# ---- block 1 ----
[src/rtl/fpu_exce_status.sv]
// Sticky FPU exception status: per-class flags, maskable IRQ, first-fault capture, host port.
// Optional saturating event counter at address 5 when FPU_EXCE_CNT_EN is defined.
module fpu_exce_status #(
    parameter int unsigned CNT_W = 8
) (
    input  logic       clk_i,
    input  logic       rst_ni,
    input  logic       in_valid_i,
    input  logic [1:0] fp_operation_i,
    input  logic [7:0] op_a_i,
    input  logic [7:0] op_b_i,
    input  logic       op_is_exception_i,
    input  logic [2:0] fp_exce_i,
    input  logic [2:0] reg_addr_i,
    input  logic       reg_rd_i,
    input  logic       reg_wr_i,
    input  logic [7:0] reg_wdata_i,
    output logic [7:0] reg_rdata_o,
    output logic       irq_o
);

    // Exception codes as emitted by the checker.
    localparam logic [2:0] ExceNone    = 3'd0;
    localparam logic [2:0] ExceQnan    = 3'd1;
    localparam logic [2:0] ExceSnan    = 3'd2;
    localparam logic [2:0] ExceInf     = 3'd3;
    localparam logic [2:0] ExceZeroDiv = 3'd4;

    localparam logic [2:0] AddrStatus = 3'd0;
    localparam logic [2:0] AddrMask   = 3'd1;
    localparam logic [2:0] AddrCapOp  = 3'd2;
    localparam logic [2:0] AddrCapA   = 3'd3;
    localparam logic [2:0] AddrCapB   = 3'd4;
    localparam logic [2:0] AddrEvtCnt = 3'd5;

    typedef enum logic [0:0] {StArmed, StHeld} cap_state_e;

    cap_state_e cap_state_q;
    logic [3:0] flags_q, flags_d;
    logic [3:0] mask_q, mask_d;
    logic [1:0] cap_op_q;
    logic [2:0] cap_code_q;
    logic [7:0] cap_a_q, cap_b_q;
    logic [7:0] rdata_q, rdata_d;
    logic [7:0] cnt_rd;
    logic [3:0] evt_bits;
    logic       evt;
    logic       wr_status, wr_mask, wr_cnt;
    logic       cap_valid;
    logic [2:0] unused_wdata;

    assign unused_wdata = reg_wdata_i[7:5];

    always_comb begin
        evt_bits = 4'b0000;
        if (in_valid_i && op_is_exception_i) begin
            unique case (fp_exce_i)
                ExceQnan:    evt_bits = 4'b0001;
                ExceSnan:    evt_bits = 4'b0010;
                ExceInf:     evt_bits = 4'b0100;
                ExceZeroDiv: evt_bits = 4'b1000;
                default:     evt_bits = 4'b0000;
            endcase
        end
    end

    assign evt       = |evt_bits;
    assign wr_status = reg_wr_i && (reg_addr_i == AddrStatus);
    assign wr_mask   = reg_wr_i && (reg_addr_i == AddrMask);
    assign wr_cnt    = reg_wr_i && (reg_addr_i == AddrEvtCnt);
    assign cap_valid = (cap_state_q == StHeld);

    // Set beats W1C when both hit the same flag.
    always_comb begin
        flags_d = flags_q;
        if (wr_status) begin
            flags_d = flags_d & ~reg_wdata_i[3:0];
        end
        flags_d = flags_d | evt_bits;
    end

    always_comb begin
        mask_d = mask_q;
        if (wr_mask) begin
            mask_d = reg_wdata_i[3:0];
        end
    end

    always_ff @(posedge clk_i or negedge rst_ni) begin
        if (!rst_ni) begin
            flags_q <= 4'b0000;
            mask_q  <= 4'b0000;
        end else begin
            flags_q <= flags_d;
            mask_q  <= mask_d;
        end
    end

    // A release and a new event in the same cycle re-captures and stays held.
    always_ff @(posedge clk_i or negedge rst_ni) begin
        if (!rst_ni) begin
            cap_state_q <= StArmed;
            cap_op_q    <= 2'b00;
            cap_code_q  <= ExceNone;
            cap_a_q     <= 8'h00;
            cap_b_q     <= 8'h00;
        end else begin
            if (evt && (cap_state_q == StArmed || (wr_status && reg_wdata_i[4]))) begin
                cap_state_q <= StHeld;
                cap_op_q    <= fp_operation_i;
                cap_code_q  <= fp_exce_i;
                cap_a_q     <= op_a_i;
                cap_b_q     <= op_b_i;
            end else if (wr_status && reg_wdata_i[4]) begin
                cap_state_q <= StArmed;
            end
        end
    end

`ifdef FPU_EXCE_CNT_EN
    localparam logic [CNT_W-1:0] CntMax = '1;

    logic [CNT_W-1:0] cnt_q, cnt_d;

    always_comb begin
        cnt_d = cnt_q;
        if (wr_cnt) begin
            cnt_d = evt ? CNT_W'(1) : '0;
        end else if (evt && cnt_q != CntMax) begin
            cnt_d = cnt_q + CNT_W'(1);
        end
    end

    always_ff @(posedge clk_i or negedge rst_ni) begin
        if (!rst_ni) begin
            cnt_q <= '0;
        end else begin
            cnt_q <= cnt_d;
        end
    end

    if (CNT_W >= 8) begin : g_cnt_wide
        assign cnt_rd = cnt_q[7:0];
    end else begin : g_cnt_narrow
        assign cnt_rd = {{(8 - CNT_W){1'b0}}, cnt_q};
    end
`else
    logic unused_wr_cnt;

    assign unused_wr_cnt = wr_cnt;
    assign cnt_rd        = 8'h00;
`endif

    // Reads sample state before any same-cycle write lands.
    always_comb begin
        rdata_d = rdata_q;
        if (reg_rd_i) begin
            unique case (reg_addr_i)
                AddrStatus: rdata_d = {3'b000, cap_valid, flags_q};
                AddrMask:   rdata_d = {4'h0, mask_q};
                AddrCapOp:  rdata_d = {3'b000, cap_code_q, cap_op_q};
                AddrCapA:   rdata_d = cap_a_q;
                AddrCapB:   rdata_d = cap_b_q;
                AddrEvtCnt: rdata_d = cnt_rd;
                default:    rdata_d = 8'h00;
            endcase
        end
    end

    always_ff @(posedge clk_i or negedge rst_ni) begin
        if (!rst_ni) begin
            rdata_q <= 8'h00;
        end else begin
            rdata_q <= rdata_d;
        end
    end

    assign reg_rdata_o = rdata_q;
    assign irq_o       = |(flags_q & mask_q);

endmodule

[config.mk]
export PLATFORM = sky130hd
export DESIGN_NAME = fpu_exce_status
export DESIGN_NICKNAME = d
export VERILOG_FILES = /design/src/rtl/fpu_exce_status.sv
export SDC_FILE = /design/constraint.sdc
export NUM_CORES = 1
export LEC_CHECK = 0
export CAP_MARGIN = 0
export CORE_UTILIZATION = 54
export CTS_BUF_LIST = sky130_fd_sc_hd__clkbuf_8
export DETAILED_ROUTE_END_ITERATION = 6
export HOLD_SLACK_MARGIN = 0.15
export PLACE_DENSITY = 0.87
export RECOVER_POWER = 25
export SYNTH_ARGS = -nofsm -noshare
export SYNTH_HDL_FRONTEND = slang
export SYNTH_SLANG_ARGS = --single-unit
[constraint.sdc]
create_clock -name clk_i -period 4.7 [get_ports clk_i]
set_input_delay 0.705 -clock clk_i [delete_from_list [all_inputs] [get_ports clk_i]]
set_output_delay 0.705 -clock clk_i [all_outputs]
set_load 0.01 [all_outputs]
==> job_summary.md <==
### Metrics collected by this job

| Metric | Value |
|---|---|
| Met3 Resource Use GR | `7.576%` |
| Top cells excl fill/tap | `clkdlybuf4s50_1 (42), dfrtp_1 (38), mux2_2 (16)` |
| Routed wl met3 | `274 um` |
| Total grt overflow | `0` |
| Post-Layout Cell Count | `approximately 240` |
| Die footprint | `roughly 0.0036 sq mm` |
| DR top layer | `met4` |
| Critical Path RT | `4.88 ns` |
| Period utilisation layout | `66.47%` |
| Clock Latency Late Sink | `around 0.29 ns` |
| Placement Cell Area | `0.002265 sq mm` |
| RR Startpoint | `cap_state_q` |
| Seq pwr | `0.494 mW` |
| Clock slew at reported path FFs | `0.07 ns` |
| Slew Viols, Final | `39` |
| DPL Wire Length | `2.819 mm` |
| Clock Buffer Count | `6` |
| Comb gates | `100` |
| Worst r2r dst | `cap_op_q[1]` |
| Crit path DAT | `3.30 ns` |
| DRT iter0 DRCs | `51` |
| Crit path from | `reg_addr_i[1]` |
| Grt met2 use | `41.29%` |
| Num CTS Buffers | `5` |
| Most common cell in the synthesized netlist | `dfrtp_1` |
| Worst setup path end | `cap_op_q[1]` |
| OpenROAD warnings | `29` |
| DP Worst Slack | `roughly 1.3 ns` |
| Hold_sp | `reg_rdata_o[1]` |
| CTS Root Cell | `clkbuf_8` |
| Final Hold Viols | `0` |
| Biggest area cells | `dfrtp_1 (52%), mux2_2 (9.8%), mux2_4 (8.2%), a22oi_1 (4.9%), nand2_1 (2.5%)` |
| CTS Hold Buffers Added | `0` |
| Hold path depth | `1` |
| Fp_density | `about three fifths` |
| Tot Pwr | `1.093 mW` |
| Commonest flop | `dfrtp_1` |
| PostCTS Resize Cnt | `0` |
| Crit path max-delay cell type | `or3b_1` |
| Logic share of the area | `33.52%` |
| Diode count | `0` |
| TAP cells | `~44` |
| CP Class | `input port to flip-flop` |
| Top power group | `registers` |
| Drt drc | `0` |
| Status | `complete, but fails checks` |
| Final antenna-violating net count | `0` |
| Cell count in the Yosys report | `150` |
| Slowest stage delay, CP | `0.74 ns` |
| Worst slew pin tran | `1.975 ns` |
| Placed Instances | `approximately 230` |
| Input/output buffers | `43` |
| Failing checks | `max-capacitance violations, max-slew violations` |
| Mapped Area | `around 0.0018 sq mm` |
| Max-cap violation count | `1` |
| Worst path depth | `5` |
| Via density | `5.908` |
| Reg area | `roughly 950 sq um` |
| Switching portion of total power | `24.71%` |
| LEAKAGE | `1.014 nW` |
| Share of cells above drive strength 1 | `18.56%` |
## kinds of logic after synthesis
| group | Yosys count | synth area share (%) |
|---|---|---|
| multiplexers | 27 | 18.57 |
| buffers and inverters | 12 | 4.164 |
| XOR/XNOR | 1 | 0.4779 |
| AND-OR/OR-AND | 42 | 16.45 |
| flip-flops | 38 | 51.88 |
| AND/OR/NAND/NOR | 30 | 8.465 |
## state kept, by name, summed over array words and instances, names as in the netlist
signal / flops
flags_q: 4
cap_a_q: 8
cap_op_q: 2
mask_q: 4
cap_code_q: 3
cap_b_q: 8
cap_state_q: 1
reg_rdata_o: 8
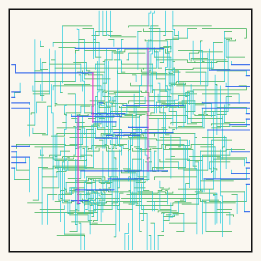
Fig. 1. Routed metal, one colour a layer (block 1).
Drawn at 4 px/um.
colour	layer	wire length
blue	met3	274 um
green	met1	1,720 um
cyan	met2	1,860 um
magenta	met4	64.6 um
Avg WL per Cell: 16.45 um
Tot GR Track Use: 25.15%
vias post-DR: 1,406

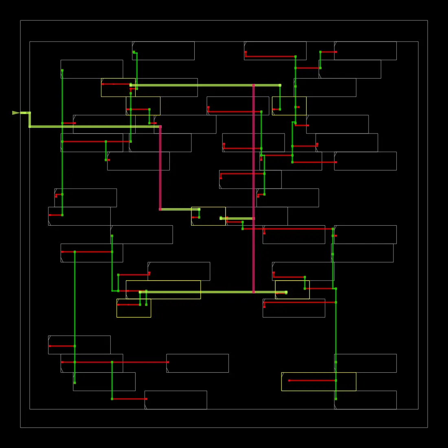
Fig. 2. The clock network (block 1).
# clock sinks: 38
sequential cell count: 38


# ---- block 2 ----
File: config.mk
export PLATFORM = sky130hd
export DESIGN_NAME = shift_reg_flat
export DESIGN_NICKNAME = d
export VERILOG_FILES = /design/src/rtl/shift_reg_if.sv /design/src/rtl/shift_reg.sv /design/src/flat_wrapper.sv
export SDC_FILE = /design/constraint.sdc
export NUM_CORES = 1
export LEC_CHECK = 0
export ABC_AREA = 0
export CELL_PAD_IN_SITES_DETAIL_PLACEMENT = 1
export CELL_PAD_IN_SITES_GLOBAL_PLACEMENT = 2
export CORE_MARGIN = 2
export CORE_UTILIZATION = 30
export CTS_CLUSTER_SIZE = 8
export DETAILED_ROUTE_END_ITERATION = 6
export GPL_TIMING_DRIVEN = 0
export PLACE_DENSITY_LB_ADDON = 0.1
export SLEW_MARGIN = 15
export SYNTH_ARGS = -nofsm -noshare
export SYNTH_HDL_FRONTEND = slang
export SYNTH_SLANG_ARGS = --single-unit
File: constraint.sdc
create_clock -name clk -period 7.41 [get_ports clk]
set_input_delay 1.482 -clock clk [delete_from_list [all_inputs] [get_ports clk]]
set_output_delay 1.482 -clock clk [all_outputs]
set_load 0.02 [all_outputs]
File: src/rtl/shift_reg_if.sv
// Stream-side bundle for the Huffman front-end bit accumulator.
// SHIFT_REG_STATUS_EN adds the empty/full/load_drop status flags.
interface shift_reg_if #(
    parameter int MAX_CODE = 9
);
    logic                load_bits;
    logic [3:0]          in_bits;
    logic [2:0]          in_len;
    logic                shift_en;
    logic [3:0]          shift_len;
    logic [MAX_CODE-1:0] shift_buf;
    logic [3:0]          bit_count;
`ifdef SHIFT_REG_STATUS_EN
    logic                empty;
    logic                full;
    logic                load_drop;

    modport master (
        output load_bits, in_bits, in_len, shift_en, shift_len,
        input  shift_buf, bit_count, empty, full, load_drop
    );
    modport slave (
        input  load_bits, in_bits, in_len, shift_en, shift_len,
        output shift_buf, bit_count, empty, full, load_drop
    );
`else
    modport master (
        output load_bits, in_bits, in_len, shift_en, shift_len,
        input  shift_buf, bit_count
    );
    modport slave (
        input  load_bits, in_bits, in_len, shift_en, shift_len,
        output shift_buf, bit_count
    );
`endif
endinterface

File: src/rtl/shift_reg.sv
// Bit accumulator: appends up to 4 stream bits per cycle, consumes matched code bits.
// Optional status flags (empty/full/load_drop) under SHIFT_REG_STATUS_EN.
module shift_reg #(
    parameter int MAX_CODE = 9
) (
    input  logic        clk,
    input  logic        reset,
    shift_reg_if.slave  bus
);
    logic [MAX_CODE-1:0] data_q, sh_buf, nxt_buf, ins;
    logic [3:0]          cnt_q, sh_cnt, nxt_cnt;
    logic [3:0]          in_mask;
    logic [4:0]          sum;
    logic                accept, drop;

    always_comb begin
        sh_buf  = data_q;
        sh_cnt  = cnt_q;
        // Consume first; asking for more than is held flushes the window.
        if (bus.shift_en && bus.shift_len != 4'd0) begin
            if (bus.shift_len > cnt_q) begin
                sh_buf = '0;
                sh_cnt = 4'd0;
            end else begin
                sh_buf = data_q >> bus.shift_len;
                sh_cnt = cnt_q - bus.shift_len;
            end
        end

        for (int i = 0; i < 4; i++)
            in_mask[i] = bus.in_bits[i] & (i < int'(bus.in_len));

        sum    = {1'b0, sh_cnt} + {2'b00, bus.in_len};
        accept = bus.load_bits && (bus.in_len <= 3'd4) && (sum <= 5'(MAX_CODE));
        drop   = bus.load_bits && !accept;
        ins    = MAX_CODE'(in_mask) << sh_cnt;

        nxt_buf = sh_buf;
        nxt_cnt = sh_cnt;
        if (accept) begin
            nxt_buf = sh_buf | ins;
            nxt_cnt = sum[3:0];
        end
    end

    always_ff @(posedge clk) begin
        if (!reset) begin
            data_q <= '0;
            cnt_q  <= 4'd0;
        end else begin
            data_q <= nxt_buf;
            cnt_q  <= nxt_cnt;
        end
    end

    assign bus.shift_buf = data_q;
    assign bus.bit_count = cnt_q;

`ifdef SHIFT_REG_STATUS_EN
    logic empty_q, full_q, drop_q;

    always_ff @(posedge clk) begin
        if (!reset) begin
            empty_q <= 1'b1;
            full_q  <= 1'b0;
            drop_q  <= 1'b0;
        end else begin
            empty_q <= (nxt_cnt == 4'd0);
            full_q  <= (nxt_cnt == 4'(MAX_CODE));
            drop_q  <= drop;
        end
    end

    assign bus.empty     = empty_q;
    assign bus.full      = full_q;
    assign bus.load_drop = drop_q;
`else
    logic unused_drop;
    assign unused_drop = drop;
`endif
endmodule

File: src/flat_wrapper.sv
// flat-port wrapper written by rule: the top's interface ports become plain ports
module shift_reg_flat 
#(
    parameter int MAX_CODE = 9
)
  (clk, reset, bus_load_bits, bus_in_bits, bus_in_len, bus_shift_en, bus_shift_len, bus_shift_buf, bus_bit_count);
  shift_reg_if #(.MAX_CODE(MAX_CODE)) bus_i ();
  input  logic clk;
  input  logic reset;
  input wire logic [$bits(bus_i.load_bits)-1:0] bus_load_bits;
  input wire logic [$bits(bus_i.in_bits)-1:0] bus_in_bits;
  input wire logic [$bits(bus_i.in_len)-1:0] bus_in_len;
  input wire logic [$bits(bus_i.shift_en)-1:0] bus_shift_en;
  input wire logic [$bits(bus_i.shift_len)-1:0] bus_shift_len;
  output wire logic [$bits(bus_i.shift_buf)-1:0] bus_shift_buf;
  output wire logic [$bits(bus_i.bit_count)-1:0] bus_bit_count;
  assign bus_i.load_bits = bus_load_bits;
  assign bus_i.in_bits = bus_in_bits;
  assign bus_i.in_len = bus_in_len;
  assign bus_i.shift_en = bus_shift_en;
  assign bus_i.shift_len = bus_shift_len;
  assign bus_shift_buf = bus_i.shift_buf;
  assign bus_bit_count = bus_i.bit_count;
  shift_reg #(.MAX_CODE(MAX_CODE)) u_core (.clk(clk), .reset(reset), .bus(bus_i));
endmodule
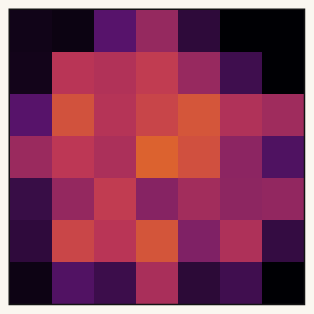
Fig. 3. Cell area per tile (block 2).
Drawn at 4 px/um. 7 x 7 tiles, from black (low) to pale yellow (high), 0 to 100% covered.
emptiest ninth of the die	top right
mean over tiles	33%
densest ninth of the die	middle
fullest tile	63%

==> job_summary.md <==
### Metrics collected by this job

| Metric | Value |
|---|---|
| RSZ-0062 raised after global routing | `no` |
| Final instance area | `0.001821 sq mm` |
| Slew Viols, Final | `0` |
| P_comb | `~0.10 mW` |
| Crit path max-delay cell type | `clkdlybuf4s50_1` |
| Worst path depth | `19` |
| Status | `completed` |
| Most common cell in the synthesized netlist | `a21oi_1` |
| Crit path from | `bus_shift_len[1]` |
| Yosys Chip Area | `0.001448 sq mm` |
| Top logic family | `AND-OR/OR-AND gates` |
| Seq pwr | `0.0776 mW` |
| Gp weighted congestion | `0.8060` |
| Worst setup margin | `1.557 ns` |
| Top cell excl fill/tap | `clkdlybuf4s50_1` |
| R2R depth | `19` |
| XOR Share, Synth | `1.815%` |
| Placement Cell Area | `about 0.0018 sq mm` |
| Mapped Area | `0.001448 sq mm` |
| Setup Fix Bufs, Post-CTS | `0` |
| Nets at Floorplan | `206` |
| First-pass GRT wire length | `~7.2 mm` |
| Synth cell count leaders | `a21oi_1 (17), nor2_1 (16), nand2_1 (14)` |
| Fin Setup TNS | `0 ns` |
| Site Rows | `25` |
| Critical Path RT | `around 7.6 ns` |
| Seq/Total Area, Yosys | `17.98%` |
| Synth Instances | `181` |
| # clock sinks | `13` |
| Cell count in the Yosys report | `181` |
| Drt drc | `0` |
| Cell type with the largest total area | `dfxtp_1` |
| Endpoint, Worst Hold | `u_core.bus.shift_buf[8]` |
| Top power group | `combinational logic` |
| Relative slew slack | `62.27%` |
| Input/output buffers | `26` |
| Post-synth ARST share | `0%` |
| CTS Hold Buffers Added | `0` |
| Die W | `~73 um` |
| Clk pwr share | `25.8%` |
| Total core area | `0.004692 sq mm` |
| Vias post-DR | `about 1,500` |
| Max-cap violation count | `0` |
| Simple Share, Synth | `20.31%` |
| CP Capture Type | `flip-flop` |
| Post-Layout Cell Count | `between 200 and 300` |
| Hold Path Class | `flip-flop to flip-flop` |
| Fp_density | `between 30 and 40%` |
| FA/HA/MAJ Cells, Area Fraction | `9.680%` |
| Cell internal pwr | `0.1551 mW` |
| Period utilisation layout | `78.99%` |
| Initial antenna violation count | `0` |
| Area Overhead vs Synth | `25.76%` |
| Chip Height | `73.47 um` |
| CTS tree | `built` |
| Num CTS Buffers | `3` |
| YS warnings | `0` |
| Share of cells above drive strength 1 | `about a tenth` |
| Unique cell types | `51` |
| Clock slew at reported path FFs | `0.05 ns` |
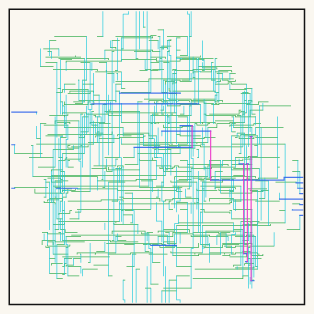
Fig. 4. Routed metal, one colour a layer (block 2).
Drawn at 4 px/um.
colour	layer	wire length
magenta	met4	101 um
green	met1	2,100 um
cyan	met2	2,120 um
blue	met3	131 um

## final cells by class
type | count | share of cell area [%]
multi-input cells | 147 | 59.66
well taps | 54 | 3.711
clock buffers | 4 | 2.474
inverters | 12 | 2.474
repair buffers | 26 | 14.30
plain buffers | 9 | 3.093
flip-flops and latches | 13 | 14.30
## routing by layer
metal	up-vias	GRT usage, %	part of all wire, %
met5	-	0	0
li1	737	-	-
met2	29	27.38	48
met3	10	2.469	2.9
met1	708	24.03	47
met4	0	4.646	2.2
## sequential cells by signal, indices dropped and copies added (netlist names)
register	count
u_core.bus.shift_buf	9
u_core.bus.bit_count	4

# ---- block 3 ----
--- config.mk ---
export PLATFORM = sky130hd
export DESIGN_NAME = risc8_mem_arbiter
export DESIGN_NICKNAME = d
export VERILOG_FILES = /design/src/rtl/risc8_pkg.sv /design/src/rtl/risc8_rd_tag_pipe.sv /design/src/rtl/risc8_mem_arbiter.sv
export SDC_FILE = /design/constraint.sdc
export NUM_CORES = 1
export LEC_CHECK = 0
export CORE_ASPECT_RATIO = 1.25
export CORE_MARGIN = 3
export CORE_UTILIZATION = 31
export DETAILED_ROUTE_END_ITERATION = 7
export PLACE_DENSITY = 0.78
export SLEW_MARGIN = 40
export SYNTH_ARGS = -nofsm -noshare
export SYNTH_HDL_FRONTEND = slang
export SYNTH_SLANG_ARGS = --single-unit
--- constraint.sdc ---
create_clock -name clk -period 1.4 [get_ports clk]
set_clock_uncertainty 0.05 [all_clocks]
set_input_delay 0.28 -clock clk [delete_from_list [all_inputs] [get_ports clk]]
set_output_delay 0.28 -clock clk [all_outputs]
set_load 0.02 [all_outputs]
--- src/rtl/risc8_pkg.sv ---
// risc8_pkg: shared arbiter state, read-owner and read-tag types for the risc8 memory path
package risc8_pkg;
  typedef enum logic {ARB_DPRI, ARB_FFORCE} arb_state_e;
  typedef enum logic {OWN_IF, OWN_D} rd_owner_e;
  typedef struct packed {
    logic      v;
    rd_owner_e o;
  } rd_tag_t;
  localparam rd_tag_t TAG_NONE = '{v: 1'b0, o: OWN_IF};
endpackage

--- src/rtl/risc8_rd_tag_pipe.sv ---
// risc8_rd_tag_pipe: RD_LAT-deep shift of read tags so each response finds its owner
module risc8_rd_tag_pipe
  import risc8_pkg::*;
#(
  parameter int RD_LAT = 1
) (
  input  logic    clk,
  input  logic    rst_n,
  input  rd_tag_t i_tag,
  output rd_tag_t o_tag,
  output logic    o_d_busy
);
  rd_tag_t r_pipe [RD_LAT];
  always_ff @(posedge clk or negedge rst_n) begin
    if (!rst_n) begin
      for (int i = 0; i < RD_LAT; i++) r_pipe[i] <= TAG_NONE;
    end else begin
      r_pipe[0] <= i_tag;
      for (int i = 1; i < RD_LAT; i++) r_pipe[i] <= r_pipe[i-1];
    end
  end
  assign o_tag = r_pipe[RD_LAT-1];
  // the exit stage still counts: d_rvalid has not been consumed until it pulses
  always_comb begin
    o_d_busy = 1'b0;
    for (int i = 0; i < RD_LAT; i++) o_d_busy = o_d_busy | (r_pipe[i].v && r_pipe[i].o == OWN_D);
  end
endmodule

--- src/rtl/risc8_mem_arbiter.sv ---
// risc8_mem_arbiter: shares one RAM port between fetch and load/store with anti-starvation
module risc8_mem_arbiter
  import risc8_pkg::*;
#(
  parameter int AW        = 8,
  parameter int DW        = 8,
  parameter int RD_LAT    = 1,
  parameter int MAX_DSTRK = 3
) (
  input  logic          clk,
  input  logic          rst_n,
  input  logic          i_if_req,
  input  logic [AW-1:0] i_if_addr,
  output logic          o_if_gnt,
  output logic          o_if_rvalid,
  output logic [DW-1:0] o_if_rdata,
  input  logic          i_d_req,
  input  logic          i_d_we,
  input  logic [AW-1:0] i_d_addr,
  input  logic [DW-1:0] i_d_wdata,
  output logic          o_d_gnt,
  output logic          o_d_rvalid,
  output logic [DW-1:0] o_d_rdata,
  output logic          o_stall,
  output logic [AW-1:0] o_ram_addr,
  output logic          o_ram_wr_en,
  output logic          o_ram_rd_en,
  output logic [DW-1:0] o_ram_wr_data,
  input  logic [DW-1:0] i_ram_rd_data
);
  arb_state_e    r_state, w_state_nxt;
  logic [3:0]    r_streak, w_streak_nxt;
  logic          w_if_gnt, w_d_gnt, w_rd;
  rd_tag_t       w_tag_in, w_tag_out;
  logic          w_d_busy;
  logic [DW-1:0] r_if_rdata, r_d_rdata;
  always_comb begin
    w_if_gnt     = 1'b0;
    w_d_gnt      = 1'b0;
    w_state_nxt  = ARB_DPRI;
    w_streak_nxt = '0;
    if (rst_n) begin
      if (r_state == ARB_FFORCE) begin
        w_if_gnt = i_if_req;
        w_d_gnt  = i_d_req & ~i_if_req;
      end else begin
        w_d_gnt  = i_d_req;
        w_if_gnt = i_if_req & ~i_d_req;
        // only data grants that make a pending fetch wait count toward the streak
        if (i_d_req && i_if_req) begin
          w_streak_nxt = r_streak + 4'd1;
          w_state_nxt  = (w_streak_nxt == 4'(MAX_DSTRK)) ? ARB_FFORCE : ARB_DPRI;
        end
      end
    end
  end
  always_ff @(posedge clk or negedge rst_n) begin
    if (!rst_n) begin
      r_state    <= ARB_DPRI;
      r_streak   <= '0;
      r_if_rdata <= '0;
      r_d_rdata  <= '0;
    end else begin
      r_state  <= w_state_nxt;
      r_streak <= w_streak_nxt;
      if (o_if_rvalid) r_if_rdata <= i_ram_rd_data;
      if (o_d_rvalid) r_d_rdata <= i_ram_rd_data;
    end
  end
  assign o_if_gnt      = w_if_gnt;
  assign o_d_gnt       = w_d_gnt;
  assign w_rd          = w_if_gnt | (w_d_gnt & ~i_d_we);
  assign o_ram_rd_en   = w_rd;
  assign o_ram_wr_en   = w_d_gnt & i_d_we;
  assign o_ram_addr    = w_if_gnt ? i_if_addr : w_d_gnt ? i_d_addr : '0;
  assign o_ram_wr_data = o_ram_wr_en ? i_d_wdata : '0;
  assign w_tag_in      = '{v: w_rd, o: w_if_gnt ? OWN_IF : OWN_D};
  risc8_rd_tag_pipe #(.RD_LAT(RD_LAT)) u_tag_pipe (
    .clk      (clk),
    .rst_n    (rst_n),
    .i_tag    (w_tag_in),
    .o_tag    (w_tag_out),
    .o_d_busy (w_d_busy)
  );
  assign o_if_rvalid = w_tag_out.v && w_tag_out.o == OWN_IF;
  assign o_d_rvalid  = w_tag_out.v && w_tag_out.o == OWN_D;
  assign o_if_rdata  = o_if_rvalid ? i_ram_rd_data : r_if_rdata;
  assign o_d_rdata   = o_d_rvalid ? i_ram_rd_data : r_d_rdata;
  assign o_stall     = rst_n & ((i_d_req & ~w_d_gnt) | w_d_busy | (i_if_req & ~w_if_gnt));
endmodule
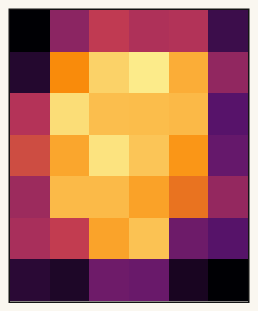
Fig. 5. Cell area per tile (block 3).
Drawn at 4 px/um. 6 x 7 tiles, from black (low) to pale yellow (high), 0 to 100% covered.
fullest tile	96%
tiles over 75% full	38%
mean over tiles	53%
densest ninth of the die	middle
nearly empty tiles	4.8%
emptiest ninth of the die	bottom right
fp_density: 33.50%
total core area: 0.003309 sq mm
post-layout util: 71.04%

==> job_summary.md <==
### Metrics collected by this job

| Metric | Value |
|---|---|
| Buf+Inv Stages, Crit Path | `2` |
| Worst setup margin | `-0.4011 ns` |
| RR Startpoint | `r_streak[0]` |
| Reg area | `575.6 sq um` |
| Clock Latency Late Sink | `about 0.26 ns` |
| Placement Cell Area | `0.002023 sq mm` |
| Sequential cell count | `23` |
| Combinational power share | `between 40% and 50%` |
| Worst path depth | `4` |
| Post-synth ARST share | `100.0%` |
| Number of setup violations in the final report | `~40` |
| Routed wl met3 | `between 150 and 200 um` |
| Failing checks | `negative setup slack` |
| Site Rows | `23` |
| Status | `complete, but fails checks` |
-- power by group through the flow --
stage	combinational (mW)	sequential (mW)	clock, mW
2_1_floorplan	0.376	0.805	0
3_3_place_gp	0.804	0.809	0
3_5_place_dp	0.819	0.817	0
4_1_cts	0.904	0.806	0.408
5_1_grt	0.982	0.817	0.444
6_report	0.931	0.805	0.402
-- state kept, by name, summed over array words and instances, names as in the netlist --
| register | count |
|---|---|
| r_d_rdata | 8 |
| r_if_rdata | 8 |
| r_state | 1 |
| r_streak | 4 |
| u_tag_pipe.o_tag | 2 |

# ---- block 4 ----
**src/rtl/lpc_axi_pkg.sv**
```systemverilog
// rtl/lpc_axi_pkg.sv - shared LPC stream geometry for lpc_frame_packer and lpc_decoder
package lpc_axi_pkg;
  localparam int LPC_IN_W        = 16;
  localparam int LPC_LANES       = 5;
  localparam int LPC_OUT_W       = LPC_IN_W * LPC_LANES;
  localparam int LPC_FRAME_WORDS = 1920;
  localparam int LPC_LANE_IDX_W  = 3;
  localparam int LPC_WORD_CNT_W  = 11;

  typedef logic [LPC_LANE_IDX_W-1:0] lane_idx_t;
  typedef logic [LPC_WORD_CNT_W-1:0] word_cnt_t;
endpackage

```
**src/rtl/lpc_frame_packer_if.sv**
```systemverilog
// rtl/lpc_frame_packer_if.sv - sample input stream and packed output stream of lpc_frame_packer
interface lpc_frame_packer_if;
  import lpc_axi_pkg::*;

  logic [LPC_IN_W-1:0]  S_DATA;
  logic                 S_VALID;
  logic                 S_READY;
  logic                 S_LAST;
  logic [LPC_OUT_W-1:0] TDATA;
  logic                 TVALID;
  logic                 TREADY;
  logic                 TLAST;
  logic                 TUSER;

  modport slave (
    input  S_DATA, S_VALID, S_LAST, TREADY,
    output S_READY, TDATA, TVALID, TLAST, TUSER
  );

  modport master (
    output S_DATA, S_VALID, S_LAST, TREADY,
    input  S_READY, TDATA, TVALID, TLAST, TUSER
  );
endinterface

```
**src/rtl/lpc_lane_accum.sv**
```systemverilog
// rtl/lpc_lane_accum.sv - lane index, partial-word accumulator and zero-padded word view
module lpc_lane_accum
  import lpc_axi_pkg::*;
#(
  parameter int IN_W  = LPC_IN_W,
  parameter int LANES = LPC_LANES
) (
  input  logic                  i_clk,
  input  logic                  i_rst,
  input  logic                  i_accept,
  input  logic [IN_W-1:0]       i_data,
  input  logic                  i_last,
  output logic                  o_closing,
  output logic [IN_W*LANES-1:0] o_word
);
  localparam int        OUT_W     = IN_W * LANES;
  localparam lane_idx_t LAST_LANE = lane_idx_t'(LANES - 1);

  lane_idx_t        r_lane;
  logic [OUT_W-1:0] r_acc;
  logic [OUT_W-1:0] w_word;

  assign o_closing = (r_lane == LAST_LANE) || i_last;
  assign o_word    = w_word;

  // Lanes above the current index are zero, which gives the early-close padding.
  always_comb begin
    w_word = '0;
    for (int k = 0; k < LANES; k++) begin
      if (k < int'(r_lane)) begin
        w_word[k*IN_W +: IN_W] = r_acc[k*IN_W +: IN_W];
      end else if (k == int'(r_lane)) begin
        w_word[k*IN_W +: IN_W] = i_data;
      end
    end
  end

  always_ff @(posedge i_clk) begin
    if (i_rst) begin
      r_lane <= '0;
      r_acc  <= '0;
    end else if (i_accept) begin
      if (o_closing) begin
        r_lane <= '0;
        r_acc  <= '0;
      end else begin
        r_lane <= r_lane + lane_idx_t'(1);
        r_acc  <= w_word;
      end
    end
  end
endmodule

```
**src/rtl/lpc_frame_packer.sv**
```systemverilog
// rtl/lpc_frame_packer.sv - packs 16-bit LPC samples into 80-bit framed stream words
// Optional frame counter output FRAME_CNT when LPC_PACK_FRAME_CNT_EN is defined.
module lpc_frame_packer
  import lpc_axi_pkg::*;
#(
  parameter int IN_W        = LPC_IN_W,
  parameter int LANES       = LPC_LANES,
  parameter int FRAME_WORDS = LPC_FRAME_WORDS
) (
  input  logic                      ACLK,
  input  logic                      ARESET,
  input  logic                      EN,
  lpc_frame_packer_if.slave         bus,
`ifdef LPC_PACK_FRAME_CNT_EN
  output logic [15:0]               FRAME_CNT,
`endif
  output logic [LPC_WORD_CNT_W-1:0] WORD_CNT
);
  localparam int        OUT_W    = IN_W * LANES;
  localparam word_cnt_t LAST_IDX = word_cnt_t'(FRAME_WORDS - 1);

  logic             w_closing;
  logic             w_ready;
  logic             w_accept;
  logic             w_commit;
  logic             w_last;
  logic [OUT_W-1:0] w_word;

  logic [OUT_W-1:0] r_tdata;
  logic             r_tvalid;
  logic             r_tlast;
  logic             r_tuser;
  word_cnt_t        r_word_cnt;
  word_cnt_t        r_next_idx;
  logic             r_first;

  lpc_lane_accum #(
    .IN_W  (IN_W),
    .LANES (LANES)
  ) u_accum (
    .i_clk     (ACLK),
    .i_rst     (ARESET),
    .i_accept  (w_accept),
    .i_data    (bus.S_DATA),
    .i_last    (bus.S_LAST),
    .o_closing (w_closing),
    .o_word    (w_word)
  );

  // Only a closing sample needs the output register free; partial lanes never stall.
  assign w_ready  = EN && !(w_closing && r_tvalid && !bus.TREADY);
  assign w_accept = bus.S_VALID && w_ready;
  assign w_commit = w_accept && w_closing;
  assign w_last   = bus.S_LAST || (r_next_idx == LAST_IDX);

  assign bus.S_READY = w_ready;
  assign bus.TDATA   = r_tdata;
  assign bus.TVALID  = r_tvalid;
  assign bus.TLAST   = r_tlast;
  assign bus.TUSER   = r_tuser;
  assign WORD_CNT    = r_word_cnt;

  always_ff @(posedge ACLK) begin
    if (ARESET) begin
      r_tdata    <= '0;
      r_tvalid   <= 1'b0;
      r_tlast    <= 1'b0;
      r_tuser    <= 1'b0;
      r_word_cnt <= '0;
      r_next_idx <= '0;
      r_first    <= 1'b1;
    end else if (w_commit) begin
      r_tdata    <= w_word;
      r_tvalid   <= 1'b1;
      r_tlast    <= w_last;
      r_tuser    <= r_first;
      r_word_cnt <= r_next_idx;
      r_first    <= w_last;
      r_next_idx <= w_last ? '0 : r_next_idx + word_cnt_t'(1);
    end else if (bus.TREADY) begin
      r_tvalid   <= 1'b0;
    end
  end

`ifdef LPC_PACK_FRAME_CNT_EN
  logic [15:0] r_frame_cnt;
  assign FRAME_CNT = r_frame_cnt;

  always_ff @(posedge ACLK) begin
    if (ARESET) begin
      r_frame_cnt <= '0;
    end else if (r_tvalid && bus.TREADY && r_tlast) begin
      r_frame_cnt <= r_frame_cnt + 16'd1;
    end
  end
`endif
endmodule

```
**src/flat_wrapper.sv**
```systemverilog
// flat-port wrapper written by rule: the top's interface ports become plain ports
module lpc_frame_packer_flat import lpc_axi_pkg::*;
#(
  parameter int IN_W        = LPC_IN_W,
  parameter int LANES       = LPC_LANES,
  parameter int FRAME_WORDS = LPC_FRAME_WORDS
)
  (ACLK, ARESET, EN, WORD_CNT, bus_S_DATA, bus_S_VALID, bus_S_LAST, bus_TREADY, bus_S_READY, bus_TDATA, bus_TVALID, bus_TLAST, bus_TUSER);
  lpc_frame_packer_if bus_i ();
  input  logic ACLK;
  input  logic ARESET;
  input  logic EN;
  output logic [LPC_WORD_CNT_W-1:0] WORD_CNT;
  input wire logic [$bits(bus_i.S_DATA)-1:0] bus_S_DATA;
  input wire logic [$bits(bus_i.S_VALID)-1:0] bus_S_VALID;
  input wire logic [$bits(bus_i.S_LAST)-1:0] bus_S_LAST;
  input wire logic [$bits(bus_i.TREADY)-1:0] bus_TREADY;
  output wire logic [$bits(bus_i.S_READY)-1:0] bus_S_READY;
  output wire logic [$bits(bus_i.TDATA)-1:0] bus_TDATA;
  output wire logic [$bits(bus_i.TVALID)-1:0] bus_TVALID;
  output wire logic [$bits(bus_i.TLAST)-1:0] bus_TLAST;
  output wire logic [$bits(bus_i.TUSER)-1:0] bus_TUSER;
  assign bus_i.S_DATA = bus_S_DATA;
  assign bus_i.S_VALID = bus_S_VALID;
  assign bus_i.S_LAST = bus_S_LAST;
  assign bus_i.TREADY = bus_TREADY;
  assign bus_S_READY = bus_i.S_READY;
  assign bus_TDATA = bus_i.TDATA;
  assign bus_TVALID = bus_i.TVALID;
  assign bus_TLAST = bus_i.TLAST;
  assign bus_TUSER = bus_i.TUSER;
  lpc_frame_packer #(.IN_W(IN_W), .LANES(LANES), .FRAME_WORDS(FRAME_WORDS)) u_core (.ACLK(ACLK), .ARESET(ARESET), .EN(EN), .bus(bus_i), .WORD_CNT(WORD_CNT));
endmodule
```
**config.mk**
```make
export PLATFORM = sky130hd
export DESIGN_NAME = lpc_frame_packer_flat
export DESIGN_NICKNAME = d
export VERILOG_FILES = /design/src/rtl/lpc_axi_pkg.sv /design/src/rtl/lpc_frame_packer_if.sv /design/src/rtl/lpc_lane_accum.sv /design/src/rtl/lpc_frame_packer.sv /design/src/flat_wrapper.sv
export SDC_FILE = /design/constraint.sdc
export NUM_CORES = 1
export LEC_CHECK = 0
export ABC_AREA = 1
export ABC_CLOCK_PERIOD_IN_PS = 2400
export CAP_MARGIN = 20
export CORE_MARGIN = 10
export CORE_UTILIZATION = 54
export CTS_CLUSTER_DIAMETER = 60
export CTS_CLUSTER_SIZE = 16
export DETAILED_ROUTE_END_ITERATION = 12
export GPL_ROUTABILITY_DRIVEN = 0
export GPL_TIMING_DRIVEN = 0
export PLACE_DENSITY_LB_ADDON = 0.12
export SLEW_MARGIN = 5
export SYNTH_ARGS = -nofsm -noshare
export SYNTH_HDL_FRONTEND = slang
export SYNTH_SLANG_ARGS = --single-unit
```
**constraint.sdc**
```tcl
create_clock -name ACLK -period 2.4 [get_ports ACLK]
set_input_delay 0.36 -clock ACLK [delete_from_list [all_inputs] [get_ports ACLK]]
set_output_delay 0.36 -clock ACLK [all_outputs]
set_load 0.005 [all_outputs]
```
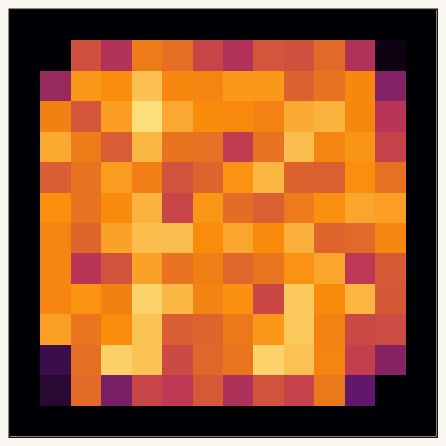
Fig. 6. Cell area per tile (block 4).
Drawn at 3 px/um. 14 x 14 tiles, from black (low) to pale yellow (high), 0 to 100% covered.
tiles over 75% full	24%
nearly empty tiles	28%
fullest tile	93%
densest ninth of the die	middle
mean over tiles	49%

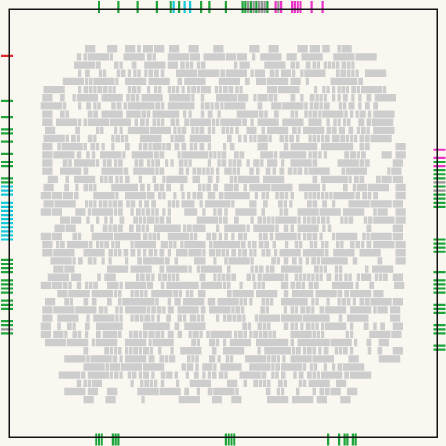
Fig. 7. Pin placement (block 4).
Drawn at 3 px/um. Pins as bars across the die edge, other pins in grey.
colour	port	pins	direction	edge
cyan	bus_S_DATA	16	input	13 left, 3 top
magenta	WORD_CNT	11	output	8 top, 3 right
red	ACLK	1	input	left
green	bus_TDATA	80	output	26 right, 24 left, 16 bottom, 14 top
Chip Height: 142.1 um
Die W: 142.1 um
input/output buffers: 115

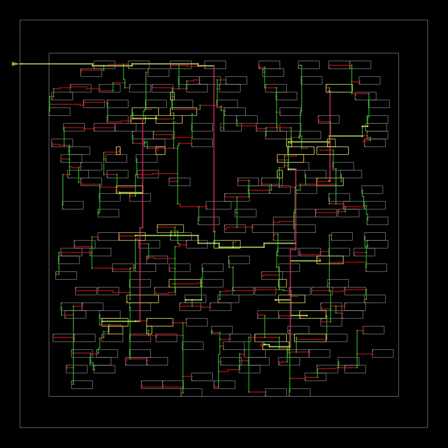
Fig. 8. The clock network (block 4).
Clock Latency Late Sink: 0.44 ns
Final Skew: 0.006838 ns
Num CTS Buffers: 17

-- per-stage QoR --
step	setup slack, ns	total power, mW	instance area, sq um	cells
after CTS	0.01144	7.335	10100	1498
after global placement	0.1675	4.249	9435	1467
after global routing	0.0005049	7.597	10120	1500
after detailed placement	0.08686	4.267	9435	1467
final	0.07502	7.345	10120	1500
after floorplan	0.6213	3.919	8054	1168
-- layer usage --
layer | GRT usage, % | vias to the layer above
met5 | 0 | -
met4 | 7.477 | 0
met3 | 4.940 | 28
met2 | 35.32 | 273
met1 | 30.41 | 3665
li1 | - | 3972
==> job_summary.md <==
### Metrics collected by this job

| Metric | Value |
|---|---|
| FA/HA/MAJ Cells, Area Fraction | `0.9321%` |
| Clk pwr share | `42.4%` |
| Worst setup path end | `bus_S_READY` |
| Tightest hold margin | `0.4451 ns` |
| XOR Share, Synth | `0.1087%` |
| Min Tclk post-route | `between 2 and 2.5 ns` |
| Total core area | `0.01459 sq mm` |
| Seq pwr share | `45.5%` |
| Final Hold Viols | `0` |
| DRT iter0 DRCs | `just over 900` |
| P per Cell Area | `between 700 and 800 mW/mm^2` |
| Max IR drop VDD | `0.0004858 V` |
| Fmax | `approximately 430 MHz` |
| Post-synth ARST share | `0%` |
| Logic area | `0.003467 sq mm` |
| Seq/Total Area, Yosys | `46.98%` |
| Drt drc | `0` |
| Avg Synthesized Cell Area | `6.896 sq um` |
| Clock Buffer Count | `21` |
| Worst slew pin tran | `0.6494 ns` |
| Crit path max-delay cell type | `clkdlybuf4s50_1` |
| I/O pin total | `117` |
| Final antenna-violating net count | `0` |
| Clock slew at reported path FFs | `0.07 ns` |
| Commonest flop | `dfxtp_1` |
| Vias post-DR | `7,938` |
| Worst path depth | `8` |
| Most common cell in the synthesized netlist | `nand2_1` |
| Logic share of the area | `34.27%` |
| Nets at Floorplan | `between 1,000 and 1,500` |
| Biggest area cells | `dfxtp_1 (47%), nand2_1 (14%), o21ai_0 (11%), nor2_1 (7.6%), inv_1 (5.4%)` |
| CP Class | `flip-flop to output pin` |
| CP Capture Type | `output pin` |
| Hold Path Class | `input port to flip-flop` |
| TAP cells | `184` |
| RR Startpoint | `u_core.u_accum.r_lane[2]` |
| Status | `completed` |
| Hold_sp | `ARESET` |
| Number of enable flip-flop cells | `0` |
| Share of cells above drive strength 1 | `6.383%` |
| First-pass GRT wire length | `37.34 mm` |
| Hold path depth | `2` |
| ClkCell Share | `6.419%` |
| Cell count in the Yosys report | `1,168` |
| RSZ-0062 raised after global routing | `no` |
| Flops out of synthesis | `189` |
| Number of setup violations in the final report | `0` |
| Multiplexer share | `0%` |
| CTS tree | `built` |
| Setup Fix Bufs, Post-CTS | `0` |
| Top power group | `registers` |
| Cell internal pwr | `5.500 mW` |
| LEAKAGE | `4.108 nW` |
| Inverters | `119` |
| Tot GR Track Use | `22.66%` |

# ---- block 5 ----
**config.mk**
```make
export PLATFORM = sky130hd
export DESIGN_NAME = vector_line_drawer
export DESIGN_NICKNAME = d
export VERILOG_FILES = /design/src/rtl/vector_line_drawer.sv
export SDC_FILE = /design/constraint.sdc
export NUM_CORES = 1
export LEC_CHECK = 0
export ABC_AREA = 0
export CORE_AREA = 2 2 157 159
export CTS_BUF_LIST = sky130_fd_sc_hd__clkbuf_4 sky130_fd_sc_hd__clkbuf_8
export DETAILED_ROUTE_END_ITERATION = 16
export DIE_AREA = 0 0 159 161
export GPL_TIMING_DRIVEN = 0
export PLACE_DENSITY_LB_ADDON = 0.08
export SETUP_SLACK_MARGIN = 0.05
export SLEW_MARGIN = 20
export SYNTH_ARGS = -nofsm -noshare
export SYNTH_HDL_FRONTEND = slang
export SYNTH_SLANG_ARGS = --single-unit
export TNS_END_PERCENT = 100
```
**constraint.sdc**
```tcl
create_clock -name clk -period 5.5 [get_ports clk]
set_clock_uncertainty 0.15 [all_clocks]
set_input_delay 1.1 -clock clk [delete_from_list [all_inputs] [get_ports clk]]
set_output_delay 1.1 -clock clk [all_outputs]
set_load 0.005 [all_outputs]
```
**src/rtl/vector_line_drawer.sv**
```systemverilog
// Vector line drawer: accepts (x0,y0)->(x1,y1) segments and steps the beam along them
// with integer Bresenham, holding every point for dwell+1 enabled cycles.
module vector_line_drawer #(
  parameter int CH_WIDTH = 8,
  parameter int DWELL_W  = 8
) (
  input  logic                clk,
  input  logic                rst,
  input  logic                enable,
  input  logic                seg_valid,
  output logic                seg_ready,
  input  logic [CH_WIDTH-1:0] seg_x0,
  input  logic [CH_WIDTH-1:0] seg_y0,
  input  logic [CH_WIDTH-1:0] seg_x1,
  input  logic [CH_WIDTH-1:0] seg_y1,
  input  logic                seg_blank,
  input  logic [DWELL_W-1:0]  dwell,
  output logic [CH_WIDTH-1:0] x_ch,
  output logic [CH_WIDTH-1:0] y_ch,
  output logic                blank,
  output logic                done
);
  localparam int EW = CH_WIDTH + 2;
  localparam logic [CH_WIDTH-1:0] ONE_C = CH_WIDTH'(1);

  typedef enum logic {IDLE = 1'b0, DRAW = 1'b1} state_t;

  state_t                state_r;
  logic                  idle_r;
  logic [CH_WIDTH-1:0]   x1_r;
  logic [CH_WIDTH-1:0]   y1_r;
  logic [DWELL_W-1:0]    dwell_r;
  logic [DWELL_W-1:0]    dwell_cnt_r;
  logic signed [EW-1:0]  dx_r;
  logic signed [EW-1:0]  dy_r;
  logic signed [EW-1:0]  err_r;
  logic                  sx_neg_r;
  logic                  sy_neg_r;

  logic                  accept_s;
  logic                  at_end_s;
  logic                  step_x_s;
  logic                  step_y_s;
  logic [CH_WIDTH-1:0]   adx_s;
  logic [CH_WIDTH-1:0]   ady_s;
  logic signed [EW-1:0]  adx_ext_s;
  logic signed [EW-1:0]  ady_ext_s;
  logic signed [EW-1:0]  e2_s;
  logic signed [EW-1:0]  err_next_s;

  // idle_r stays low until the first edge after reset so seg_ready comes up one cycle late
  assign seg_ready = idle_r && enable;

  // Handshake, endpoint detection and one Bresenham step of the error term
  always_comb begin
    accept_s = seg_valid && seg_ready;
    at_end_s = (x_ch == x1_r) && (y_ch == y1_r);
    if (seg_x1 >= seg_x0) begin
      adx_s = seg_x1 - seg_x0;
    end else begin
      adx_s = seg_x0 - seg_x1;
    end
    if (seg_y1 >= seg_y0) begin
      ady_s = seg_y1 - seg_y0;
    end else begin
      ady_s = seg_y0 - seg_y1;
    end
    adx_ext_s  = $signed({2'b00, adx_s});
    ady_ext_s  = $signed({2'b00, ady_s});
    e2_s       = $signed({err_r[EW-2:0], 1'b0});
    step_x_s   = (e2_s >= dy_r);
    step_y_s   = (e2_s <= dx_r);
    err_next_s = err_r + (step_x_s ? dy_r : $signed({EW{1'b0}}))
                       + (step_y_s ? dx_r : $signed({EW{1'b0}}));
  end

  // Segment FSM, dwell timing and beam position registers
  always_ff @(posedge clk or negedge rst) begin
    if (!rst) begin
      state_r     <= IDLE;
      idle_r      <= 1'b0;
      x1_r        <= {CH_WIDTH{1'b0}};
      y1_r        <= {CH_WIDTH{1'b0}};
      dwell_r     <= {DWELL_W{1'b0}};
      dwell_cnt_r <= {DWELL_W{1'b0}};
      dx_r        <= {EW{1'b0}};
      dy_r        <= {EW{1'b0}};
      err_r       <= {EW{1'b0}};
      sx_neg_r    <= 1'b0;
      sy_neg_r    <= 1'b0;
      x_ch        <= {CH_WIDTH{1'b0}};
      y_ch        <= {CH_WIDTH{1'b0}};
      blank       <= 1'b1;
      done        <= 1'b0;
    end else begin
      done <= 1'b0;
      case (state_r)
        IDLE: begin
          idle_r <= 1'b1;
          if (accept_s) begin
            state_r     <= DRAW;
            idle_r      <= 1'b0;
            x1_r        <= seg_x1;
            y1_r        <= seg_y1;
            dwell_r     <= dwell;
            dwell_cnt_r <= dwell;
            dx_r        <= adx_ext_s;
            dy_r        <= -ady_ext_s;
            err_r       <= adx_ext_s - ady_ext_s;
            sx_neg_r    <= (seg_x1 < seg_x0);
            sy_neg_r    <= (seg_y1 < seg_y0);
            blank       <= seg_blank;
            // A blanked move jumps straight to the endpoint, which is then also the last point
            if (seg_blank) begin
              x_ch <= seg_x1;
              y_ch <= seg_y1;
            end else begin
              x_ch <= seg_x0;
              y_ch <= seg_y0;
            end
          end
        end
        DRAW: begin
          if (enable) begin
            if (dwell_cnt_r != {DWELL_W{1'b0}}) begin
              dwell_cnt_r <= dwell_cnt_r - DWELL_W'(1);
            end else if (at_end_s) begin
              state_r <= IDLE;
              idle_r  <= 1'b1;
              done    <= 1'b1;
            end else begin
              dwell_cnt_r <= dwell_r;
              err_r       <= err_next_s;
              if (step_x_s) begin
                x_ch <= sx_neg_r ? (x_ch - ONE_C) : (x_ch + ONE_C);
              end
              if (step_y_s) begin
                y_ch <= sy_neg_r ? (y_ch - ONE_C) : (y_ch + ONE_C);
              end
            end
          end
        end
        default: begin
          state_r <= IDLE;
          idle_r  <= 1'b0;
        end
      endcase
    end
  end

endmodule
```
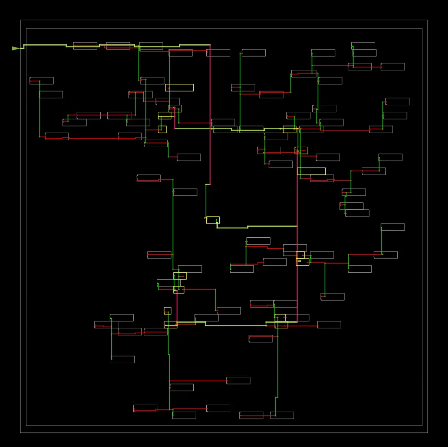
Fig. 9. The clock network (block 5).
# clock sinks: 81
Num CTS Buffers: 9
Clock Latency Late Sink: 0.39 ns

==> job_summary.md <==
### Metrics collected by this job

| Metric | Value |
|---|---|
| LEAKAGE | `3.791 nW` |
| Ao+oa area frac | `around 18%` |
| Buf+Inv Stages, Crit Path | `3` |
| DR top layer | `met4` |
| Seq/Total Area, Yosys | `28.81%` |
| Cell type with the largest total area | `dfrtp_1` |
| Sequential cell count | `81` |
| Critical Path RT | `about 5.7 ns` |
| CTS Hold Buffers Added | `0` |
| I/O pin total | `64` |
| Final wirelength | `21.86 mm` |
| DP Worst Slack | `-0.2486 ns` |
| Total grt overflow | `0` |
| Synth Instances | `831` |
| Endpoint, Worst Hold | `blank` |
| Worst r2r dst | `err_r[7]` |
| Top logic family | `adder cells` |
| Diode count | `0` |
| Clock Buffer Count | `9` |
| Max-cap violation count | `0` |
| Status | `completed` |
| Top cell area share | `between 20% and 30%` |
| Largest net degree at the start of global routing | `45` |
-- worst max path at each step --
stage              start        to  slack (ns)  cells after the start
2_1_floorplan  seg_x1[0]  err_r[7]        0.78                     15
3_3_place_gp         rst   y_ch[4]       -0.37                      1
3_5_place_dp   seg_x0[4]  err_r[7]       -0.25                     19
4_1_cts        seg_x0[4]  err_r[7]        0.16                     19
5_1_grt        seg_x1[0]  err_r[6]        0.05                     21
6_report       seg_x1[0]  err_r[7]        0.29                     16
-- what timing repair did --
item / CTS / global route
resized: 0 / 6
endpoints found under the setup margin: 0 / 4
buffers inserted: 0 / 1
hold endpoints to repair: 0 / 0

# ---- block 6 ----
$ cat src/rtl/awgn_pkg.sv
// Shared constants and helpers for the AWGN channel generator: LFSR polynomial,
// lane seeding and signed saturation.
package awgn_pkg;

    localparam logic [31:0] LFSR_TAPS    = 32'h8020_0003;
    localparam logic [31:0] DEFAULT_SEED = 32'h1ACE_B00C;
    localparam logic [31:0] SEED_STRIDE  = 32'h9E37_79B9;

    // Galois right-shift step: feedback from bit 0.
    function automatic logic [31:0] lfsr_next(input logic [31:0] s);
        return (s >> 1) ^ (s[0] ? LFSR_TAPS : 32'h0);
    endfunction

    // An all-zero state would lock the LFSR, so it is replaced by 1.
    function automatic logic [31:0] lane_seed(input logic [31:0] s, input int unsigned k);
        logic [31:0] m;
        m = s ^ (32'(k) * SEED_STRIDE);
        return (m == 32'h0) ? 32'h1 : m;
    endfunction

    function automatic logic signed [63:0] sat(input logic signed [63:0] x, input int unsigned w);
        logic signed [63:0] hi;
        logic signed [63:0] lo;
        hi = (64'sd1 <<< (w - 1)) - 64'sd1;
        lo = -(64'sd1 <<< (w - 1));
        if (x > hi) return hi;
        if (x < lo) return lo;
        return x;
    endfunction

endpackage

$ cat src/rtl/awgn_lfsr.sv
// One uniform noise lane: 32-bit Galois LFSR that is reseeded on load and
// steps only when the top accepts a sample.
module awgn_lfsr
    import awgn_pkg::*;
#(
    parameter int          U_W  = 12,
    parameter int unsigned LANE = 0
) (
    input  logic           clk_i,
    input  logic           rst_i,
    input  logic [31:0]    seed_i,
    input  logic           load_i,
    input  logic           step_i,
    output logic [31:0]    state_o,
    output logic [U_W-1:0] uniform_o
);

    logic [31:0] state_q;
    logic [31:0] state_d;

    always_comb begin
        state_d = state_q;
        if (load_i) begin
            state_d = lane_seed(seed_i, LANE);
        end else if (step_i) begin
            state_d = lfsr_next(state_q);
        end
    end

    always_ff @(posedge clk_i) begin
        if (rst_i) begin
            state_q <= lane_seed(DEFAULT_SEED, LANE);
        end else begin
            state_q <= state_d;
        end
    end

    assign state_o   = state_q;
    assign uniform_o = state_q[U_W-1:0];

endmodule

$ cat src/rtl/awgn_channel_gen.sv
// AWGN channel: CLT sum of LFSR uniforms scaled by a runtime sigma, added to the
// input sample with saturation. Three-stage pipeline (sum, multiply, add).
module awgn_channel_gen
    import awgn_pkg::*;
#(
    parameter int DATA_W = 16,
    parameter int FRAC_W = 13,
    parameter int U_W    = 12,
    parameter int N_SUM  = 4,
    parameter int SHIFT  = 12
) (
    input  logic                     clk_i,
    input  logic                     rst_i,
    input  logic [31:0]              seed_i,
    input  logic                     seed_load_i,
    input  logic                     noise_en_i,
    input  logic [DATA_W-1:0]        sigma_q_i,
    input  logic signed [DATA_W-1:0] in_data_i,
    input  logic                     in_valid_i,
    output logic                     in_ready_o,
    output logic signed [DATA_W-1:0] out_data_o,
    output logic signed [DATA_W-1:0] out_noise_o,
    output logic                     out_valid_o,
    input  logic                     out_ready_i
);

    localparam int G_W = U_W + $clog2(N_SUM);
    localparam int P_W = G_W + DATA_W + 1;

    if (FRAC_W >= DATA_W || N_SUM < 1 || N_SUM > 8) begin : g_param_check
        $error("awgn_channel_gen: unsupported FRAC_W/N_SUM");
    end

    logic adv;
    logic accept;

    logic [N_SUM-1:0][31:0]  lane_state;
    logic [N_SUM-1:0][U_W-1:0] lane_uni;
    logic                    state_unused;

    logic                     s1_valid_q, s1_valid_d;
    logic signed [G_W-1:0]    s1_g_q, s1_g_d;
    logic signed [DATA_W-1:0] s1_data_q, s1_data_d;
    logic                     s1_en_q, s1_en_d;
    logic [DATA_W-1:0]        s1_sigma_q, s1_sigma_d;

    logic                     s2_valid_q, s2_valid_d;
    logic signed [DATA_W-1:0] s2_data_q, s2_data_d;
    logic signed [DATA_W-1:0] s2_n_q, s2_n_d;

    logic                     s3_valid_q, s3_valid_d;
    logic signed [DATA_W-1:0] s3_data_q, s3_data_d;
    logic signed [DATA_W-1:0] s3_n_q, s3_n_d;

    logic signed [G_W-1:0]    g_sum;
    logic signed [P_W-1:0]    prod;
    logic signed [P_W-1:0]    prod_sh;
    logic signed [DATA_W-1:0] noise_n;
    logic signed [DATA_W:0]   add_full;
    logic signed [DATA_W-1:0] add_sat;

    // The whole pipeline moves as one; a pending output blocks everything.
    assign adv        = !s3_valid_q || out_ready_i;
    assign in_ready_o = adv && !seed_load_i;
    assign accept     = in_valid_i && in_ready_o;

    for (genvar k = 0; k < N_SUM; k++) begin : g_lane
        awgn_lfsr #(.U_W(U_W), .LANE(k)) u_lfsr (
            .clk_i     (clk_i),
            .rst_i     (rst_i),
            .seed_i    (seed_i),
            .load_i    (seed_load_i),
            .step_i    (accept),
            .state_o   (lane_state[k]),
            .uniform_o (lane_uni[k])
        );
    end

    assign state_unused = ^lane_state;

    always_comb begin
        g_sum = '0;
        for (int k = 0; k < N_SUM; k++) begin
            g_sum = g_sum + G_W'($signed(lane_uni[k]));
        end
    end

    always_comb begin
        prod     = P_W'(s1_g_q) * P_W'($signed({1'b0, s1_sigma_q}));
        prod_sh  = prod >>> SHIFT;
        noise_n  = s1_en_q ? DATA_W'(sat(64'(prod_sh), DATA_W)) : '0;
        add_full = (DATA_W+1)'(s2_data_q) + (DATA_W+1)'(s2_n_q);
        add_sat  = DATA_W'(sat(64'(add_full), DATA_W));
    end

    always_comb begin
        s1_valid_d = s1_valid_q;
        s1_g_d     = s1_g_q;
        s1_data_d  = s1_data_q;
        s1_en_d    = s1_en_q;
        s1_sigma_d = s1_sigma_q;
        s2_valid_d = s2_valid_q;
        s2_data_d  = s2_data_q;
        s2_n_d     = s2_n_q;
        s3_valid_d = s3_valid_q;
        s3_data_d  = s3_data_q;
        s3_n_d     = s3_n_q;
        if (seed_load_i) begin
            s1_valid_d = 1'b0;
            s2_valid_d = 1'b0;
            s3_valid_d = 1'b0;
        end else if (adv) begin
            s1_valid_d = accept;
            s2_valid_d = s1_valid_q;
            s3_valid_d = s2_valid_q;
            if (accept) begin
                s1_g_d     = g_sum;
                s1_data_d  = in_data_i;
                s1_en_d    = noise_en_i;
                s1_sigma_d = sigma_q_i;
            end
            if (s1_valid_q) begin
                s2_data_d = s1_data_q;
                s2_n_d    = noise_n;
            end
            if (s2_valid_q) begin
                s3_data_d = add_sat;
                s3_n_d    = s2_n_q;
            end
        end
    end

    always_ff @(posedge clk_i) begin
        if (rst_i) begin
            s1_valid_q <= 1'b0;
            s1_g_q     <= '0;
            s1_data_q  <= '0;
            s1_en_q    <= 1'b0;
            s1_sigma_q <= '0;
            s2_valid_q <= 1'b0;
            s2_data_q  <= '0;
            s2_n_q     <= '0;
            s3_valid_q <= 1'b0;
            s3_data_q  <= '0;
            s3_n_q     <= '0;
        end else begin
            s1_valid_q <= s1_valid_d;
            s1_g_q     <= s1_g_d;
            s1_data_q  <= s1_data_d;
            s1_en_q    <= s1_en_d;
            s1_sigma_q <= s1_sigma_d;
            s2_valid_q <= s2_valid_d;
            s2_data_q  <= s2_data_d;
            s2_n_q     <= s2_n_d;
            s3_valid_q <= s3_valid_d;
            s3_data_q  <= s3_data_d;
            s3_n_q     <= s3_n_d;
        end
    end

    assign out_valid_o = s3_valid_q;
    assign out_data_o  = s3_data_q;
    assign out_noise_o = s3_n_q;

endmodule
$ cat config.mk
export PLATFORM = sky130hd
export DESIGN_NAME = awgn_channel_gen
export DESIGN_NICKNAME = d
export VERILOG_FILES = /design/src/rtl/awgn_pkg.sv /design/src/rtl/awgn_lfsr.sv /design/src/rtl/awgn_channel_gen.sv
export SDC_FILE = /design/constraint.sdc
export NUM_CORES = 1
export LEC_CHECK = 0
export ABC_CLOCK_PERIOD_IN_PS = 8550
export CORE_MARGIN = 10
export CORE_UTILIZATION = 40
export DETAILED_ROUTE_END_ITERATION = 8
export GPL_TIMING_DRIVEN = 0
export PLACE_DENSITY = 0.66
export SETUP_SLACK_MARGIN = 0.3
export SYNTH_ARGS = -nofsm -noshare
export SYNTH_HDL_FRONTEND = slang
export SYNTH_SLANG_ARGS = --single-unit
$ cat constraint.sdc
create_clock -name clk_i -period 8.55 [get_ports clk_i]
set_clock_uncertainty 0.15 [all_clocks]
set_input_delay 0.855 -clock clk_i [delete_from_list [all_inputs] [get_ports clk_i]]
set_output_delay 0.855 -clock clk_i [all_outputs]
set_load 0.01 [all_outputs]
==> job_summary.md <==
### Metrics collected by this job

| Metric | Value |
|---|---|
| Status | `completed` |
| Slew Viols, Final | `0` |
| Combinational power share | `30.2%` |
| ClkCell Share | `4.244%` |
| Slowest stage delay, CP | `0.57 ns` |
| Routed wl met2 | `28.11 mm` |
| Endpoint, Worst Hold | `s2_data_q[11]` |
| Final instance area | `0.02149 sq mm` |
| Vias in the first global route | `around 17,000` |
| P_comb | `between 1 and 1.5 mW` |
| DP Worst Slack | `between 1 and 1.5 ns` |
| Fp_density | `roughly two fifths` |
| Switching power | `1.257 mW` |
| Die footprint | `0.05609 sq mm` |
| Switching portion of total power | `35.22%` |
| DR pass1 iterations | `6` |
| Number of setup violations in the final report | `0` |
| Worst setup path end | `s2_n_q[4]` |
| Worst slew pin tran | `0.9817 ns` |
| RR Startpoint | `s1_g_q[2]` |
| Synth Instances | `2,256` |
| Startpoint types | `flip-flop` |
| PostCTS Resize Cnt | `0` |
| Area Overhead vs Synth | `14.30%` |
| Drt drc | `0` |
| Hold path depth | `2` |
| Signal buffers share of area | `7.032%` |
| # clock sinks | `242` |
| RSZ-0062 raised after global routing | `no` |
| Yosys Chip Area | `between 0.015 and 0.02 sq mm` |
| DRT iter0 DRCs | `1,523` |
| Flops out of synthesis | `~240` |
| Final Hold Viols | `0` |
| Input/output buffers | `roughly 100` |
| Avg WL per Cell | `20.39 um` |
| Cell count in the Yosys report | `2,256` |
| Placement Cell Area | `0.02058 sq mm` |
| Sequential cell count | `242` |
| Min Tclk post-route | `~7.5 ns` |
| CP Class | `flip-flop to flip-flop` |
| Final nets | `2,786` |
| Number of enable flip-flop cells | `0` |
| Diode count | `0` |
| Top cell excl fill/tap | `nand2_1` |
| Post-layout util | `46.17%` |
| Nets at Floorplan | `2,655` |
| Buf+Inv Stages, Crit Path | `8` |
| Initial antenna violation count | `2` |
| Logic share of the area | `58.48%` |
| OpenROAD warnings | `26` |
| Biggest area cells | `dfxtp_1 (26%), fa_1 (20%), nand2_1 (10%), ha_1 (9.2%), inv_1 (4.8%)` |
| First-pass GRT wire length | `~96 mm` |
| Max IR drop VDD | `0.0001569 V` |
| Logic area | `0.01257 sq mm` |
| Post-synth ARST share | `0%` |
state kept, by name, summed over array words and instances (netlist names):
signal and count:
g_lane.u_lfsr.state_o 128, out_valid_o 1, s2_valid_q 1, s1_valid_q 1
s1_data_q 16, s1_sigma_q 16, out_noise_o 16, s2_n_q 16
out_data_o 16, s1_g_q 14, s1_en_q 1, s2_data_q 16
logic make-up after synthesis:
group	count (synthesis)	share of synthesized area, %
adder cells (fa/ha/maj)	332	29.67
multiplexers	2	0.1065
flip-flops	242	25.76
AND/OR/NAND/NOR	868	20.94
buffers and inverters	366	7.405
XOR/XNOR	50	2.329
AND-OR/OR-AND	396	13.78
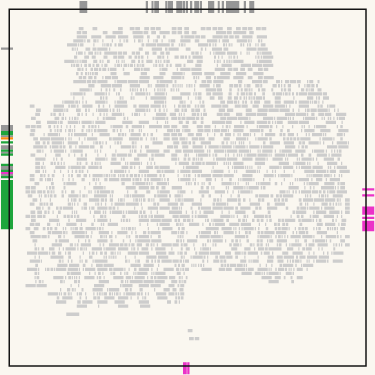
Fig. 10. Pin placement (block 6).
Drawn at 1.5 px/um. Pins as bars across the die edge, other pins in grey.
colour	port	pins	direction	edge
green	seed_i	32	input	left
magenta	sigma_q_i	16	input	12 right, 3 bottom, 1 left
orange	in_valid_i	1	input	left

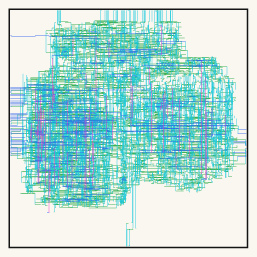
Fig. 11. Routed metal, one colour a layer (block 6).
Drawn at 1 px/um.
colour	layer	wire length
magenta	met4	2,090 um
cyan	met2	28.1 mm
green	met1	26.1 mm
blue	met3	5,110 um

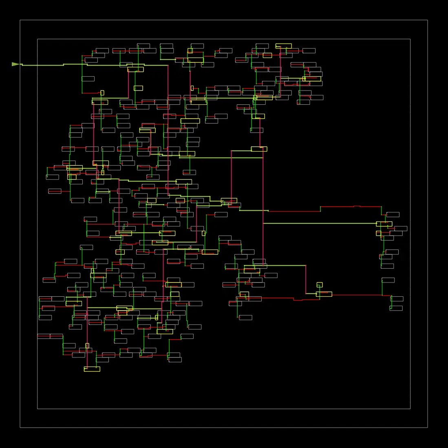
Fig. 12. The clock network (block 6).
Num CTS Buffers: 27
Clock Buffer Count: 41


# ---- block 7 ----
Fig. 13: block 7, routed metal, one colour a layer
Drawn at 2 px/um.
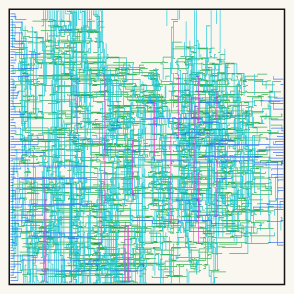
Fig. 14: block 7, pin placement
Drawn at 3 px/um. Pins as bars across the die edge, other pins in grey.
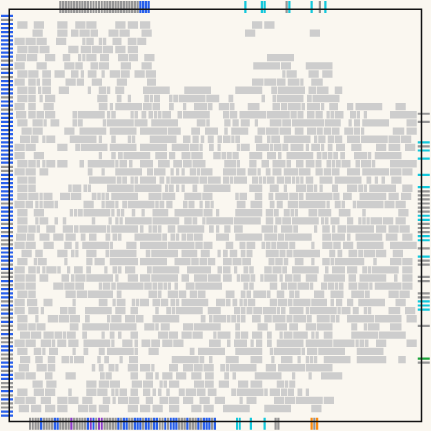
Fig. 15: block 7, the clock network
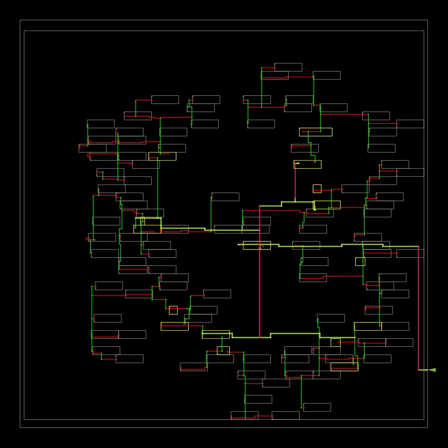
===== src/rtl/mod_add_arb.sv =====
// mod_add_arb: N_REQ requesters share a single modular adder through an
// arbiter feeding a two-stage valid/ready pipeline.
//   S1 holds the granted operands, the modulus captured at accept time and
//      the requester id; mod_add evaluates combinationally on S1.
//   S2 holds the reduced result and id presented on the result port.
// Optional feature macro: MOD_ADD_ARB_RR_EN
//   defined   -> round-robin arbitration with a pointer register
//   undefined -> fixed priority, lowest valid index wins (no pointer)

// Single modular adder: c = (a + b) mod q, valid for a, b < q.
module mod_add (
    input  logic [23:0] a,
    input  logic [23:0] b,
    input  logic [22:0] q,
    output logic [22:0] c
);

    logic [24:0] sum;
    logic [24:0] q_ext;
    logic [24:0] red;
    logic [1:0]  unused_hi;

    // One conditional subtract is enough because a + b < 2q.
    always_comb begin
        sum   = {1'b0, a} + {1'b0, b};
        q_ext = {2'b00, q};
        red   = (sum >= q_ext) ? (sum - q_ext) : sum;
    end

    assign {unused_hi, c} = red;

endmodule

module mod_add_arb #(
    parameter int N_REQ = 4,
    parameter int ID_W  = $clog2(N_REQ)
) (
    input  logic                  clk_i,
    input  logic                  rst_n_i,
    input  logic [N_REQ-1:0]      req_valid_i,
    output logic [N_REQ-1:0]      req_ready_o,
    input  logic [N_REQ*24-1:0]   req_a_i,
    input  logic [N_REQ*24-1:0]   req_b_i,
    input  logic [22:0]           q_i,
    output logic                  res_valid_o,
    input  logic                  res_ready_i,
    output logic [22:0]           res_c_o,
    output logic [ID_W-1:0]       res_id_o
);

    // Stage 1: operands, modulus and id of the accepted operation.
    logic            s1_valid;
    logic [23:0]     s1_a;
    logic [23:0]     s1_b;
    logic [22:0]     s1_q;
    logic [ID_W-1:0] s1_id;

    // Stage 2: reduced result waiting for the consumer.
    logic            s2_valid;
    logic [22:0]     s2_c;
    logic [ID_W-1:0] s2_id;

    // Pipeline flow control.
    logic            s1_adv;
    logic            s2_adv;
    logic            accept;

    // Arbiter results.
    logic [N_REQ-1:0] grant_vec;
    logic [ID_W-1:0]  grant_id;
    logic             grant_any;

    // Operands of the granted requester.
    logic [23:0]      sel_a;
    logic [23:0]      sel_b;

    logic [22:0]      mod_c;

    assign s2_adv      = !s2_valid || res_ready_i;
    assign s1_adv      = !s1_valid || s2_adv;
    assign req_ready_o = (rst_n_i && s1_adv) ? grant_vec : '0;
    assign accept      = grant_any && rst_n_i && s1_adv;

`ifdef MOD_ADD_ARB_RR_EN

    logic [ID_W-1:0] ptr;

    // Round-robin search: first valid index at or above the pointer, else the
    // lowest valid index overall (which then lies below the pointer).
    always_comb begin
        grant_vec = '0;
        grant_id  = '0;
        grant_any = 1'b0;
        for (int j = 0; j < N_REQ; j++) begin
            if (!grant_any && req_valid_i[j] && (ID_W'(j) >= ptr)) begin
                grant_any    = 1'b1;
                grant_vec[j] = 1'b1;
                grant_id     = ID_W'(j);
            end
        end
        for (int j = 0; j < N_REQ; j++) begin
            if (!grant_any && req_valid_i[j]) begin
                grant_any    = 1'b1;
                grant_vec[j] = 1'b1;
                grant_id     = ID_W'(j);
            end
        end
    end

    // Pointer moves just past the requester that was actually accepted.
    always_ff @(posedge clk_i or negedge rst_n_i) begin
        if (!rst_n_i) begin
            ptr <= '0;
        end else if (accept) begin
            ptr <= (grant_id == ID_W'(N_REQ - 1)) ? '0 : grant_id + ID_W'(1);
        end
    end

`else

    // Fixed priority: lowest valid index wins.
    always_comb begin
        grant_vec = '0;
        grant_id  = '0;
        grant_any = 1'b0;
        for (int j = 0; j < N_REQ; j++) begin
            if (!grant_any && req_valid_i[j]) begin
                grant_any    = 1'b1;
                grant_vec[j] = 1'b1;
                grant_id     = ID_W'(j);
            end
        end
    end

`endif

    // Operand mux driven by the one-hot grant.
    always_comb begin
        sel_a = '0;
        sel_b = '0;
        for (int j = 0; j < N_REQ; j++) begin
            if (grant_vec[j]) begin
                sel_a = req_a_i[j*24 +: 24];
                sel_b = req_b_i[j*24 +: 24];
            end
        end
    end

    // Stage 1 captures the granted operation and the modulus of this cycle.
    always_ff @(posedge clk_i or negedge rst_n_i) begin
        if (!rst_n_i) begin
            s1_valid <= 1'b0;
            s1_a     <= '0;
            s1_b     <= '0;
            s1_q     <= '0;
            s1_id    <= '0;
        end else if (s1_adv) begin
            s1_valid <= accept;
            if (accept) begin
                s1_a  <= sel_a;
                s1_b  <= sel_b;
                s1_q  <= q_i;
                s1_id <= grant_id;
            end
        end
    end

    mod_add u_mod_add (
        .a (s1_a),
        .b (s1_b),
        .q (s1_q),
        .c (mod_c)
    );

    // Stage 2 holds its result steady until the consumer takes it.
    always_ff @(posedge clk_i or negedge rst_n_i) begin
        if (!rst_n_i) begin
            s2_valid <= 1'b0;
            s2_c     <= '0;
            s2_id    <= '0;
        end else if (s2_adv) begin
            s2_valid <= s1_valid;
            if (s1_valid) begin
                s2_c  <= mod_c;
                s2_id <= s1_id;
            end
        end
    end

    assign res_valid_o = s2_valid;
    assign res_c_o     = s2_c;
    assign res_id_o    = s2_id;

endmodule

===== config.mk =====
export PLATFORM = sky130hd
export DESIGN_NAME = mod_add_arb
export DESIGN_NICKNAME = d
export VERILOG_FILES = /design/src/rtl/mod_add_arb.sv
export SDC_FILE = /design/constraint.sdc
export NUM_CORES = 1
export LEC_CHECK = 0
export CAP_MARGIN = 20
export CORE_UTILIZATION = 40
export CTS_CLUSTER_DIAMETER = 40
export CTS_CLUSTER_SIZE = 25
export DETAILED_ROUTE_END_ITERATION = 16
export GPL_TIMING_DRIVEN = 0
export PLACE_DENSITY = 0.75
export SYNTH_ARGS = -nofsm -noshare
export SYNTH_HDL_FRONTEND = slang
export SYNTH_SLANG_ARGS = --single-unit

===== constraint.sdc =====
create_clock -name clk_i -period 3.8 [get_ports clk_i]
set_input_delay 0.76 -clock clk_i [delete_from_list [all_inputs] [get_ports clk_i]]
set_output_delay 0.76 -clock clk_i [all_outputs]
set_load 0.02 [all_outputs]

==> job_summary.md <==
### Metrics collected by this job

| Metric | Value |
|---|---|
| Status | `complete, but fails checks` |
| Failing checks | `negative setup slack` |
| FILL cells | `around 1,500` |
| Routed wl met3 | `between 1.5 and 2 mm` |
| Seq/Total Area, Yosys | `roughly 34%` |
| Hold Path Class | `input port to asynchronous set/reset pin` |
| Tightest hold margin | `0.4515 ns` |
| FA/HA/MAJ Cells, Area Fraction | `8.625%` |
| Clock Buffer Count | `10` |
| Setup Fix Bufs, Post-CTS | `26` |
| Relative slew slack | `between 40% and 50%` |
| I/O pin total | `roughly 250` |
| Signal buffers share of area | `27.58%` |
| Number of enable flip-flop cells | `0` |
| Via density | `around 5.6` |
| Worst setup margin | `-0.4516 ns` |
| Area Overhead vs Synth | `51.58%` |
| Final antenna-violating net count | `0` |
| Seq pwr | `1.52 mW` |
| Biggest area cells | `dfrtp_1 (34%), ha_1 (8.1%), a221oi_1 (6.1%), nand2_1 (5.4%), a22oi_1 (4.9%)` |
| Top logic family | `AND-OR/OR-AND gates` |
| Slowest stage delay, CP | `0.46 ns` |
| Most common cell in the synthesized netlist | `nand2_1` |
| Cell count in the Yosys report | `between 800 and 900` |
| CTS Hold Buffers Added | `0` |
| Worst path depth | `17` |
| Grt peak-use layer | `met2` |
| Initial antenna violation count | `1` |
| Final wirelength | `25.77 mm` |
| ClkCell Share | `~2.7%` |
| Max-cap violation count | `0` |
| R2R depth | `17` |
| Min Tclk post-route | `4.252 ns` |
| DRT iter0 DRCs | `roughly 450` |
| Max IR drop VDD | `0.0004503 V` |
| Met3 Resource Use GR | `6.148%` |
| Top cell category | `multi-input combinational cells` |
| Grt met2 use | `roughly half` |
| Simple Share, Synth | `15.72%` |
| Site Rows | `48` |
| Count of non-CTS buffers in the layout | `334` |
| Switching portion of total power | `42.04%` |
| Crit path max-delay cell type | `or3_4` |
| Cell internal pwr | `between 4 and 5 mW` |
| Vias post-DR | `7,746` |
| DR top layer | `met4` |
| First-pass GRT wire length | `39.61 mm` |
| DPL Wire Length | `20.24 mm` |
| Gp weighted congestion | `0.9108` |
| Post-synth ARST share | `100.0%` |
| CTS HTree Levels | `3` |
| Commonest flop | `dfrtp_1` |
| Inverters | `32` |
| Synth Instances | `853` |
| Number of setup violations in the final report | `23` |
| Top power group | `combinational logic` |
| Clk pwr share | `a little over an eighth` |
| CP Class | `flip-flop to flip-flop` |
| Clock Latency Late Sink | `around 0.36 ns` |
| Clock slew at reported path FFs | `0.07 ns` |
| Mapped Area | `0.007282 sq mm` |
| RR Startpoint | `s1_a[0]` |
| XOR Share, Synth | `under 10%` |
Notes on Fig. 13 above:
colour	layer	wire length
green	met1	10,300 um
cyan	met2	13,100 um
blue	met3	1,590 um
magenta	met4	779 um

Notes on Fig. 14 above:
colour	port	pins	direction	edge
orange	res_id_o	2	output	bottom
green	rst_n_i	1	input	right
blue	req_a_i	96	input	67 left, 25 bottom, 4 top
purple	req_valid_i	4	input	bottom
cyan	q_i	23	input	13 right, 6 top, 4 bottom
all pins by edge	99 left, 77 bottom, 41 top, 35 right
input/output buffers: 250
Chip Height: 136.9 um
Die W: 136.9 um

Notes on Fig. 15 above:
# clock sinks: 100
Num CTS Buffers: 9
clock network power: 0.949 mW

[registers in the layout, summed over array words and instances, names as in the netlist]
register and flops:
res_c_o 23, s1_valid 1, res_valid_o 1, s1_a 24, s1_b 24, s1_q 23, s1_id 2, res_id_o 2
[through the flow]
step                cells  worst slack (ns)
floorplan             853           -0.1247
global placement     1328            -2.965
detailed placement   1329           -0.6503
CTS                  1372           -0.4024
global route         1376           -0.5927
finish               1376           -0.4516

# ---- block 8 ----
Fig. 16: block 8, placed cells, one colour a class
Drawn at 3 px/um.
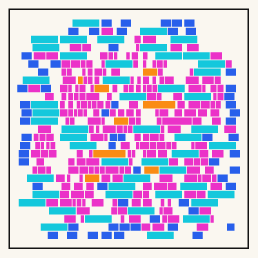
Fig. 17: block 8, the clock network
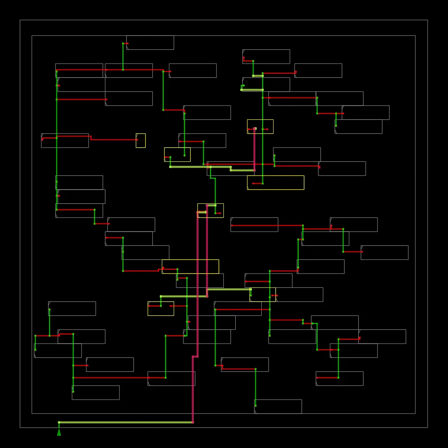
Fig. 18: block 8, cell area per tile
Drawn at 4 px/um. 8 x 8 tiles, from black (low) to pale yellow (high), 0 to 100% covered.
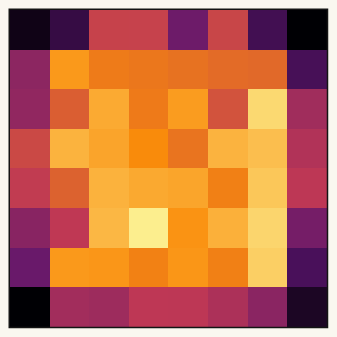
$ cat src/rtl/loop_ctrl_if.sv
// loop_ctrl_if: row issue handshake and loop index bus
// master: drives row_vld, idx_row/blk/frm/pat/lay and last_row; samples row_rdy
// slave:  samples the row bus; drives row_rdy
interface loop_ctrl_if #(
  parameter int ROW_W = 5,
  parameter int BLK_W = 6,
  parameter int FRM_W = 4,
  parameter int PAT_W = 4,
  parameter int LAY_W = 4
);
  logic row_vld, row_rdy, last_row;
  logic [ROW_W-1:0] idx_row;
  logic [BLK_W-1:0] idx_blk;
  logic [FRM_W-1:0] idx_frm;
  logic [PAT_W-1:0] idx_pat;
  logic [LAY_W-1:0] idx_lay;
  modport master(output row_vld, idx_row, idx_blk, idx_frm, idx_pat, idx_lay, last_row, input row_rdy);
  modport slave(input row_vld, idx_row, idx_blk, idx_frm, idx_pat, idx_lay, last_row, output row_rdy);
endinterface

$ cat src/rtl/loop_ctrl.sv
// loop_ctrl: five-level odometer loop sequencer issuing one row per handshake
// clk/rst_n: clock and async active-low reset
// start/abort: run request (IDLE only) and run cancel (LOAD/RUN only)
// CFG_*: loop bounds, latched on start
// row: row handshake and current indices (master side)
// busy/done/cfg_err: status; done and cfg_err are one-cycle pulses
module loop_ctrl #(
  parameter int ROW_W = 5,
  parameter int BLK_W = 6,
  parameter int FRM_W = 4,
  parameter int PAT_W = 4,
  parameter int LAY_W = 4
) (
  input  logic             clk,
  input  logic             rst_n,
  input  logic             start,
  input  logic             abort,
  input  logic [ROW_W-1:0] CFG_LenRow,
  input  logic [BLK_W-1:0] CFG_NumBlk,
  input  logic [FRM_W-1:0] CFG_NumFrm,
  input  logic [PAT_W-1:0] CFG_NumPat,
  input  logic [LAY_W-1:0] CFG_NumLay,
  loop_ctrl_if.master      row,
  output logic             busy,
  output logic             done,
  output logic             cfg_err
);
  typedef enum logic [1:0] {IDLE, LOAD, RUN, DONE} state_t;
  state_t state, state_nxt;
  logic [ROW_W-1:0] len_row;
  logic [BLK_W-1:0] num_blk;
  logic [FRM_W-1:0] num_frm;
  logic [PAT_W-1:0] num_pat;
  logic [LAY_W-1:0] num_lay;
  logic xfer, w_row, w_blk, w_frm, w_pat, w_lay, fin, cfg_ok, adv;
  assign xfer = row.row_vld & row.row_rdy;
  // counts are known non-zero in RUN, so count-1 never underflows there
  assign w_row = row.idx_row == len_row;
  assign w_blk = row.idx_blk == num_blk - BLK_W'(1);
  assign w_frm = row.idx_frm == num_frm - FRM_W'(1);
  assign w_pat = row.idx_pat == num_pat - PAT_W'(1);
  assign w_lay = row.idx_lay == num_lay - LAY_W'(1);
  assign fin = w_row & w_blk & w_frm & w_pat & w_lay;
  assign cfg_ok = (|num_blk) & (|num_frm) & (|num_pat) & (|num_lay);
  assign adv = (state == RUN) & xfer & ~abort & ~fin;
  assign row.row_vld = state == RUN;
  // gated so every output reads 0 out of reset and between runs
  assign row.last_row = (state == RUN) & w_row;
  assign busy = (state == LOAD) | (state == RUN);
  assign done = state == DONE;
  always_comb begin
    state_nxt = state;
    case (state)
      IDLE: state_nxt = start ? LOAD : IDLE;
      LOAD: state_nxt = (!abort && cfg_ok) ? RUN : IDLE;
      RUN:  state_nxt = abort ? IDLE : (xfer && fin) ? DONE : RUN;
      DONE: state_nxt = IDLE;
    endcase
  end
  always_ff @(posedge clk or negedge rst_n) begin
    if (!rst_n) begin
      state <= IDLE;
      cfg_err <= 1'b0;
      len_row <= '0;
      num_blk <= '0;
      num_frm <= '0;
      num_pat <= '0;
      num_lay <= '0;
      row.idx_row <= '0;
      row.idx_blk <= '0;
      row.idx_frm <= '0;
      row.idx_pat <= '0;
      row.idx_lay <= '0;
    end else begin
      state <= state_nxt;
      cfg_err <= (state == LOAD) & ~abort & ~cfg_ok;
      if (state == IDLE && start) begin
        len_row <= CFG_LenRow;
        num_blk <= CFG_NumBlk;
        num_frm <= CFG_NumFrm;
        num_pat <= CFG_NumPat;
        num_lay <= CFG_NumLay;
      end
      if (state == LOAD) begin
        row.idx_row <= '0;
        row.idx_blk <= '0;
        row.idx_frm <= '0;
        row.idx_pat <= '0;
        row.idx_lay <= '0;
      end else if (adv) begin
        row.idx_row <= w_row ? '0 : row.idx_row + ROW_W'(1);
        if (w_row) row.idx_blk <= w_blk ? '0 : row.idx_blk + BLK_W'(1);
        if (w_row && w_blk) row.idx_frm <= w_frm ? '0 : row.idx_frm + FRM_W'(1);
        if (w_row && w_blk && w_frm) row.idx_pat <= w_pat ? '0 : row.idx_pat + PAT_W'(1);
        if (w_row && w_blk && w_frm && w_pat) row.idx_lay <= w_lay ? '0 : row.idx_lay + LAY_W'(1);
      end
    end
  end
endmodule

$ cat src/flat_wrapper.sv
// flat-port wrapper written by rule: the top's interface ports become plain ports
module loop_ctrl_flat 
#(
  parameter int ROW_W = 5,
  parameter int BLK_W = 6,
  parameter int FRM_W = 4,
  parameter int PAT_W = 4,
  parameter int LAY_W = 4
)
  (clk, rst_n, start, abort, CFG_LenRow, CFG_NumBlk, CFG_NumFrm, CFG_NumPat, CFG_NumLay, busy, done, cfg_err, row_row_vld, row_idx_row, row_idx_blk, row_idx_frm, row_idx_pat, row_idx_lay, row_last_row, row_row_rdy);
  loop_ctrl_if #(.ROW_W(ROW_W), .BLK_W(BLK_W), .FRM_W(FRM_W), .PAT_W(PAT_W), .LAY_W(LAY_W)) row_i ();
  input  logic clk;
  input  logic rst_n;
  input  logic start;
  input  logic abort;
  input  logic [ROW_W-1:0] CFG_LenRow;
  input  logic [BLK_W-1:0] CFG_NumBlk;
  input  logic [FRM_W-1:0] CFG_NumFrm;
  input  logic [PAT_W-1:0] CFG_NumPat;
  input  logic [LAY_W-1:0] CFG_NumLay;
  output logic busy;
  output logic done;
  output logic cfg_err;
  output wire logic [$bits(row_i.row_vld)-1:0] row_row_vld;
  output wire logic [$bits(row_i.idx_row)-1:0] row_idx_row;
  output wire logic [$bits(row_i.idx_blk)-1:0] row_idx_blk;
  output wire logic [$bits(row_i.idx_frm)-1:0] row_idx_frm;
  output wire logic [$bits(row_i.idx_pat)-1:0] row_idx_pat;
  output wire logic [$bits(row_i.idx_lay)-1:0] row_idx_lay;
  output wire logic [$bits(row_i.last_row)-1:0] row_last_row;
  input wire logic [$bits(row_i.row_rdy)-1:0] row_row_rdy;
  assign row_row_vld = row_i.row_vld;
  assign row_idx_row = row_i.idx_row;
  assign row_idx_blk = row_i.idx_blk;
  assign row_idx_frm = row_i.idx_frm;
  assign row_idx_pat = row_i.idx_pat;
  assign row_idx_lay = row_i.idx_lay;
  assign row_last_row = row_i.last_row;
  assign row_i.row_rdy = row_row_rdy;
  loop_ctrl #(.ROW_W(ROW_W), .BLK_W(BLK_W), .FRM_W(FRM_W), .PAT_W(PAT_W), .LAY_W(LAY_W)) u_core (.clk(clk), .rst_n(rst_n), .start(start), .abort(abort), .CFG_LenRow(CFG_LenRow), .CFG_NumBlk(CFG_NumBlk), .CFG_NumFrm(CFG_NumFrm), .CFG_NumPat(CFG_NumPat), .CFG_NumLay(CFG_NumLay), .row(row_i), .busy(busy), .done(done), .cfg_err(cfg_err));
endmodule
$ cat config.mk
export PLATFORM = sky130hd
export DESIGN_NAME = loop_ctrl_flat
export DESIGN_NICKNAME = d
export VERILOG_FILES = /design/src/rtl/loop_ctrl_if.sv /design/src/rtl/loop_ctrl.sv /design/src/flat_wrapper.sv
export SDC_FILE = /design/constraint.sdc
export NUM_CORES = 1
export LEC_CHECK = 0
export CORE_MARGIN = 2
export CORE_UTILIZATION = 52
export CTS_CLUSTER_DIAMETER = 40
export DETAILED_ROUTE_END_ITERATION = 7
export PLACE_DENSITY = 0.79
export SKIP_CTS_REPAIR_TIMING = 1
export SLEW_MARGIN = 40
export SYNTH_ARGS = -nofsm -noshare
export SYNTH_HDL_FRONTEND = slang
export SYNTH_SLANG_ARGS = --single-unit
$ cat constraint.sdc
create_clock -name clk -period 3 [get_ports clk]
set_input_delay 0.45 -clock clk [delete_from_list [all_inputs] [get_ports clk]]
set_output_delay 0.45 -clock clk [all_outputs]
set_load 0.02 [all_outputs]
==> job_summary.md <==
### Metrics collected by this job

| Metric | Value |
|---|---|
| Vias in the first global route | `approximately 2,400` |
| DR pass1 iterations | `5` |
| Critical Path RT | `3.22 ns` |
| YS warnings | `0` |
| Chip Height | `79.20 um` |
| Status | `completed` |
| Site Rows | `27` |
| CP Capture Type | `flip-flop` |
| Flops out of synthesis | `49` |
| Max-cap violation count | `0` |
| M1 WL | `2.902 mm` |
| Top logic family | `simple AND/OR/NAND/NOR gates` |
| CP Class | `flip-flop to flip-flop` |
| Diode count | `0` |
| Worst setup margin | `0.1827 ns` |
| Avg Synthesized Cell Area | `roughly 10 sq um` |
| Met3 Resource Use GR | `3.864%` |
| Period utilisation layout | `between 90% and 100%` |
| Top cell area share | `41.70%` |
Notes on Fig. 16 above:
colour	class	cells	share of their area
cyan	flip-flops	49	34%
orange	clock drivers and dummy loads	8	3.7%
blue	other buffers and delay cells	61	16%
magenta	all other logic	236	46%

Notes on Fig. 17 above:
Clock Latency Late Sink: 0.31 ns
Num CTS Buffers: 5

Notes on Fig. 18 above:
densest ninth of the die	middle
tiles over 75% full	33%
mean over tiles	58%

==> cell type report <==
cell class	count	area (sq um)	share of cell area, %
multi-input cells	219	1614	43.38
flip-flops and latches	49	1226	32.95
repair buffers	61	593.1	15.94
well taps	72	90.09	2.421
clock buffers	5	68.82	1.849
clock inverters	3	65.06	1.748
inverters	17	63.81	1.715
==> cells in the mapped netlist, drive strengths merged (4+ instances only) <==
library cell and number:
nor2 17, or4 4, nand4 6, buf 4, clkbuf 5, dfrtp 49
o21ai 17, o311ai 4, nand3 11, ha 18, nand2 17, and3 4
mux2 23, nor3 12, nor2b 5, a21oi 12, a31oi 4, inv 17
xnor2 30

# ---- block 9 ----
Fig. 19: block 9, cell area per tile
Drawn at 2 px/um. 16 x 16 tiles, from black (low) to pale yellow (high), 0 to 100% covered.
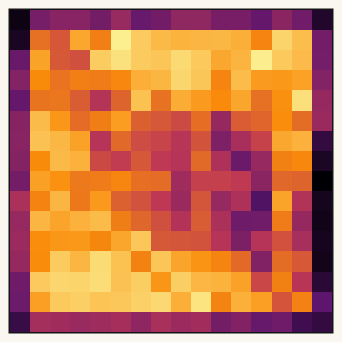
Fig. 20: block 9, placed cells, one colour a class
Drawn at 1.5 px/um.
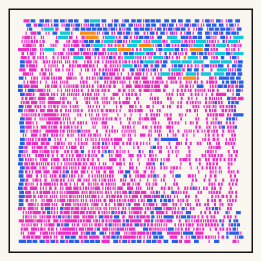
`config.mk`:
```
export PLATFORM = sky130hd
export DESIGN_NAME = sisc_exec_ctrl_flat
export DESIGN_NICKNAME = d
export VERILOG_FILES = /design/src/rtl/sisc_exec_ctrl_if.sv /design/src/rtl/sisc_exec_ctrl.sv /design/src/flat_wrapper.sv
export SDC_FILE = /design/constraint.sdc
export NUM_CORES = 1
export LEC_CHECK = 0
export ABC_AREA = 1
export CAP_MARGIN = 40
export CORE_MARGIN = 5
export CORE_UTILIZATION = 54
export CTS_BUF_LIST = sky130_fd_sc_hd__clkbuf_16
export DETAILED_ROUTE_END_ITERATION = 6
export GPL_TIMING_DRIVEN = 0
export HOLD_SLACK_MARGIN = 0.06
export PLACE_DENSITY = 0.81
export SYNTH_ARGS = -nofsm -noshare
export SYNTH_HDL_FRONTEND = slang
export SYNTH_SLANG_ARGS = --single-unit
```
`constraint.sdc`:
```
create_clock -name clk -period 3.69 [get_ports clk]
set_input_delay 0.738 -clock clk [delete_from_list [all_inputs] [get_ports clk]]
set_output_delay 0.738 -clock clk [all_outputs]
set_load 0.01 [all_outputs]
```
`src/rtl/sisc_exec_ctrl_if.sv`:
```
// Operand, instruction and writeback bundle between the SISC register file and its execute/control slice.
// The execute block connects through the slave modport; the register-file side uses master.
interface sisc_exec_ctrl_if;
    logic [31:0] ir;
    logic [31:0] rsa;
    logic [31:0] rsb;
    logic [31:0] alt_data;
    logic [1:0]  alu_op;
    logic        wb_sel;
    logic        rf_we;
    logic [31:0] wb_data;
    logic [31:0] alu_result;
    logic [3:0]  stat;
    logic        halted;

    modport master (
        output ir, rsa, rsb, alt_data,
        input  alu_op, wb_sel, rf_we, wb_data, alu_result, stat, halted
    );

    modport slave (
        input  ir, rsa, rsb, alt_data,
        output alu_op, wb_sel, rf_we, wb_data, alu_result, stat, halted
    );
endinterface

```
`src/rtl/sisc_exec_ctrl.sv`:
```
// SISC execute/control slice: multi-cycle control FSM, 32-bit ALU with CNVZ status and writeback mux.
// Define EXEC_ROTATE_EN to build the ROL/ROR functions (mm 1000/1001); otherwise those codes act as NOP.
module sisc_exec_ctrl (
    input  logic              clk,
    input  logic              rst_f,
    sisc_exec_ctrl_if.slave   bus
);

    typedef enum logic [2:0] {
        ST_START0,
        ST_START1,
        ST_FETCH,
        ST_DECODE,
        ST_EXECUTE,
        ST_MEM,
        ST_WRITEBACK,
        ST_HALT
    } state_t;

    localparam logic [3:0] OP_ALU_REG = 4'b0001;
    localparam logic [3:0] OP_ALU_IMM = 4'b0010;
    localparam logic [3:0] OP_MOV     = 4'b0011;
    localparam logic [3:0] OP_HALT    = 4'b1111;

    localparam logic [3:0] MM_ADD = 4'b0000;
    localparam logic [3:0] MM_SUB = 4'b0001;
    localparam logic [3:0] MM_AND = 4'b0010;
    localparam logic [3:0] MM_OR  = 4'b0011;
    localparam logic [3:0] MM_XOR = 4'b0100;
    localparam logic [3:0] MM_NOT = 4'b0101;
    localparam logic [3:0] MM_SLL = 4'b0110;
    localparam logic [3:0] MM_SRL = 4'b0111;
`ifdef EXEC_ROTATE_EN
    localparam logic [3:0] MM_ROL = 4'b1000;
    localparam logic [3:0] MM_ROR = 4'b1001;
`endif

    state_t      state_reg, state_next;
    logic [31:0] alu_result_reg, alu_result_next;
    logic [3:0]  stat_reg, stat_next;
    logic [1:0]  alu_op_reg, alu_op_next;
    logic        wb_sel_reg, wb_sel_next;

    logic [3:0]  opcode;
    logic [3:0]  mm;
    logic [15:0] imm;
    logic        mm_valid;
    logic        is_alu;
    logic        is_mov;

    logic [31:0] op2;
    logic [4:0]  shamt;
    logic [32:0] add_sum;
    logic [32:0] sub_diff;
    logic [32:0] shl_ext;
    logic [32:0] shr_ext;
    logic [31:0] alu_res;
    logic        alu_c;
    logic        alu_v;

    // rd/rs fields are consumed by the register file, not by this slice.
    logic        unused_ir_fields;
    assign unused_ir_fields = ^bus.ir[23:16];

    assign opcode = bus.ir[31:28];
    assign mm     = bus.ir[27:24];
    assign imm    = bus.ir[15:0];

    always_comb begin
        mm_valid = 1'b0;
        case (mm)
            MM_ADD, MM_SUB, MM_AND, MM_OR,
            MM_XOR, MM_NOT, MM_SLL, MM_SRL: mm_valid = 1'b1;
`ifdef EXEC_ROTATE_EN
            MM_ROL, MM_ROR:                 mm_valid = 1'b1;
`endif
            default:                        mm_valid = 1'b0;
        endcase
    end

    // An ALU opcode with an unknown function is squashed here, so it never
    // reaches the result/status registers or the write strobe.
    assign is_alu = ((opcode == OP_ALU_REG) || (opcode == OP_ALU_IMM)) && mm_valid;
    assign is_mov = (opcode == OP_MOV);

    assign op2   = alu_op_reg[0] ? {16'h0000, imm} : bus.rsb;
    assign shamt = op2[4:0];

    assign add_sum  = {1'b0, bus.rsa} + {1'b0, op2};
    assign sub_diff = {1'b0, bus.rsa} - {1'b0, op2};
    // The extra bit catches the last bit shifted out; it stays 0 for a zero amount.
    assign shl_ext  = {1'b0, bus.rsa} << shamt;
    assign shr_ext  = {bus.rsa, 1'b0} >> shamt;

    always_comb begin
        alu_res = 32'h0000_0000;
        alu_c   = 1'b0;
        alu_v   = 1'b0;
        case (mm)
            MM_ADD: begin
                alu_res = add_sum[31:0];
                alu_c   = add_sum[32];
                alu_v   = (bus.rsa[31] == op2[31]) && (alu_res[31] != bus.rsa[31]);
            end
            MM_SUB: begin
                alu_res = sub_diff[31:0];
                alu_c   = sub_diff[32];
                alu_v   = (bus.rsa[31] != op2[31]) && (alu_res[31] != bus.rsa[31]);
            end
            MM_AND: alu_res = bus.rsa & op2;
            MM_OR:  alu_res = bus.rsa | op2;
            MM_XOR: alu_res = bus.rsa ^ op2;
            MM_NOT: alu_res = ~bus.rsa;
            MM_SLL: begin
                alu_res = shl_ext[31:0];
                alu_c   = shl_ext[32];
            end
            MM_SRL: begin
                alu_res = shr_ext[32:1];
                alu_c   = shr_ext[0];
            end
`ifdef EXEC_ROTATE_EN
            MM_ROL: alu_res = (bus.rsa << shamt) | (bus.rsa >> (6'd32 - {1'b0, shamt}));
            MM_ROR: alu_res = (bus.rsa >> shamt) | (bus.rsa << (6'd32 - {1'b0, shamt}));
`endif
            default: begin
                alu_res = 32'h0000_0000;
                alu_c   = 1'b0;
                alu_v   = 1'b0;
            end
        endcase
    end

    always_ff @(posedge clk) begin
        if (rst_f) begin
            state_reg      <= ST_START0;
            alu_result_reg <= 32'h0000_0000;
            stat_reg       <= 4'h0;
            alu_op_reg     <= 2'b00;
            wb_sel_reg     <= 1'b0;
        end else begin
            state_reg      <= state_next;
            alu_result_reg <= alu_result_next;
            stat_reg       <= stat_next;
            alu_op_reg     <= alu_op_next;
            wb_sel_reg     <= wb_sel_next;
        end
    end

    always_comb begin
        state_next      = state_reg;
        alu_result_next = alu_result_reg;
        stat_next       = stat_reg;
        alu_op_next     = alu_op_reg;
        wb_sel_next     = wb_sel_reg;
        case (state_reg)
            ST_START0: state_next = ST_START1;
            ST_START1: state_next = ST_FETCH;
            ST_FETCH:  state_next = ST_DECODE;
            ST_DECODE: begin
                if (opcode == OP_HALT) begin
                    state_next = ST_HALT;
                end else begin
                    state_next  = ST_EXECUTE;
                    alu_op_next = {is_alu, is_alu && (opcode == OP_ALU_IMM)};
                    wb_sel_next = is_mov;
                end
            end
            ST_EXECUTE: begin
                state_next = ST_MEM;
                if (alu_op_reg[1]) begin
                    alu_result_next = alu_res;
                    stat_next       = {alu_c, alu_res[31], alu_v, (alu_res == 32'h0000_0000)};
                end
            end
            ST_MEM: state_next = ST_WRITEBACK;
            ST_WRITEBACK: begin
                state_next  = ST_FETCH;
                alu_op_next = 2'b00;
                wb_sel_next = 1'b0;
            end
            ST_HALT: state_next = ST_HALT;
            default: state_next = ST_START0;
        endcase
    end

    assign bus.alu_op     = alu_op_reg;
    assign bus.wb_sel     = wb_sel_reg;
    assign bus.rf_we      = (state_reg == ST_WRITEBACK) && (alu_op_reg[1] || wb_sel_reg);
    assign bus.alu_result = alu_result_reg;
    assign bus.stat       = stat_reg;
    assign bus.halted     = (state_reg == ST_HALT);
    assign bus.wb_data    = wb_sel_reg ? bus.alt_data : alu_result_reg;

endmodule

```
`src/flat_wrapper.sv`:
```
// flat-port wrapper written by rule: the top's interface ports become plain ports
module sisc_exec_ctrl_flat 
  (clk, rst_f, bus_ir, bus_rsa, bus_rsb, bus_alt_data, bus_alu_op, bus_wb_sel, bus_rf_we, bus_wb_data, bus_alu_result, bus_stat, bus_halted);
  sisc_exec_ctrl_if bus_i ();
  input  logic clk;
  input  logic rst_f;
  input wire logic [$bits(bus_i.ir)-1:0] bus_ir;
  input wire logic [$bits(bus_i.rsa)-1:0] bus_rsa;
  input wire logic [$bits(bus_i.rsb)-1:0] bus_rsb;
  input wire logic [$bits(bus_i.alt_data)-1:0] bus_alt_data;
  output wire logic [$bits(bus_i.alu_op)-1:0] bus_alu_op;
  output wire logic [$bits(bus_i.wb_sel)-1:0] bus_wb_sel;
  output wire logic [$bits(bus_i.rf_we)-1:0] bus_rf_we;
  output wire logic [$bits(bus_i.wb_data)-1:0] bus_wb_data;
  output wire logic [$bits(bus_i.alu_result)-1:0] bus_alu_result;
  output wire logic [$bits(bus_i.stat)-1:0] bus_stat;
  output wire logic [$bits(bus_i.halted)-1:0] bus_halted;
  assign bus_i.ir = bus_ir;
  assign bus_i.rsa = bus_rsa;
  assign bus_i.rsb = bus_rsb;
  assign bus_i.alt_data = bus_alt_data;
  assign bus_alu_op = bus_i.alu_op;
  assign bus_wb_sel = bus_i.wb_sel;
  assign bus_rf_we = bus_i.rf_we;
  assign bus_wb_data = bus_i.wb_data;
  assign bus_alu_result = bus_i.alu_result;
  assign bus_stat = bus_i.stat;
  assign bus_halted = bus_i.halted;
  sisc_exec_ctrl u_core (.clk(clk), .rst_f(rst_f), .bus(bus_i));
endmodule
```
==> job_summary.md <==
### Metrics collected by this job

| Metric | Value |
|---|---|
| Final wirelength | `68.03 mm` |
| Failing checks | `design-rule violations, negative setup slack` |
| Period utilisation layout | `105.2%` |
| Final Hold Viols | `0` |
| Clock network power | `0.508 mW` |
| Logic share of the area | `65.73%` |
| Diode count | `0` |
| Drt drc | `96` |
| Relative slew slack | `48.13%` |
| Startpoint types | `input port` |
| Most frequent CP cell | `nand2_1` |
| Number of setup violations in the final report | `2` |
| TAP cells | `285` |
| Sequential cell count | `41` |
| Number of enable flip-flop cells | `0` |
| Routed wl met3 | `11.29 mm` |
| RR Startpoint | `u_core.bus.alu_op[0]` |
| Seq/Total Area, Yosys | `6.667%` |
| Slew Viols, Final | `0` |
| M1 WL | `22.78 mm` |
| Top power group | `combinational logic` |
| Post-Layout Cell Count | `2,917` |
| Post-synth ARST share | `0%` |
| Vias post-DR | `18,990` |
| Final Skew | `0.006761 ns` |
| Post-layout util | `around 70%` |
| Final antenna-violating net count | `0` |
| Routed wl met2 | `approximately 28 mm` |
| DR pass1 iterations | `7` |
| Cell internal pwr | `1.454 mW` |
| Met3 Resource Use GR | `between 10% and 20%` |
| Reg area | `822.0 sq um` |
| Flops out of synthesis | `41` |
| Initial antenna violation count | `1` |
| CP Capture Type | `flip-flop` |
| DRT iter0 DRCs | `3,397` |
| Comb gates | `1,933` |
| CP delay by family, top | `simple AND/OR/NAND/NOR gates` |
| Synth Instances | `2,404` |
| OpenROAD warnings | `121` |
| Min Tclk post-route | `just under 4 ns` |
| Cell type with the largest total area | `nand2_1` |
| Share of cells above drive strength 1 | `12.80%` |
| # clock sinks | `~41` |
| XOR Share, Synth | `less than 1%` |
| Num CTS Buffers | `5` |
| I/O pin total | `203` |
| Ao+oa area frac | `14.26%` |
| FILL cells | `a little over 2,000` |
| Worst setup margin | `-0.1904 ns` |
| Fin Setup TNS | `-0.2022 ns` |
| Top logic family | `simple AND/OR/NAND/NOR gates` |
| Critical Path RT | `3.91 ns` |
| Buf+Inv Stages, Crit Path | `4` |
| Total grt overflow | `0` |
| Fp_density | `a little over half` |
| Vias in the first global route | `16,980` |
| Hold path depth | `2` |
| Crit Path Max Fanout | `10` |
| Switching portion of total power | `52.11%` |
| DP Worst Slack | `-1.279 ns` |
| Worst slew pin tran | `0.7780 ns` |
| ClkCell Share | `~1.0%` |
| Status | `complete, but fails checks` |
| Mapped Area | `0.01231 sq mm` |
| Top cells excl fill/tap | `nand2_1 (676), nand3_1 (445), inv_1 (292)` |
| Top cell area share | `21.65%` |
| Hold_sp | `u_core.bus.stat[3]` |
## Picture notes: Fig. 19
nearly empty tiles	0.40%
tiles over 75% full	36%
fullest tile	96%
mean over tiles	61%

## Picture notes: Fig. 20
colour	class	cells	share of their area
blue	other buffers and delay cells	329	19%
cyan	flip-flops	41	5.2%
magenta	all other logic	2,254	75%
orange	clock drivers and dummy loads	8	1.1%
final instance area: 0.01608 sq mm
Seq/total area: 5.111%

## synth_stat cells (all sizes together), types with 10 or more instances
| cell type | n |
|---|---|
| buf | 60 |
| inv | 319 |
| ha | 119 |
| clkbuf | 49 |
| o22ai | 43 |
| nand3 | 468 |
| nor2 | 225 |
| or2 | 15 |
| nor3 | 19 |
| nand4 | 25 |
| o21ai | 114 |
| dfxtp | 41 |
| nand2 | 730 |
| a21oi | 113 |
| o211ai | 18 |
| o21bai | 10 |
## repair_timing
item / in CTS / in global routing
setup buffers: 21 / 21
setup endpoints to repair: 32 / 11
pin swaps: 19 / 40
resized: 129 / 196
cloned: 1 / 0

# ---- block 10 ----
`src/rtl/idli_sqi_ctrl.sv`:
```
// idli_sqi_ctrl: SQI (quad-SPI) memory controller.
// Turns one request (address, direction, chip select, burst length) into a
// full SQI transaction: command, address, optional dummy periods and a burst
// of data words, with a write-data handshake before every written word.
module idli_sqi_ctrl #(
   parameter int unsigned ADDR_W    = 24,
   parameter int unsigned DATA_W    = 16,
   parameter int unsigned NUM_CS    = 2,
   parameter int unsigned LEN_W     = 4,
   parameter int unsigned DUMMY_CYC = 4,
   parameter logic [7:0]  CMD_RD    = 8'h03,
   parameter logic [7:0]  CMD_WR    = 8'h02,
   localparam int unsigned CS_W     = (NUM_CS > 1) ? $clog2(NUM_CS) : 1
) (
   input  logic              i_clk,
   input  logic              i_rst_n,
   input  logic              i_req_vld,
   output logic              o_req_rdy,
   input  logic              i_req_wr,
   input  logic [ADDR_W-1:0] i_req_addr,
   input  logic [CS_W-1:0]   i_req_cs,
   input  logic [LEN_W-1:0]  i_req_len,
   input  logic              i_wdata_vld,
   output logic              o_wdata_rdy,
   input  logic [DATA_W-1:0] i_wdata,
   output logic              o_rdata_vld,
   output logic [DATA_W-1:0] o_rdata,
   output logic              o_sqi_sck,
   output logic [NUM_CS-1:0] o_sqi_cs_n,
   output logic [3:0]        o_sqi_data,
   output logic              o_sqi_oe,
   input  logic [3:0]        i_sqi_data
);

   localparam int unsigned ADDR_NIBS = ADDR_W / 4;
   localparam int unsigned DATA_NIBS = DATA_W / 4;
   localparam int unsigned SH_W      = (8 + ADDR_W > DATA_W) ? 8 + ADDR_W : DATA_W;
   localparam int unsigned MAX_AD    = (ADDR_NIBS > DATA_NIBS) ? ADDR_NIBS : DATA_NIBS;
   localparam int unsigned MAX_ADD   = (MAX_AD > DUMMY_CYC) ? MAX_AD : DUMMY_CYC;
   localparam int unsigned MAX_N     = (MAX_ADD > 2) ? MAX_ADD : 2;
   localparam int unsigned CNT_W     = $clog2(MAX_N + 1);
   localparam int unsigned DUM_LAST  = (DUMMY_CYC > 0) ? DUMMY_CYC - 1 : 0;

   typedef enum logic [2:0] {
      S_IDLE, S_CMD, S_ADDR, S_DUMMY, S_DATA, S_WWAIT, S_DONE
   } state_t;

   state_t             state_q, state_d;
   logic               phase_q, phase_d;
   logic [CNT_W-1:0]   nib_q, nib_d;
   logic [LEN_W-1:0]   word_q, word_d;
   logic               wr_q, wr_d;
   logic [CS_W-1:0]    cs_q, cs_d;
   logic [LEN_W-1:0]   len_q, len_d;
   logic [SH_W-1:0]    sh_q, sh_d;
   logic [DATA_W-1:0]  rx_q, rx_d;
   logic               nib_last;

   logic               sck_d, oe_d, rdy_d, wrdy_d, rvld_d, active_d;
   logic [NUM_CS-1:0]  cs_n_d;
   logic [3:0]         sdata_d;
   logic [DATA_W-1:0]  rdata_d;

   // Next-state: request latch, nibble/phase sequencing and shift registers
   always_comb begin
      state_d  = state_q;
      phase_d  = phase_q;
      nib_d    = nib_q;
      word_d   = word_q;
      wr_d     = wr_q;
      cs_d     = cs_q;
      len_d    = len_q;
      sh_d     = sh_q;
      rx_d     = rx_q;
      rvld_d   = 1'b0;
      rdata_d  = o_rdata;
      nib_last = 1'b0;
      case (state_q)
         S_IDLE: begin
            if (i_req_vld && o_req_rdy) begin
               wr_d    = i_req_wr;
               cs_d    = i_req_cs;
               len_d   = i_req_len;
               sh_d    = '0;
               sh_d[SH_W-1 -: 8+ADDR_W] = {(i_req_wr ? CMD_WR : CMD_RD), i_req_addr};
               state_d = S_CMD;
               phase_d = 1'b0;
               nib_d   = '0;
               word_d  = '0;
            end
         end
         S_CMD, S_ADDR, S_DUMMY, S_DATA: begin
            phase_d = ~phase_q;
            if (phase_q) begin
               // End of a high SCK period: move on to the next nibble
               sh_d  = sh_q << 4;
               nib_d = nib_q + CNT_W'(1);
               if (state_q == S_DATA && !wr_q)
                  rx_d = (rx_q << 4) | DATA_W'(i_sqi_data);
               case (state_q)
                  S_CMD:   nib_last = (nib_q == CNT_W'(1));
                  S_ADDR:  nib_last = (nib_q == CNT_W'(ADDR_NIBS - 1));
                  S_DUMMY: nib_last = (nib_q == CNT_W'(DUM_LAST));
                  default: nib_last = (nib_q == CNT_W'(DATA_NIBS - 1));
               endcase
               if (nib_last) begin
                  nib_d = '0;
                  case (state_q)
                     S_CMD:   state_d = S_ADDR;
                     S_ADDR:  state_d = wr_q ? S_WWAIT : ((DUMMY_CYC > 0) ? S_DUMMY : S_DATA);
                     S_DUMMY: state_d = S_DATA;
                     default: begin
                        if (!wr_q) begin
                           rvld_d  = 1'b1;
                           rdata_d = rx_d;
                        end
                        if (word_q == len_q) begin
                           state_d = S_DONE;
                        end else begin
                           word_d  = word_q + LEN_W'(1);
                           state_d = wr_q ? S_WWAIT : S_DATA;
                        end
                     end
                  endcase
               end
            end
         end
         S_WWAIT: begin
            if (i_wdata_vld && o_wdata_rdy) begin
               sh_d    = '0;
               sh_d[SH_W-1 -: DATA_W] = i_wdata;
               state_d = S_DATA;
               phase_d = 1'b0;
               nib_d   = '0;
            end
         end
         S_DONE: begin
            if (nib_q == CNT_W'(1)) begin
               state_d = S_IDLE;
               nib_d   = '0;
            end else begin
               nib_d = nib_q + CNT_W'(1);
            end
         end
         default: state_d = S_IDLE;
      endcase
   end

   // Output decode from the next state, so every pin comes straight off a flop
   always_comb begin
      active_d = (state_d == S_CMD) || (state_d == S_ADDR) || (state_d == S_DUMMY) ||
                 (state_d == S_DATA) || (state_d == S_WWAIT);
      sck_d    = phase_d && ((state_d == S_CMD) || (state_d == S_ADDR) ||
                             (state_d == S_DUMMY) || (state_d == S_DATA));
      oe_d     = (state_d == S_CMD) || (state_d == S_ADDR) ||
                 (wr_d && ((state_d == S_DATA) || (state_d == S_WWAIT)));
      sdata_d  = (oe_d && state_d != S_WWAIT) ? sh_d[SH_W-1 -: 4] : 4'h0;
      rdy_d    = (state_d == S_IDLE);
      wrdy_d   = (state_d == S_WWAIT);
      cs_n_d   = '1;
      // An out-of-range select matches no bit, so the bus runs with no device selected
      for (int i = 0; i < NUM_CS; i++) begin
         if (active_d && cs_d == CS_W'(i))
            cs_n_d[i] = 1'b0;
      end
   end

   // Control state and registered outputs, cleared by reset
   always_ff @(posedge i_clk) begin
      if (!i_rst_n) begin
         state_q     <= S_IDLE;
         phase_q     <= 1'b0;
         nib_q       <= '0;
         word_q      <= '0;
         o_req_rdy   <= 1'b0;
         o_wdata_rdy <= 1'b0;
         o_rdata_vld <= 1'b0;
         o_rdata     <= '0;
         o_sqi_sck   <= 1'b0;
         o_sqi_cs_n  <= '1;
         o_sqi_oe    <= 1'b0;
         o_sqi_data  <= 4'h0;
      end else begin
         state_q     <= state_d;
         phase_q     <= phase_d;
         nib_q       <= nib_d;
         word_q      <= word_d;
         o_req_rdy   <= rdy_d;
         o_wdata_rdy <= wrdy_d;
         o_rdata_vld <= rvld_d;
         o_rdata     <= rdata_d;
         o_sqi_sck   <= sck_d;
         o_sqi_cs_n  <= cs_n_d;
         o_sqi_oe    <= oe_d;
         o_sqi_data  <= sdata_d;
      end
   end

   // Request fields and shift registers; only meaningful once a request is latched
   always_ff @(posedge i_clk) begin
      wr_q  <= wr_d;
      cs_q  <= cs_d;
      len_q <= len_d;
      sh_q  <= sh_d;
      rx_q  <= rx_d;
   end

endmodule

```
`config.mk`:
```
export PLATFORM = sky130hd
export DESIGN_NAME = idli_sqi_ctrl
export DESIGN_NICKNAME = d
export VERILOG_FILES = /design/src/rtl/idli_sqi_ctrl.sv
export SDC_FILE = /design/constraint.sdc
export NUM_CORES = 1
export LEC_CHECK = 0
export CORE_ASPECT_RATIO = 0.5
export CORE_MARGIN = 2
export CORE_UTILIZATION = 50
export DETAILED_ROUTE_END_ITERATION = 6
export GPL_TIMING_DRIVEN = 0
export PLACE_DENSITY_LB_ADDON = 0.15
export SLEW_MARGIN = 20
export SYNTH_ARGS = -nofsm -noshare
export SYNTH_HDL_FRONTEND = slang
export SYNTH_SLANG_ARGS = --single-unit
```
`constraint.sdc`:
```
create_clock -name i_clk -period 3.5 [get_ports i_clk]
set_input_delay 0.525 -clock i_clk [delete_from_list [all_inputs] [get_ports i_clk]]
set_output_delay 0.525 -clock i_clk [all_outputs]
set_load 0.05 [all_outputs]
```
==> job_summary.md <==
### Metrics collected by this job

| Metric | Value |
|---|---|
| Status | `completed` |
| Setup Fix Bufs, Post-CTS | `0` |
| DP Worst Slack | `0.4082 ns` |
| Post-Layout Cell Count | `535` |
| R2R depth | `8` |
| Worst setup margin | `0.6847 ns` |
| Avg Synthesized Cell Area | `11.13 sq um` |
| YS warnings | `0` |
| M1 WL | `4.192 mm` |
| Crit path max-delay cell type | `nor3_1` |
| Tightest hold margin | `0.4656 ns` |
| CTS Root Cell | `clkbuf_16` |
| Switching power | `between 0.7 and 0.8 mW` |
| Cell internal pwr | `1.979 mW` |
| Clk pwr share | `35.7%` |
| Relative slew slack | `about two fifths` |
| Final nets | `491` |
| Clock network power | `0.957 mW` |
| XOR Share, Synth | `1.841%` |
| Logic area | `around 0.0015 sq mm` |
| Worst setup path end | `o_rdata[10]` |
| DR top layer | `met4` |
| R2R setup slack | `between 0.6 and 0.7 ns` |
| Simple Share, Synth | `13.38%` |
| Yosys Chip Area | `0.003805 sq mm` |
| Seq pwr share | `46.9%` |
| Placed Instances | `519` |
| Largest net degree at the start of global routing | `22` |
| Commonest flop | `edfxtp_1` |
| Worst slew pin tran | `0.8667 ns` |
| Post-layout util | `68.78%` |
| PostCTS Resize Cnt | `0` |
| CTS Hold Buffers Added | `0` |
| Area Overhead vs Synth | `32.85%` |
| Logic share of the area | `29.18%` |
| Total grt overflow | `0` |
| Synth Instances | `between 300 and 400` |
| Synth cell count leaders | `dfxtp_1 (44), edfxtp_1 (44), nand2_1 (39)` |
| Slew Viols, Final | `0` |
| Site Rows | `22` |
| Crit-path cells | `buf_2, o21bai_1, a32o_1, o21ai_2, nor3_1, clkbuf_1, nand2_1, a21oi_1` |
| Top cell category | `registers` |
| Crit Path Max Fanout | `10` |
| P per Cell Area | `530.6 mW/mm^2` |
| Seq/Total Area, Yosys | `57.88%` |
| Crit path DAT | `3.09 ns` |
| Ao+oa area frac | `around 18%` |
| I/O pin total | `81` |
| Placement Cell Area | `0.004755 sq mm` |
| Startpoint types | `flip-flop` |
| Clock Latency Late Sink | `0.34 ns` |
| P_comb | `0.468 mW` |
| Buf+Inv Stages, Crit Path | `2` |
| CP Capture Type | `flip-flop` |
| Combinational power share | `roughly 17%` |
| Min Tclk post-route | `between 2 and 3 ns` |
state kept, by name, summed over array words and instances (netlist names), 2 cells and up:
name        cells
sh_q           32
o_rdata        16
rx_q           12
len_q           4
o_sqi_data      4
word_q          4
nib_q           3
state_q         3
o_sqi_cs_n      2
layer usage:
layer  up-vias  GRT usage [%]
li1       1447              -
met1      1418          30.08
met2        89          35.36
met3         8          6.270
met4         0          7.418
met5         -              0
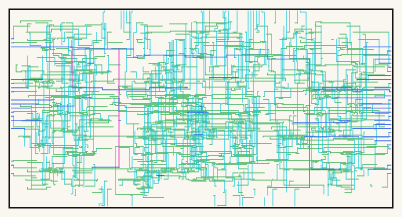
Fig. 21. Routed metal, one colour a layer (block 10).
Drawn at 3 px/um.
colour	layer	wire length
magenta	met4	95.9 um
blue	met3	511 um
cyan	met2	4,040 um
green	met1	4,190 um

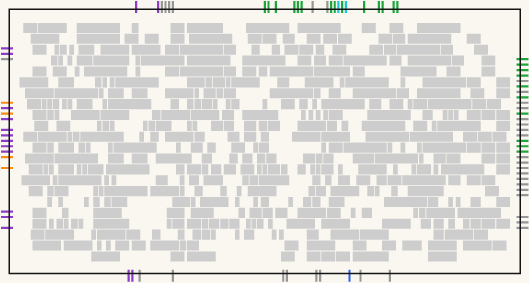
Fig. 22. Pin placement (block 10).
Drawn at 4 px/um. Pins as bars across the die edge, other pins in grey.
colour	port	pins	direction	edge
orange	i_sqi_data	4	input	left
cyan	o_sqi_cs_n	2	output	top
purple	o_rdata	16	output	12 left, 2 top, 2 bottom
blue	o_sqi_oe	1	output	bottom
green	i_req_addr	24	input	14 top, 10 right
all pins by edge	29 right, 24 top, 17 left, 11 bottom
Chip Height: 65.69 um
input/output buffers: 80


# ---- block 11 ----
`src/rtl/button_press_decoder_if.sv`:
```
// rtl/button_press_decoder_if.sv - press/release pulse inputs and control outputs of the button decoder
interface button_press_decoder_if;
    logic press_i;
    logic release_i;
    logic start_stop_pulse_o;
    logic clear_pulse_o;
    logic running_o;
    logic busy_o;

    modport master (
        output press_i,
        output release_i,
        input  start_stop_pulse_o,
        input  clear_pulse_o,
        input  running_o,
        input  busy_o
    );

    modport slave (
        input  press_i,
        input  release_i,
        output start_stop_pulse_o,
        output clear_pulse_o,
        output running_o,
        output busy_o
    );
endinterface

```
`src/rtl/button_press_decoder.sv`:
```
// rtl/button_press_decoder.sv - classifies button holds as short (run/stop toggle) or long (clear)
module button_press_decoder #(
    parameter int LONG_PRESS_CYCLES = 50000000,
    parameter int CNT_W             = 26
) (
    input  logic                  clk,
    input  logic                  rst,
    button_press_decoder_if.slave bus
);
    localparam logic [1:0] ST_IDLE      = 2'd0;
    localparam logic [1:0] ST_PRESSED   = 2'd1;
    localparam logic [1:0] ST_LONG_HELD = 2'd2;

    localparam logic [CNT_W-1:0] CNT_LAST = CNT_W'(LONG_PRESS_CYCLES - 1);
    localparam logic [CNT_W-1:0] CNT_MAX  = {CNT_W{1'b1}};

    logic [1:0]       state_q, state_d;
    logic [CNT_W-1:0] cnt_q, cnt_d;
    logic             start_stop_q, start_stop_d;
    logic             clear_q, clear_d;
    logic             running_q, running_d;

    always_comb begin
        state_d      = state_q;
        cnt_d        = cnt_q;
        start_stop_d = 1'b0;
        clear_d      = 1'b0;
        running_d    = running_q;
        case (state_q)
            ST_IDLE: begin
                // Simultaneous press and release cannot be classified, so both are dropped.
                if (bus.press_i && !bus.release_i) begin
                    state_d = ST_PRESSED;
                    cnt_d   = '0;
                end
            end
            ST_PRESSED: begin
                cnt_d = (cnt_q == CNT_MAX) ? cnt_q : cnt_q + 1'b1;
                if (bus.release_i) begin
                    start_stop_d = 1'b1;
                    running_d    = ~running_q;
                    state_d      = ST_IDLE;
                    cnt_d        = '0;
                end else if (cnt_q == CNT_LAST) begin
                    clear_d   = 1'b1;
                    running_d = 1'b0;
                    state_d   = ST_LONG_HELD;
                end
            end
            ST_LONG_HELD: begin
                if (bus.release_i) begin
                    state_d = ST_IDLE;
                end
            end
            default: begin
                state_d = ST_IDLE;
                cnt_d   = '0;
            end
        endcase
    end

    always_ff @(posedge clk) begin
        if (rst) begin
            state_q      <= ST_IDLE;
            cnt_q        <= '0;
            start_stop_q <= 1'b0;
            clear_q      <= 1'b0;
            running_q    <= 1'b0;
        end else begin
            state_q      <= state_d;
            cnt_q        <= cnt_d;
            start_stop_q <= start_stop_d;
            clear_q      <= clear_d;
            running_q    <= running_d;
        end
    end

    assign bus.start_stop_pulse_o = start_stop_q;
    assign bus.clear_pulse_o      = clear_q;
    assign bus.running_o          = running_q;
    assign bus.busy_o             = (state_q != ST_IDLE);
endmodule

```
`src/flat_wrapper.sv`:
```
// flat-port wrapper written by rule: the top's interface ports become plain ports
module button_press_decoder_flat 
#(
    parameter int LONG_PRESS_CYCLES = 50000000,
    parameter int CNT_W             = 26
)
  (clk, rst, bus_press_i, bus_release_i, bus_start_stop_pulse_o, bus_clear_pulse_o, bus_running_o, bus_busy_o);
  button_press_decoder_if bus_i ();
  input  logic clk;
  input  logic rst;
  input wire logic [$bits(bus_i.press_i)-1:0] bus_press_i;
  input wire logic [$bits(bus_i.release_i)-1:0] bus_release_i;
  output wire logic [$bits(bus_i.start_stop_pulse_o)-1:0] bus_start_stop_pulse_o;
  output wire logic [$bits(bus_i.clear_pulse_o)-1:0] bus_clear_pulse_o;
  output wire logic [$bits(bus_i.running_o)-1:0] bus_running_o;
  output wire logic [$bits(bus_i.busy_o)-1:0] bus_busy_o;
  assign bus_i.press_i = bus_press_i;
  assign bus_i.release_i = bus_release_i;
  assign bus_start_stop_pulse_o = bus_i.start_stop_pulse_o;
  assign bus_clear_pulse_o = bus_i.clear_pulse_o;
  assign bus_running_o = bus_i.running_o;
  assign bus_busy_o = bus_i.busy_o;
  button_press_decoder #(.LONG_PRESS_CYCLES(LONG_PRESS_CYCLES), .CNT_W(CNT_W)) u_core (.clk(clk), .rst(rst), .bus(bus_i));
endmodule
```
`config.mk`:
```
export PLATFORM = sky130hd
export DESIGN_NAME = button_press_decoder_flat
export DESIGN_NICKNAME = d
export VERILOG_FILES = /design/src/rtl/button_press_decoder_if.sv /design/src/rtl/button_press_decoder.sv /design/src/flat_wrapper.sv
export SDC_FILE = /design/constraint.sdc
export NUM_CORES = 1
export LEC_CHECK = 0
export ABC_AREA = 1
export CAP_MARGIN = 20
export CORE_MARGIN = 4
export CORE_UTILIZATION = 60
export CTS_CLUSTER_SIZE = 24
export DETAILED_ROUTE_END_ITERATION = 12
export GPL_TIMING_DRIVEN = 0
export PLACE_DENSITY_LB_ADDON = 0.1
export SYNTH_ARGS = -nofsm -noshare
export SYNTH_HDL_FRONTEND = slang
export SYNTH_SLANG_ARGS = --single-unit
```
`constraint.sdc`:
```
create_clock -name clk -period 1.9 [get_ports clk]
set_clock_uncertainty 0.2 [all_clocks]
set_input_delay 0.38 -clock clk [delete_from_list [all_inputs] [get_ports clk]]
set_output_delay 0.38 -clock clk [all_outputs]
set_load 0.05 [all_outputs]
```
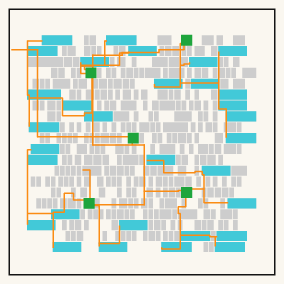
Fig. 23. Clock distribution (block 11).
Drawn at 4 px/um.
[cyan] flip-flops | count: 31
[orange] clock wires | length: 452 um
[green] cells driving clock nets | count: 5
routed clock nets	6
clock network power: 0.455 mW
Clk pwr share: 36.2%
Clock Latency Late Sink: 0.35 ns

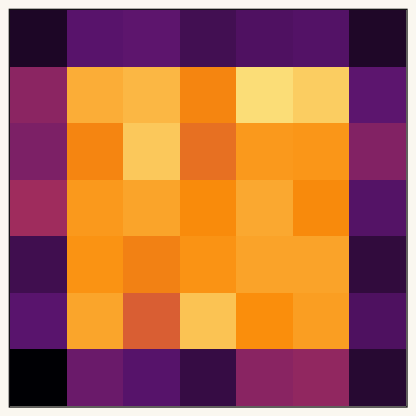
Fig. 24. Cell area per tile (block 11).
Drawn at 6 px/um. 7 x 7 tiles, from black (low) to pale yellow (high), 0 to 100% covered.
emptiest ninth of the die	bottom left
mean over tiles	51%
nearly empty tiles	2.0%
densest ninth of the die	middle
tiles over 75% full	37%
fullest tile	93%

==> job_summary.md <==
### Metrics collected by this job

| Metric | Value |
|---|---|
| Met1 Use GR | `approximately a third` |
| Top cell area share | `between 30% and 40%` |
| Biggest area cells | `dfxtp_1 (31%), nand2_1 (21%), inv_1 (8.9%), nor2_1 (8.9%), nand3_1 (6.7%)` |
| I/O pin total | `8` |
| Relative slew slack | `about two thirds` |
| Final antenna-violating net count | `0` |
| Commonest flop | `dfxtp_1` |
| Endpoint, Worst Hold | `u_core.cnt_q[8]` |
| Worst slew pin tran | `just under 0.5 ns` |
| Fmax | `550.9 MHz` |
| P per Cell Area | `547.9 mW/mm^2` |
| CP delay by family, top | `buffers and inverters` |
| Grt met2 use | `38.67%` |
| RR Startpoint | `u_core.cnt_q[0]` |
| Die footprint | `0.004360 sq mm` |
| Status | `completed` |
| Routed wl met2 | `2.247 mm` |
| DPL Wire Length | `3.457 mm` |
| Placed Instances | `390` |
| Chip Height | `66.03 um` |
| Diode count | `0` |
| CTS Root Cell | `clkbuf_4` |
| CP Class | `flip-flop to output pin` |
| Crit path from | `u_core.bus.running_o` |
| CTS tree | `built` |
| CTS Hold Buffers Added | `0` |
| Number of setup violations in the final report | `0` |
| Num CTS Buffers | `5` |
| Die W | `66.03 um` |
| Max-cap violation count | `0` |
| Post-layout util | `73.40%` |
| Yosys Chip Area | `0.002021 sq mm` |
| RSZ-0062 raised after global routing | `no` |
| Clock slew at reported path FFs | `~0.1 ns` |
| Seq/Total Area, Yosys | `30.71%` |
| Tightest hold margin | `0.1184 ns` |
| Total core area | `0.003128 sq mm` |
| Cell type with the largest total area | `dfxtp_1` |
-- power breakdown --
group / leakage (nW) / switching, mW / internal [mW]
logic: 0.656 / 0.0864 / 0.0416
registers: 0.257 / 0.0137 / 0.661
clock network: 0.0386 / 0.238 / 0.217
-- final cells by class --
type | instances | area (sq um)
Buffer | 5 | 40.04
Clock buffer | 8 | 68.82
Fill cell | 266 | 832.0
Inverter | 51 | 196.4
Multi-Input combinational cell | 253 | 1222
Sequential cell | 31 | 639.4
Tap cell | 44 | 55.05
Timing Repair Buffer | 9 | 73.82


==> layout pictures side by side <==
The clock network.
Plate I
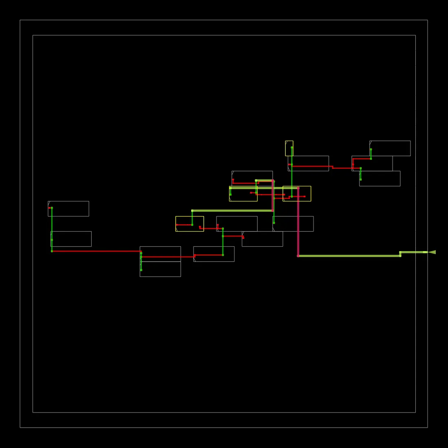
Plate II
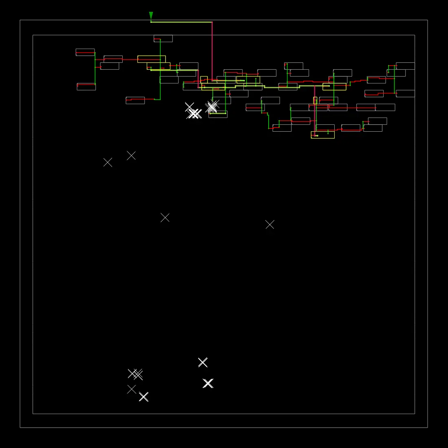
Plate III
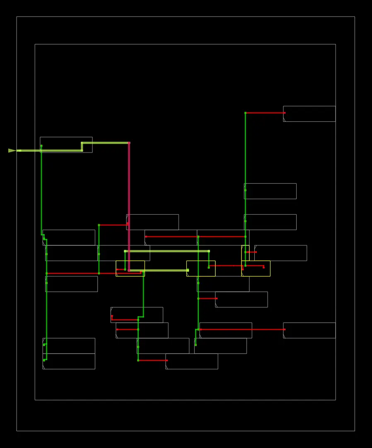
Plate IV
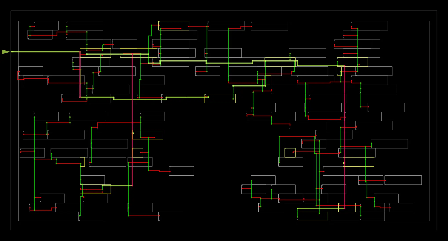
Plate III: block 3
Plate I: block 2
Plate II: block 9
Plate IV: block 10
- most clock buffers: Plate IV
- most sequential cells: Plate IV


==> layout pictures side by side <==
Placed cells, one colour a class.
picture 1
Drawn at 4 px/um.
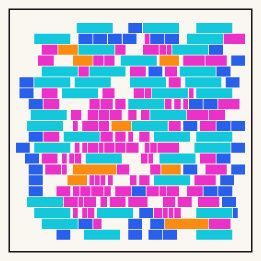
picture 2
Drawn at 3 px/um.
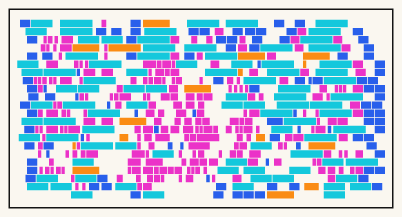
picture 3
Drawn at 4 px/um.
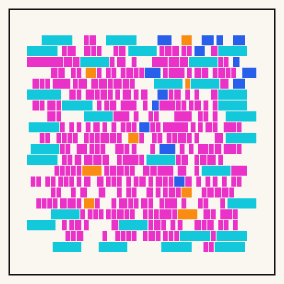
picture 4
Drawn at 1 px/um.
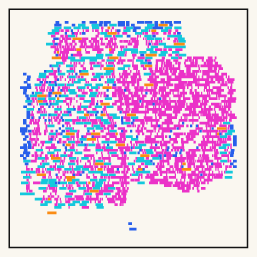
picture 5
Drawn at 2 px/um.
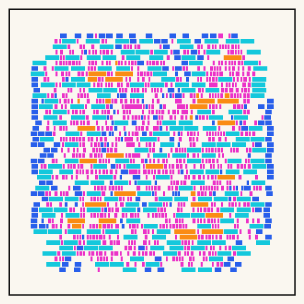
picture 6
Drawn at 4 px/um.
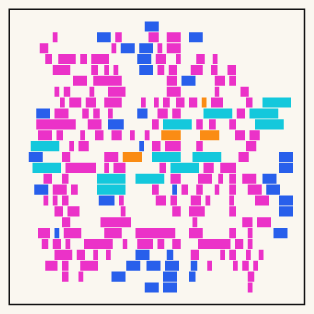
The one with the lowest utilization is picture 6.
The one with the most sequential cells is picture 4.
For block 6, see picture 4.
For block 2, see picture 6.
For block 4, see picture 5.
For block 11, see picture 3.
For block 10, see picture 2.
For block 1, see picture 1.

Power figures rest on the tool's default switching activity, not on a simulated workload.
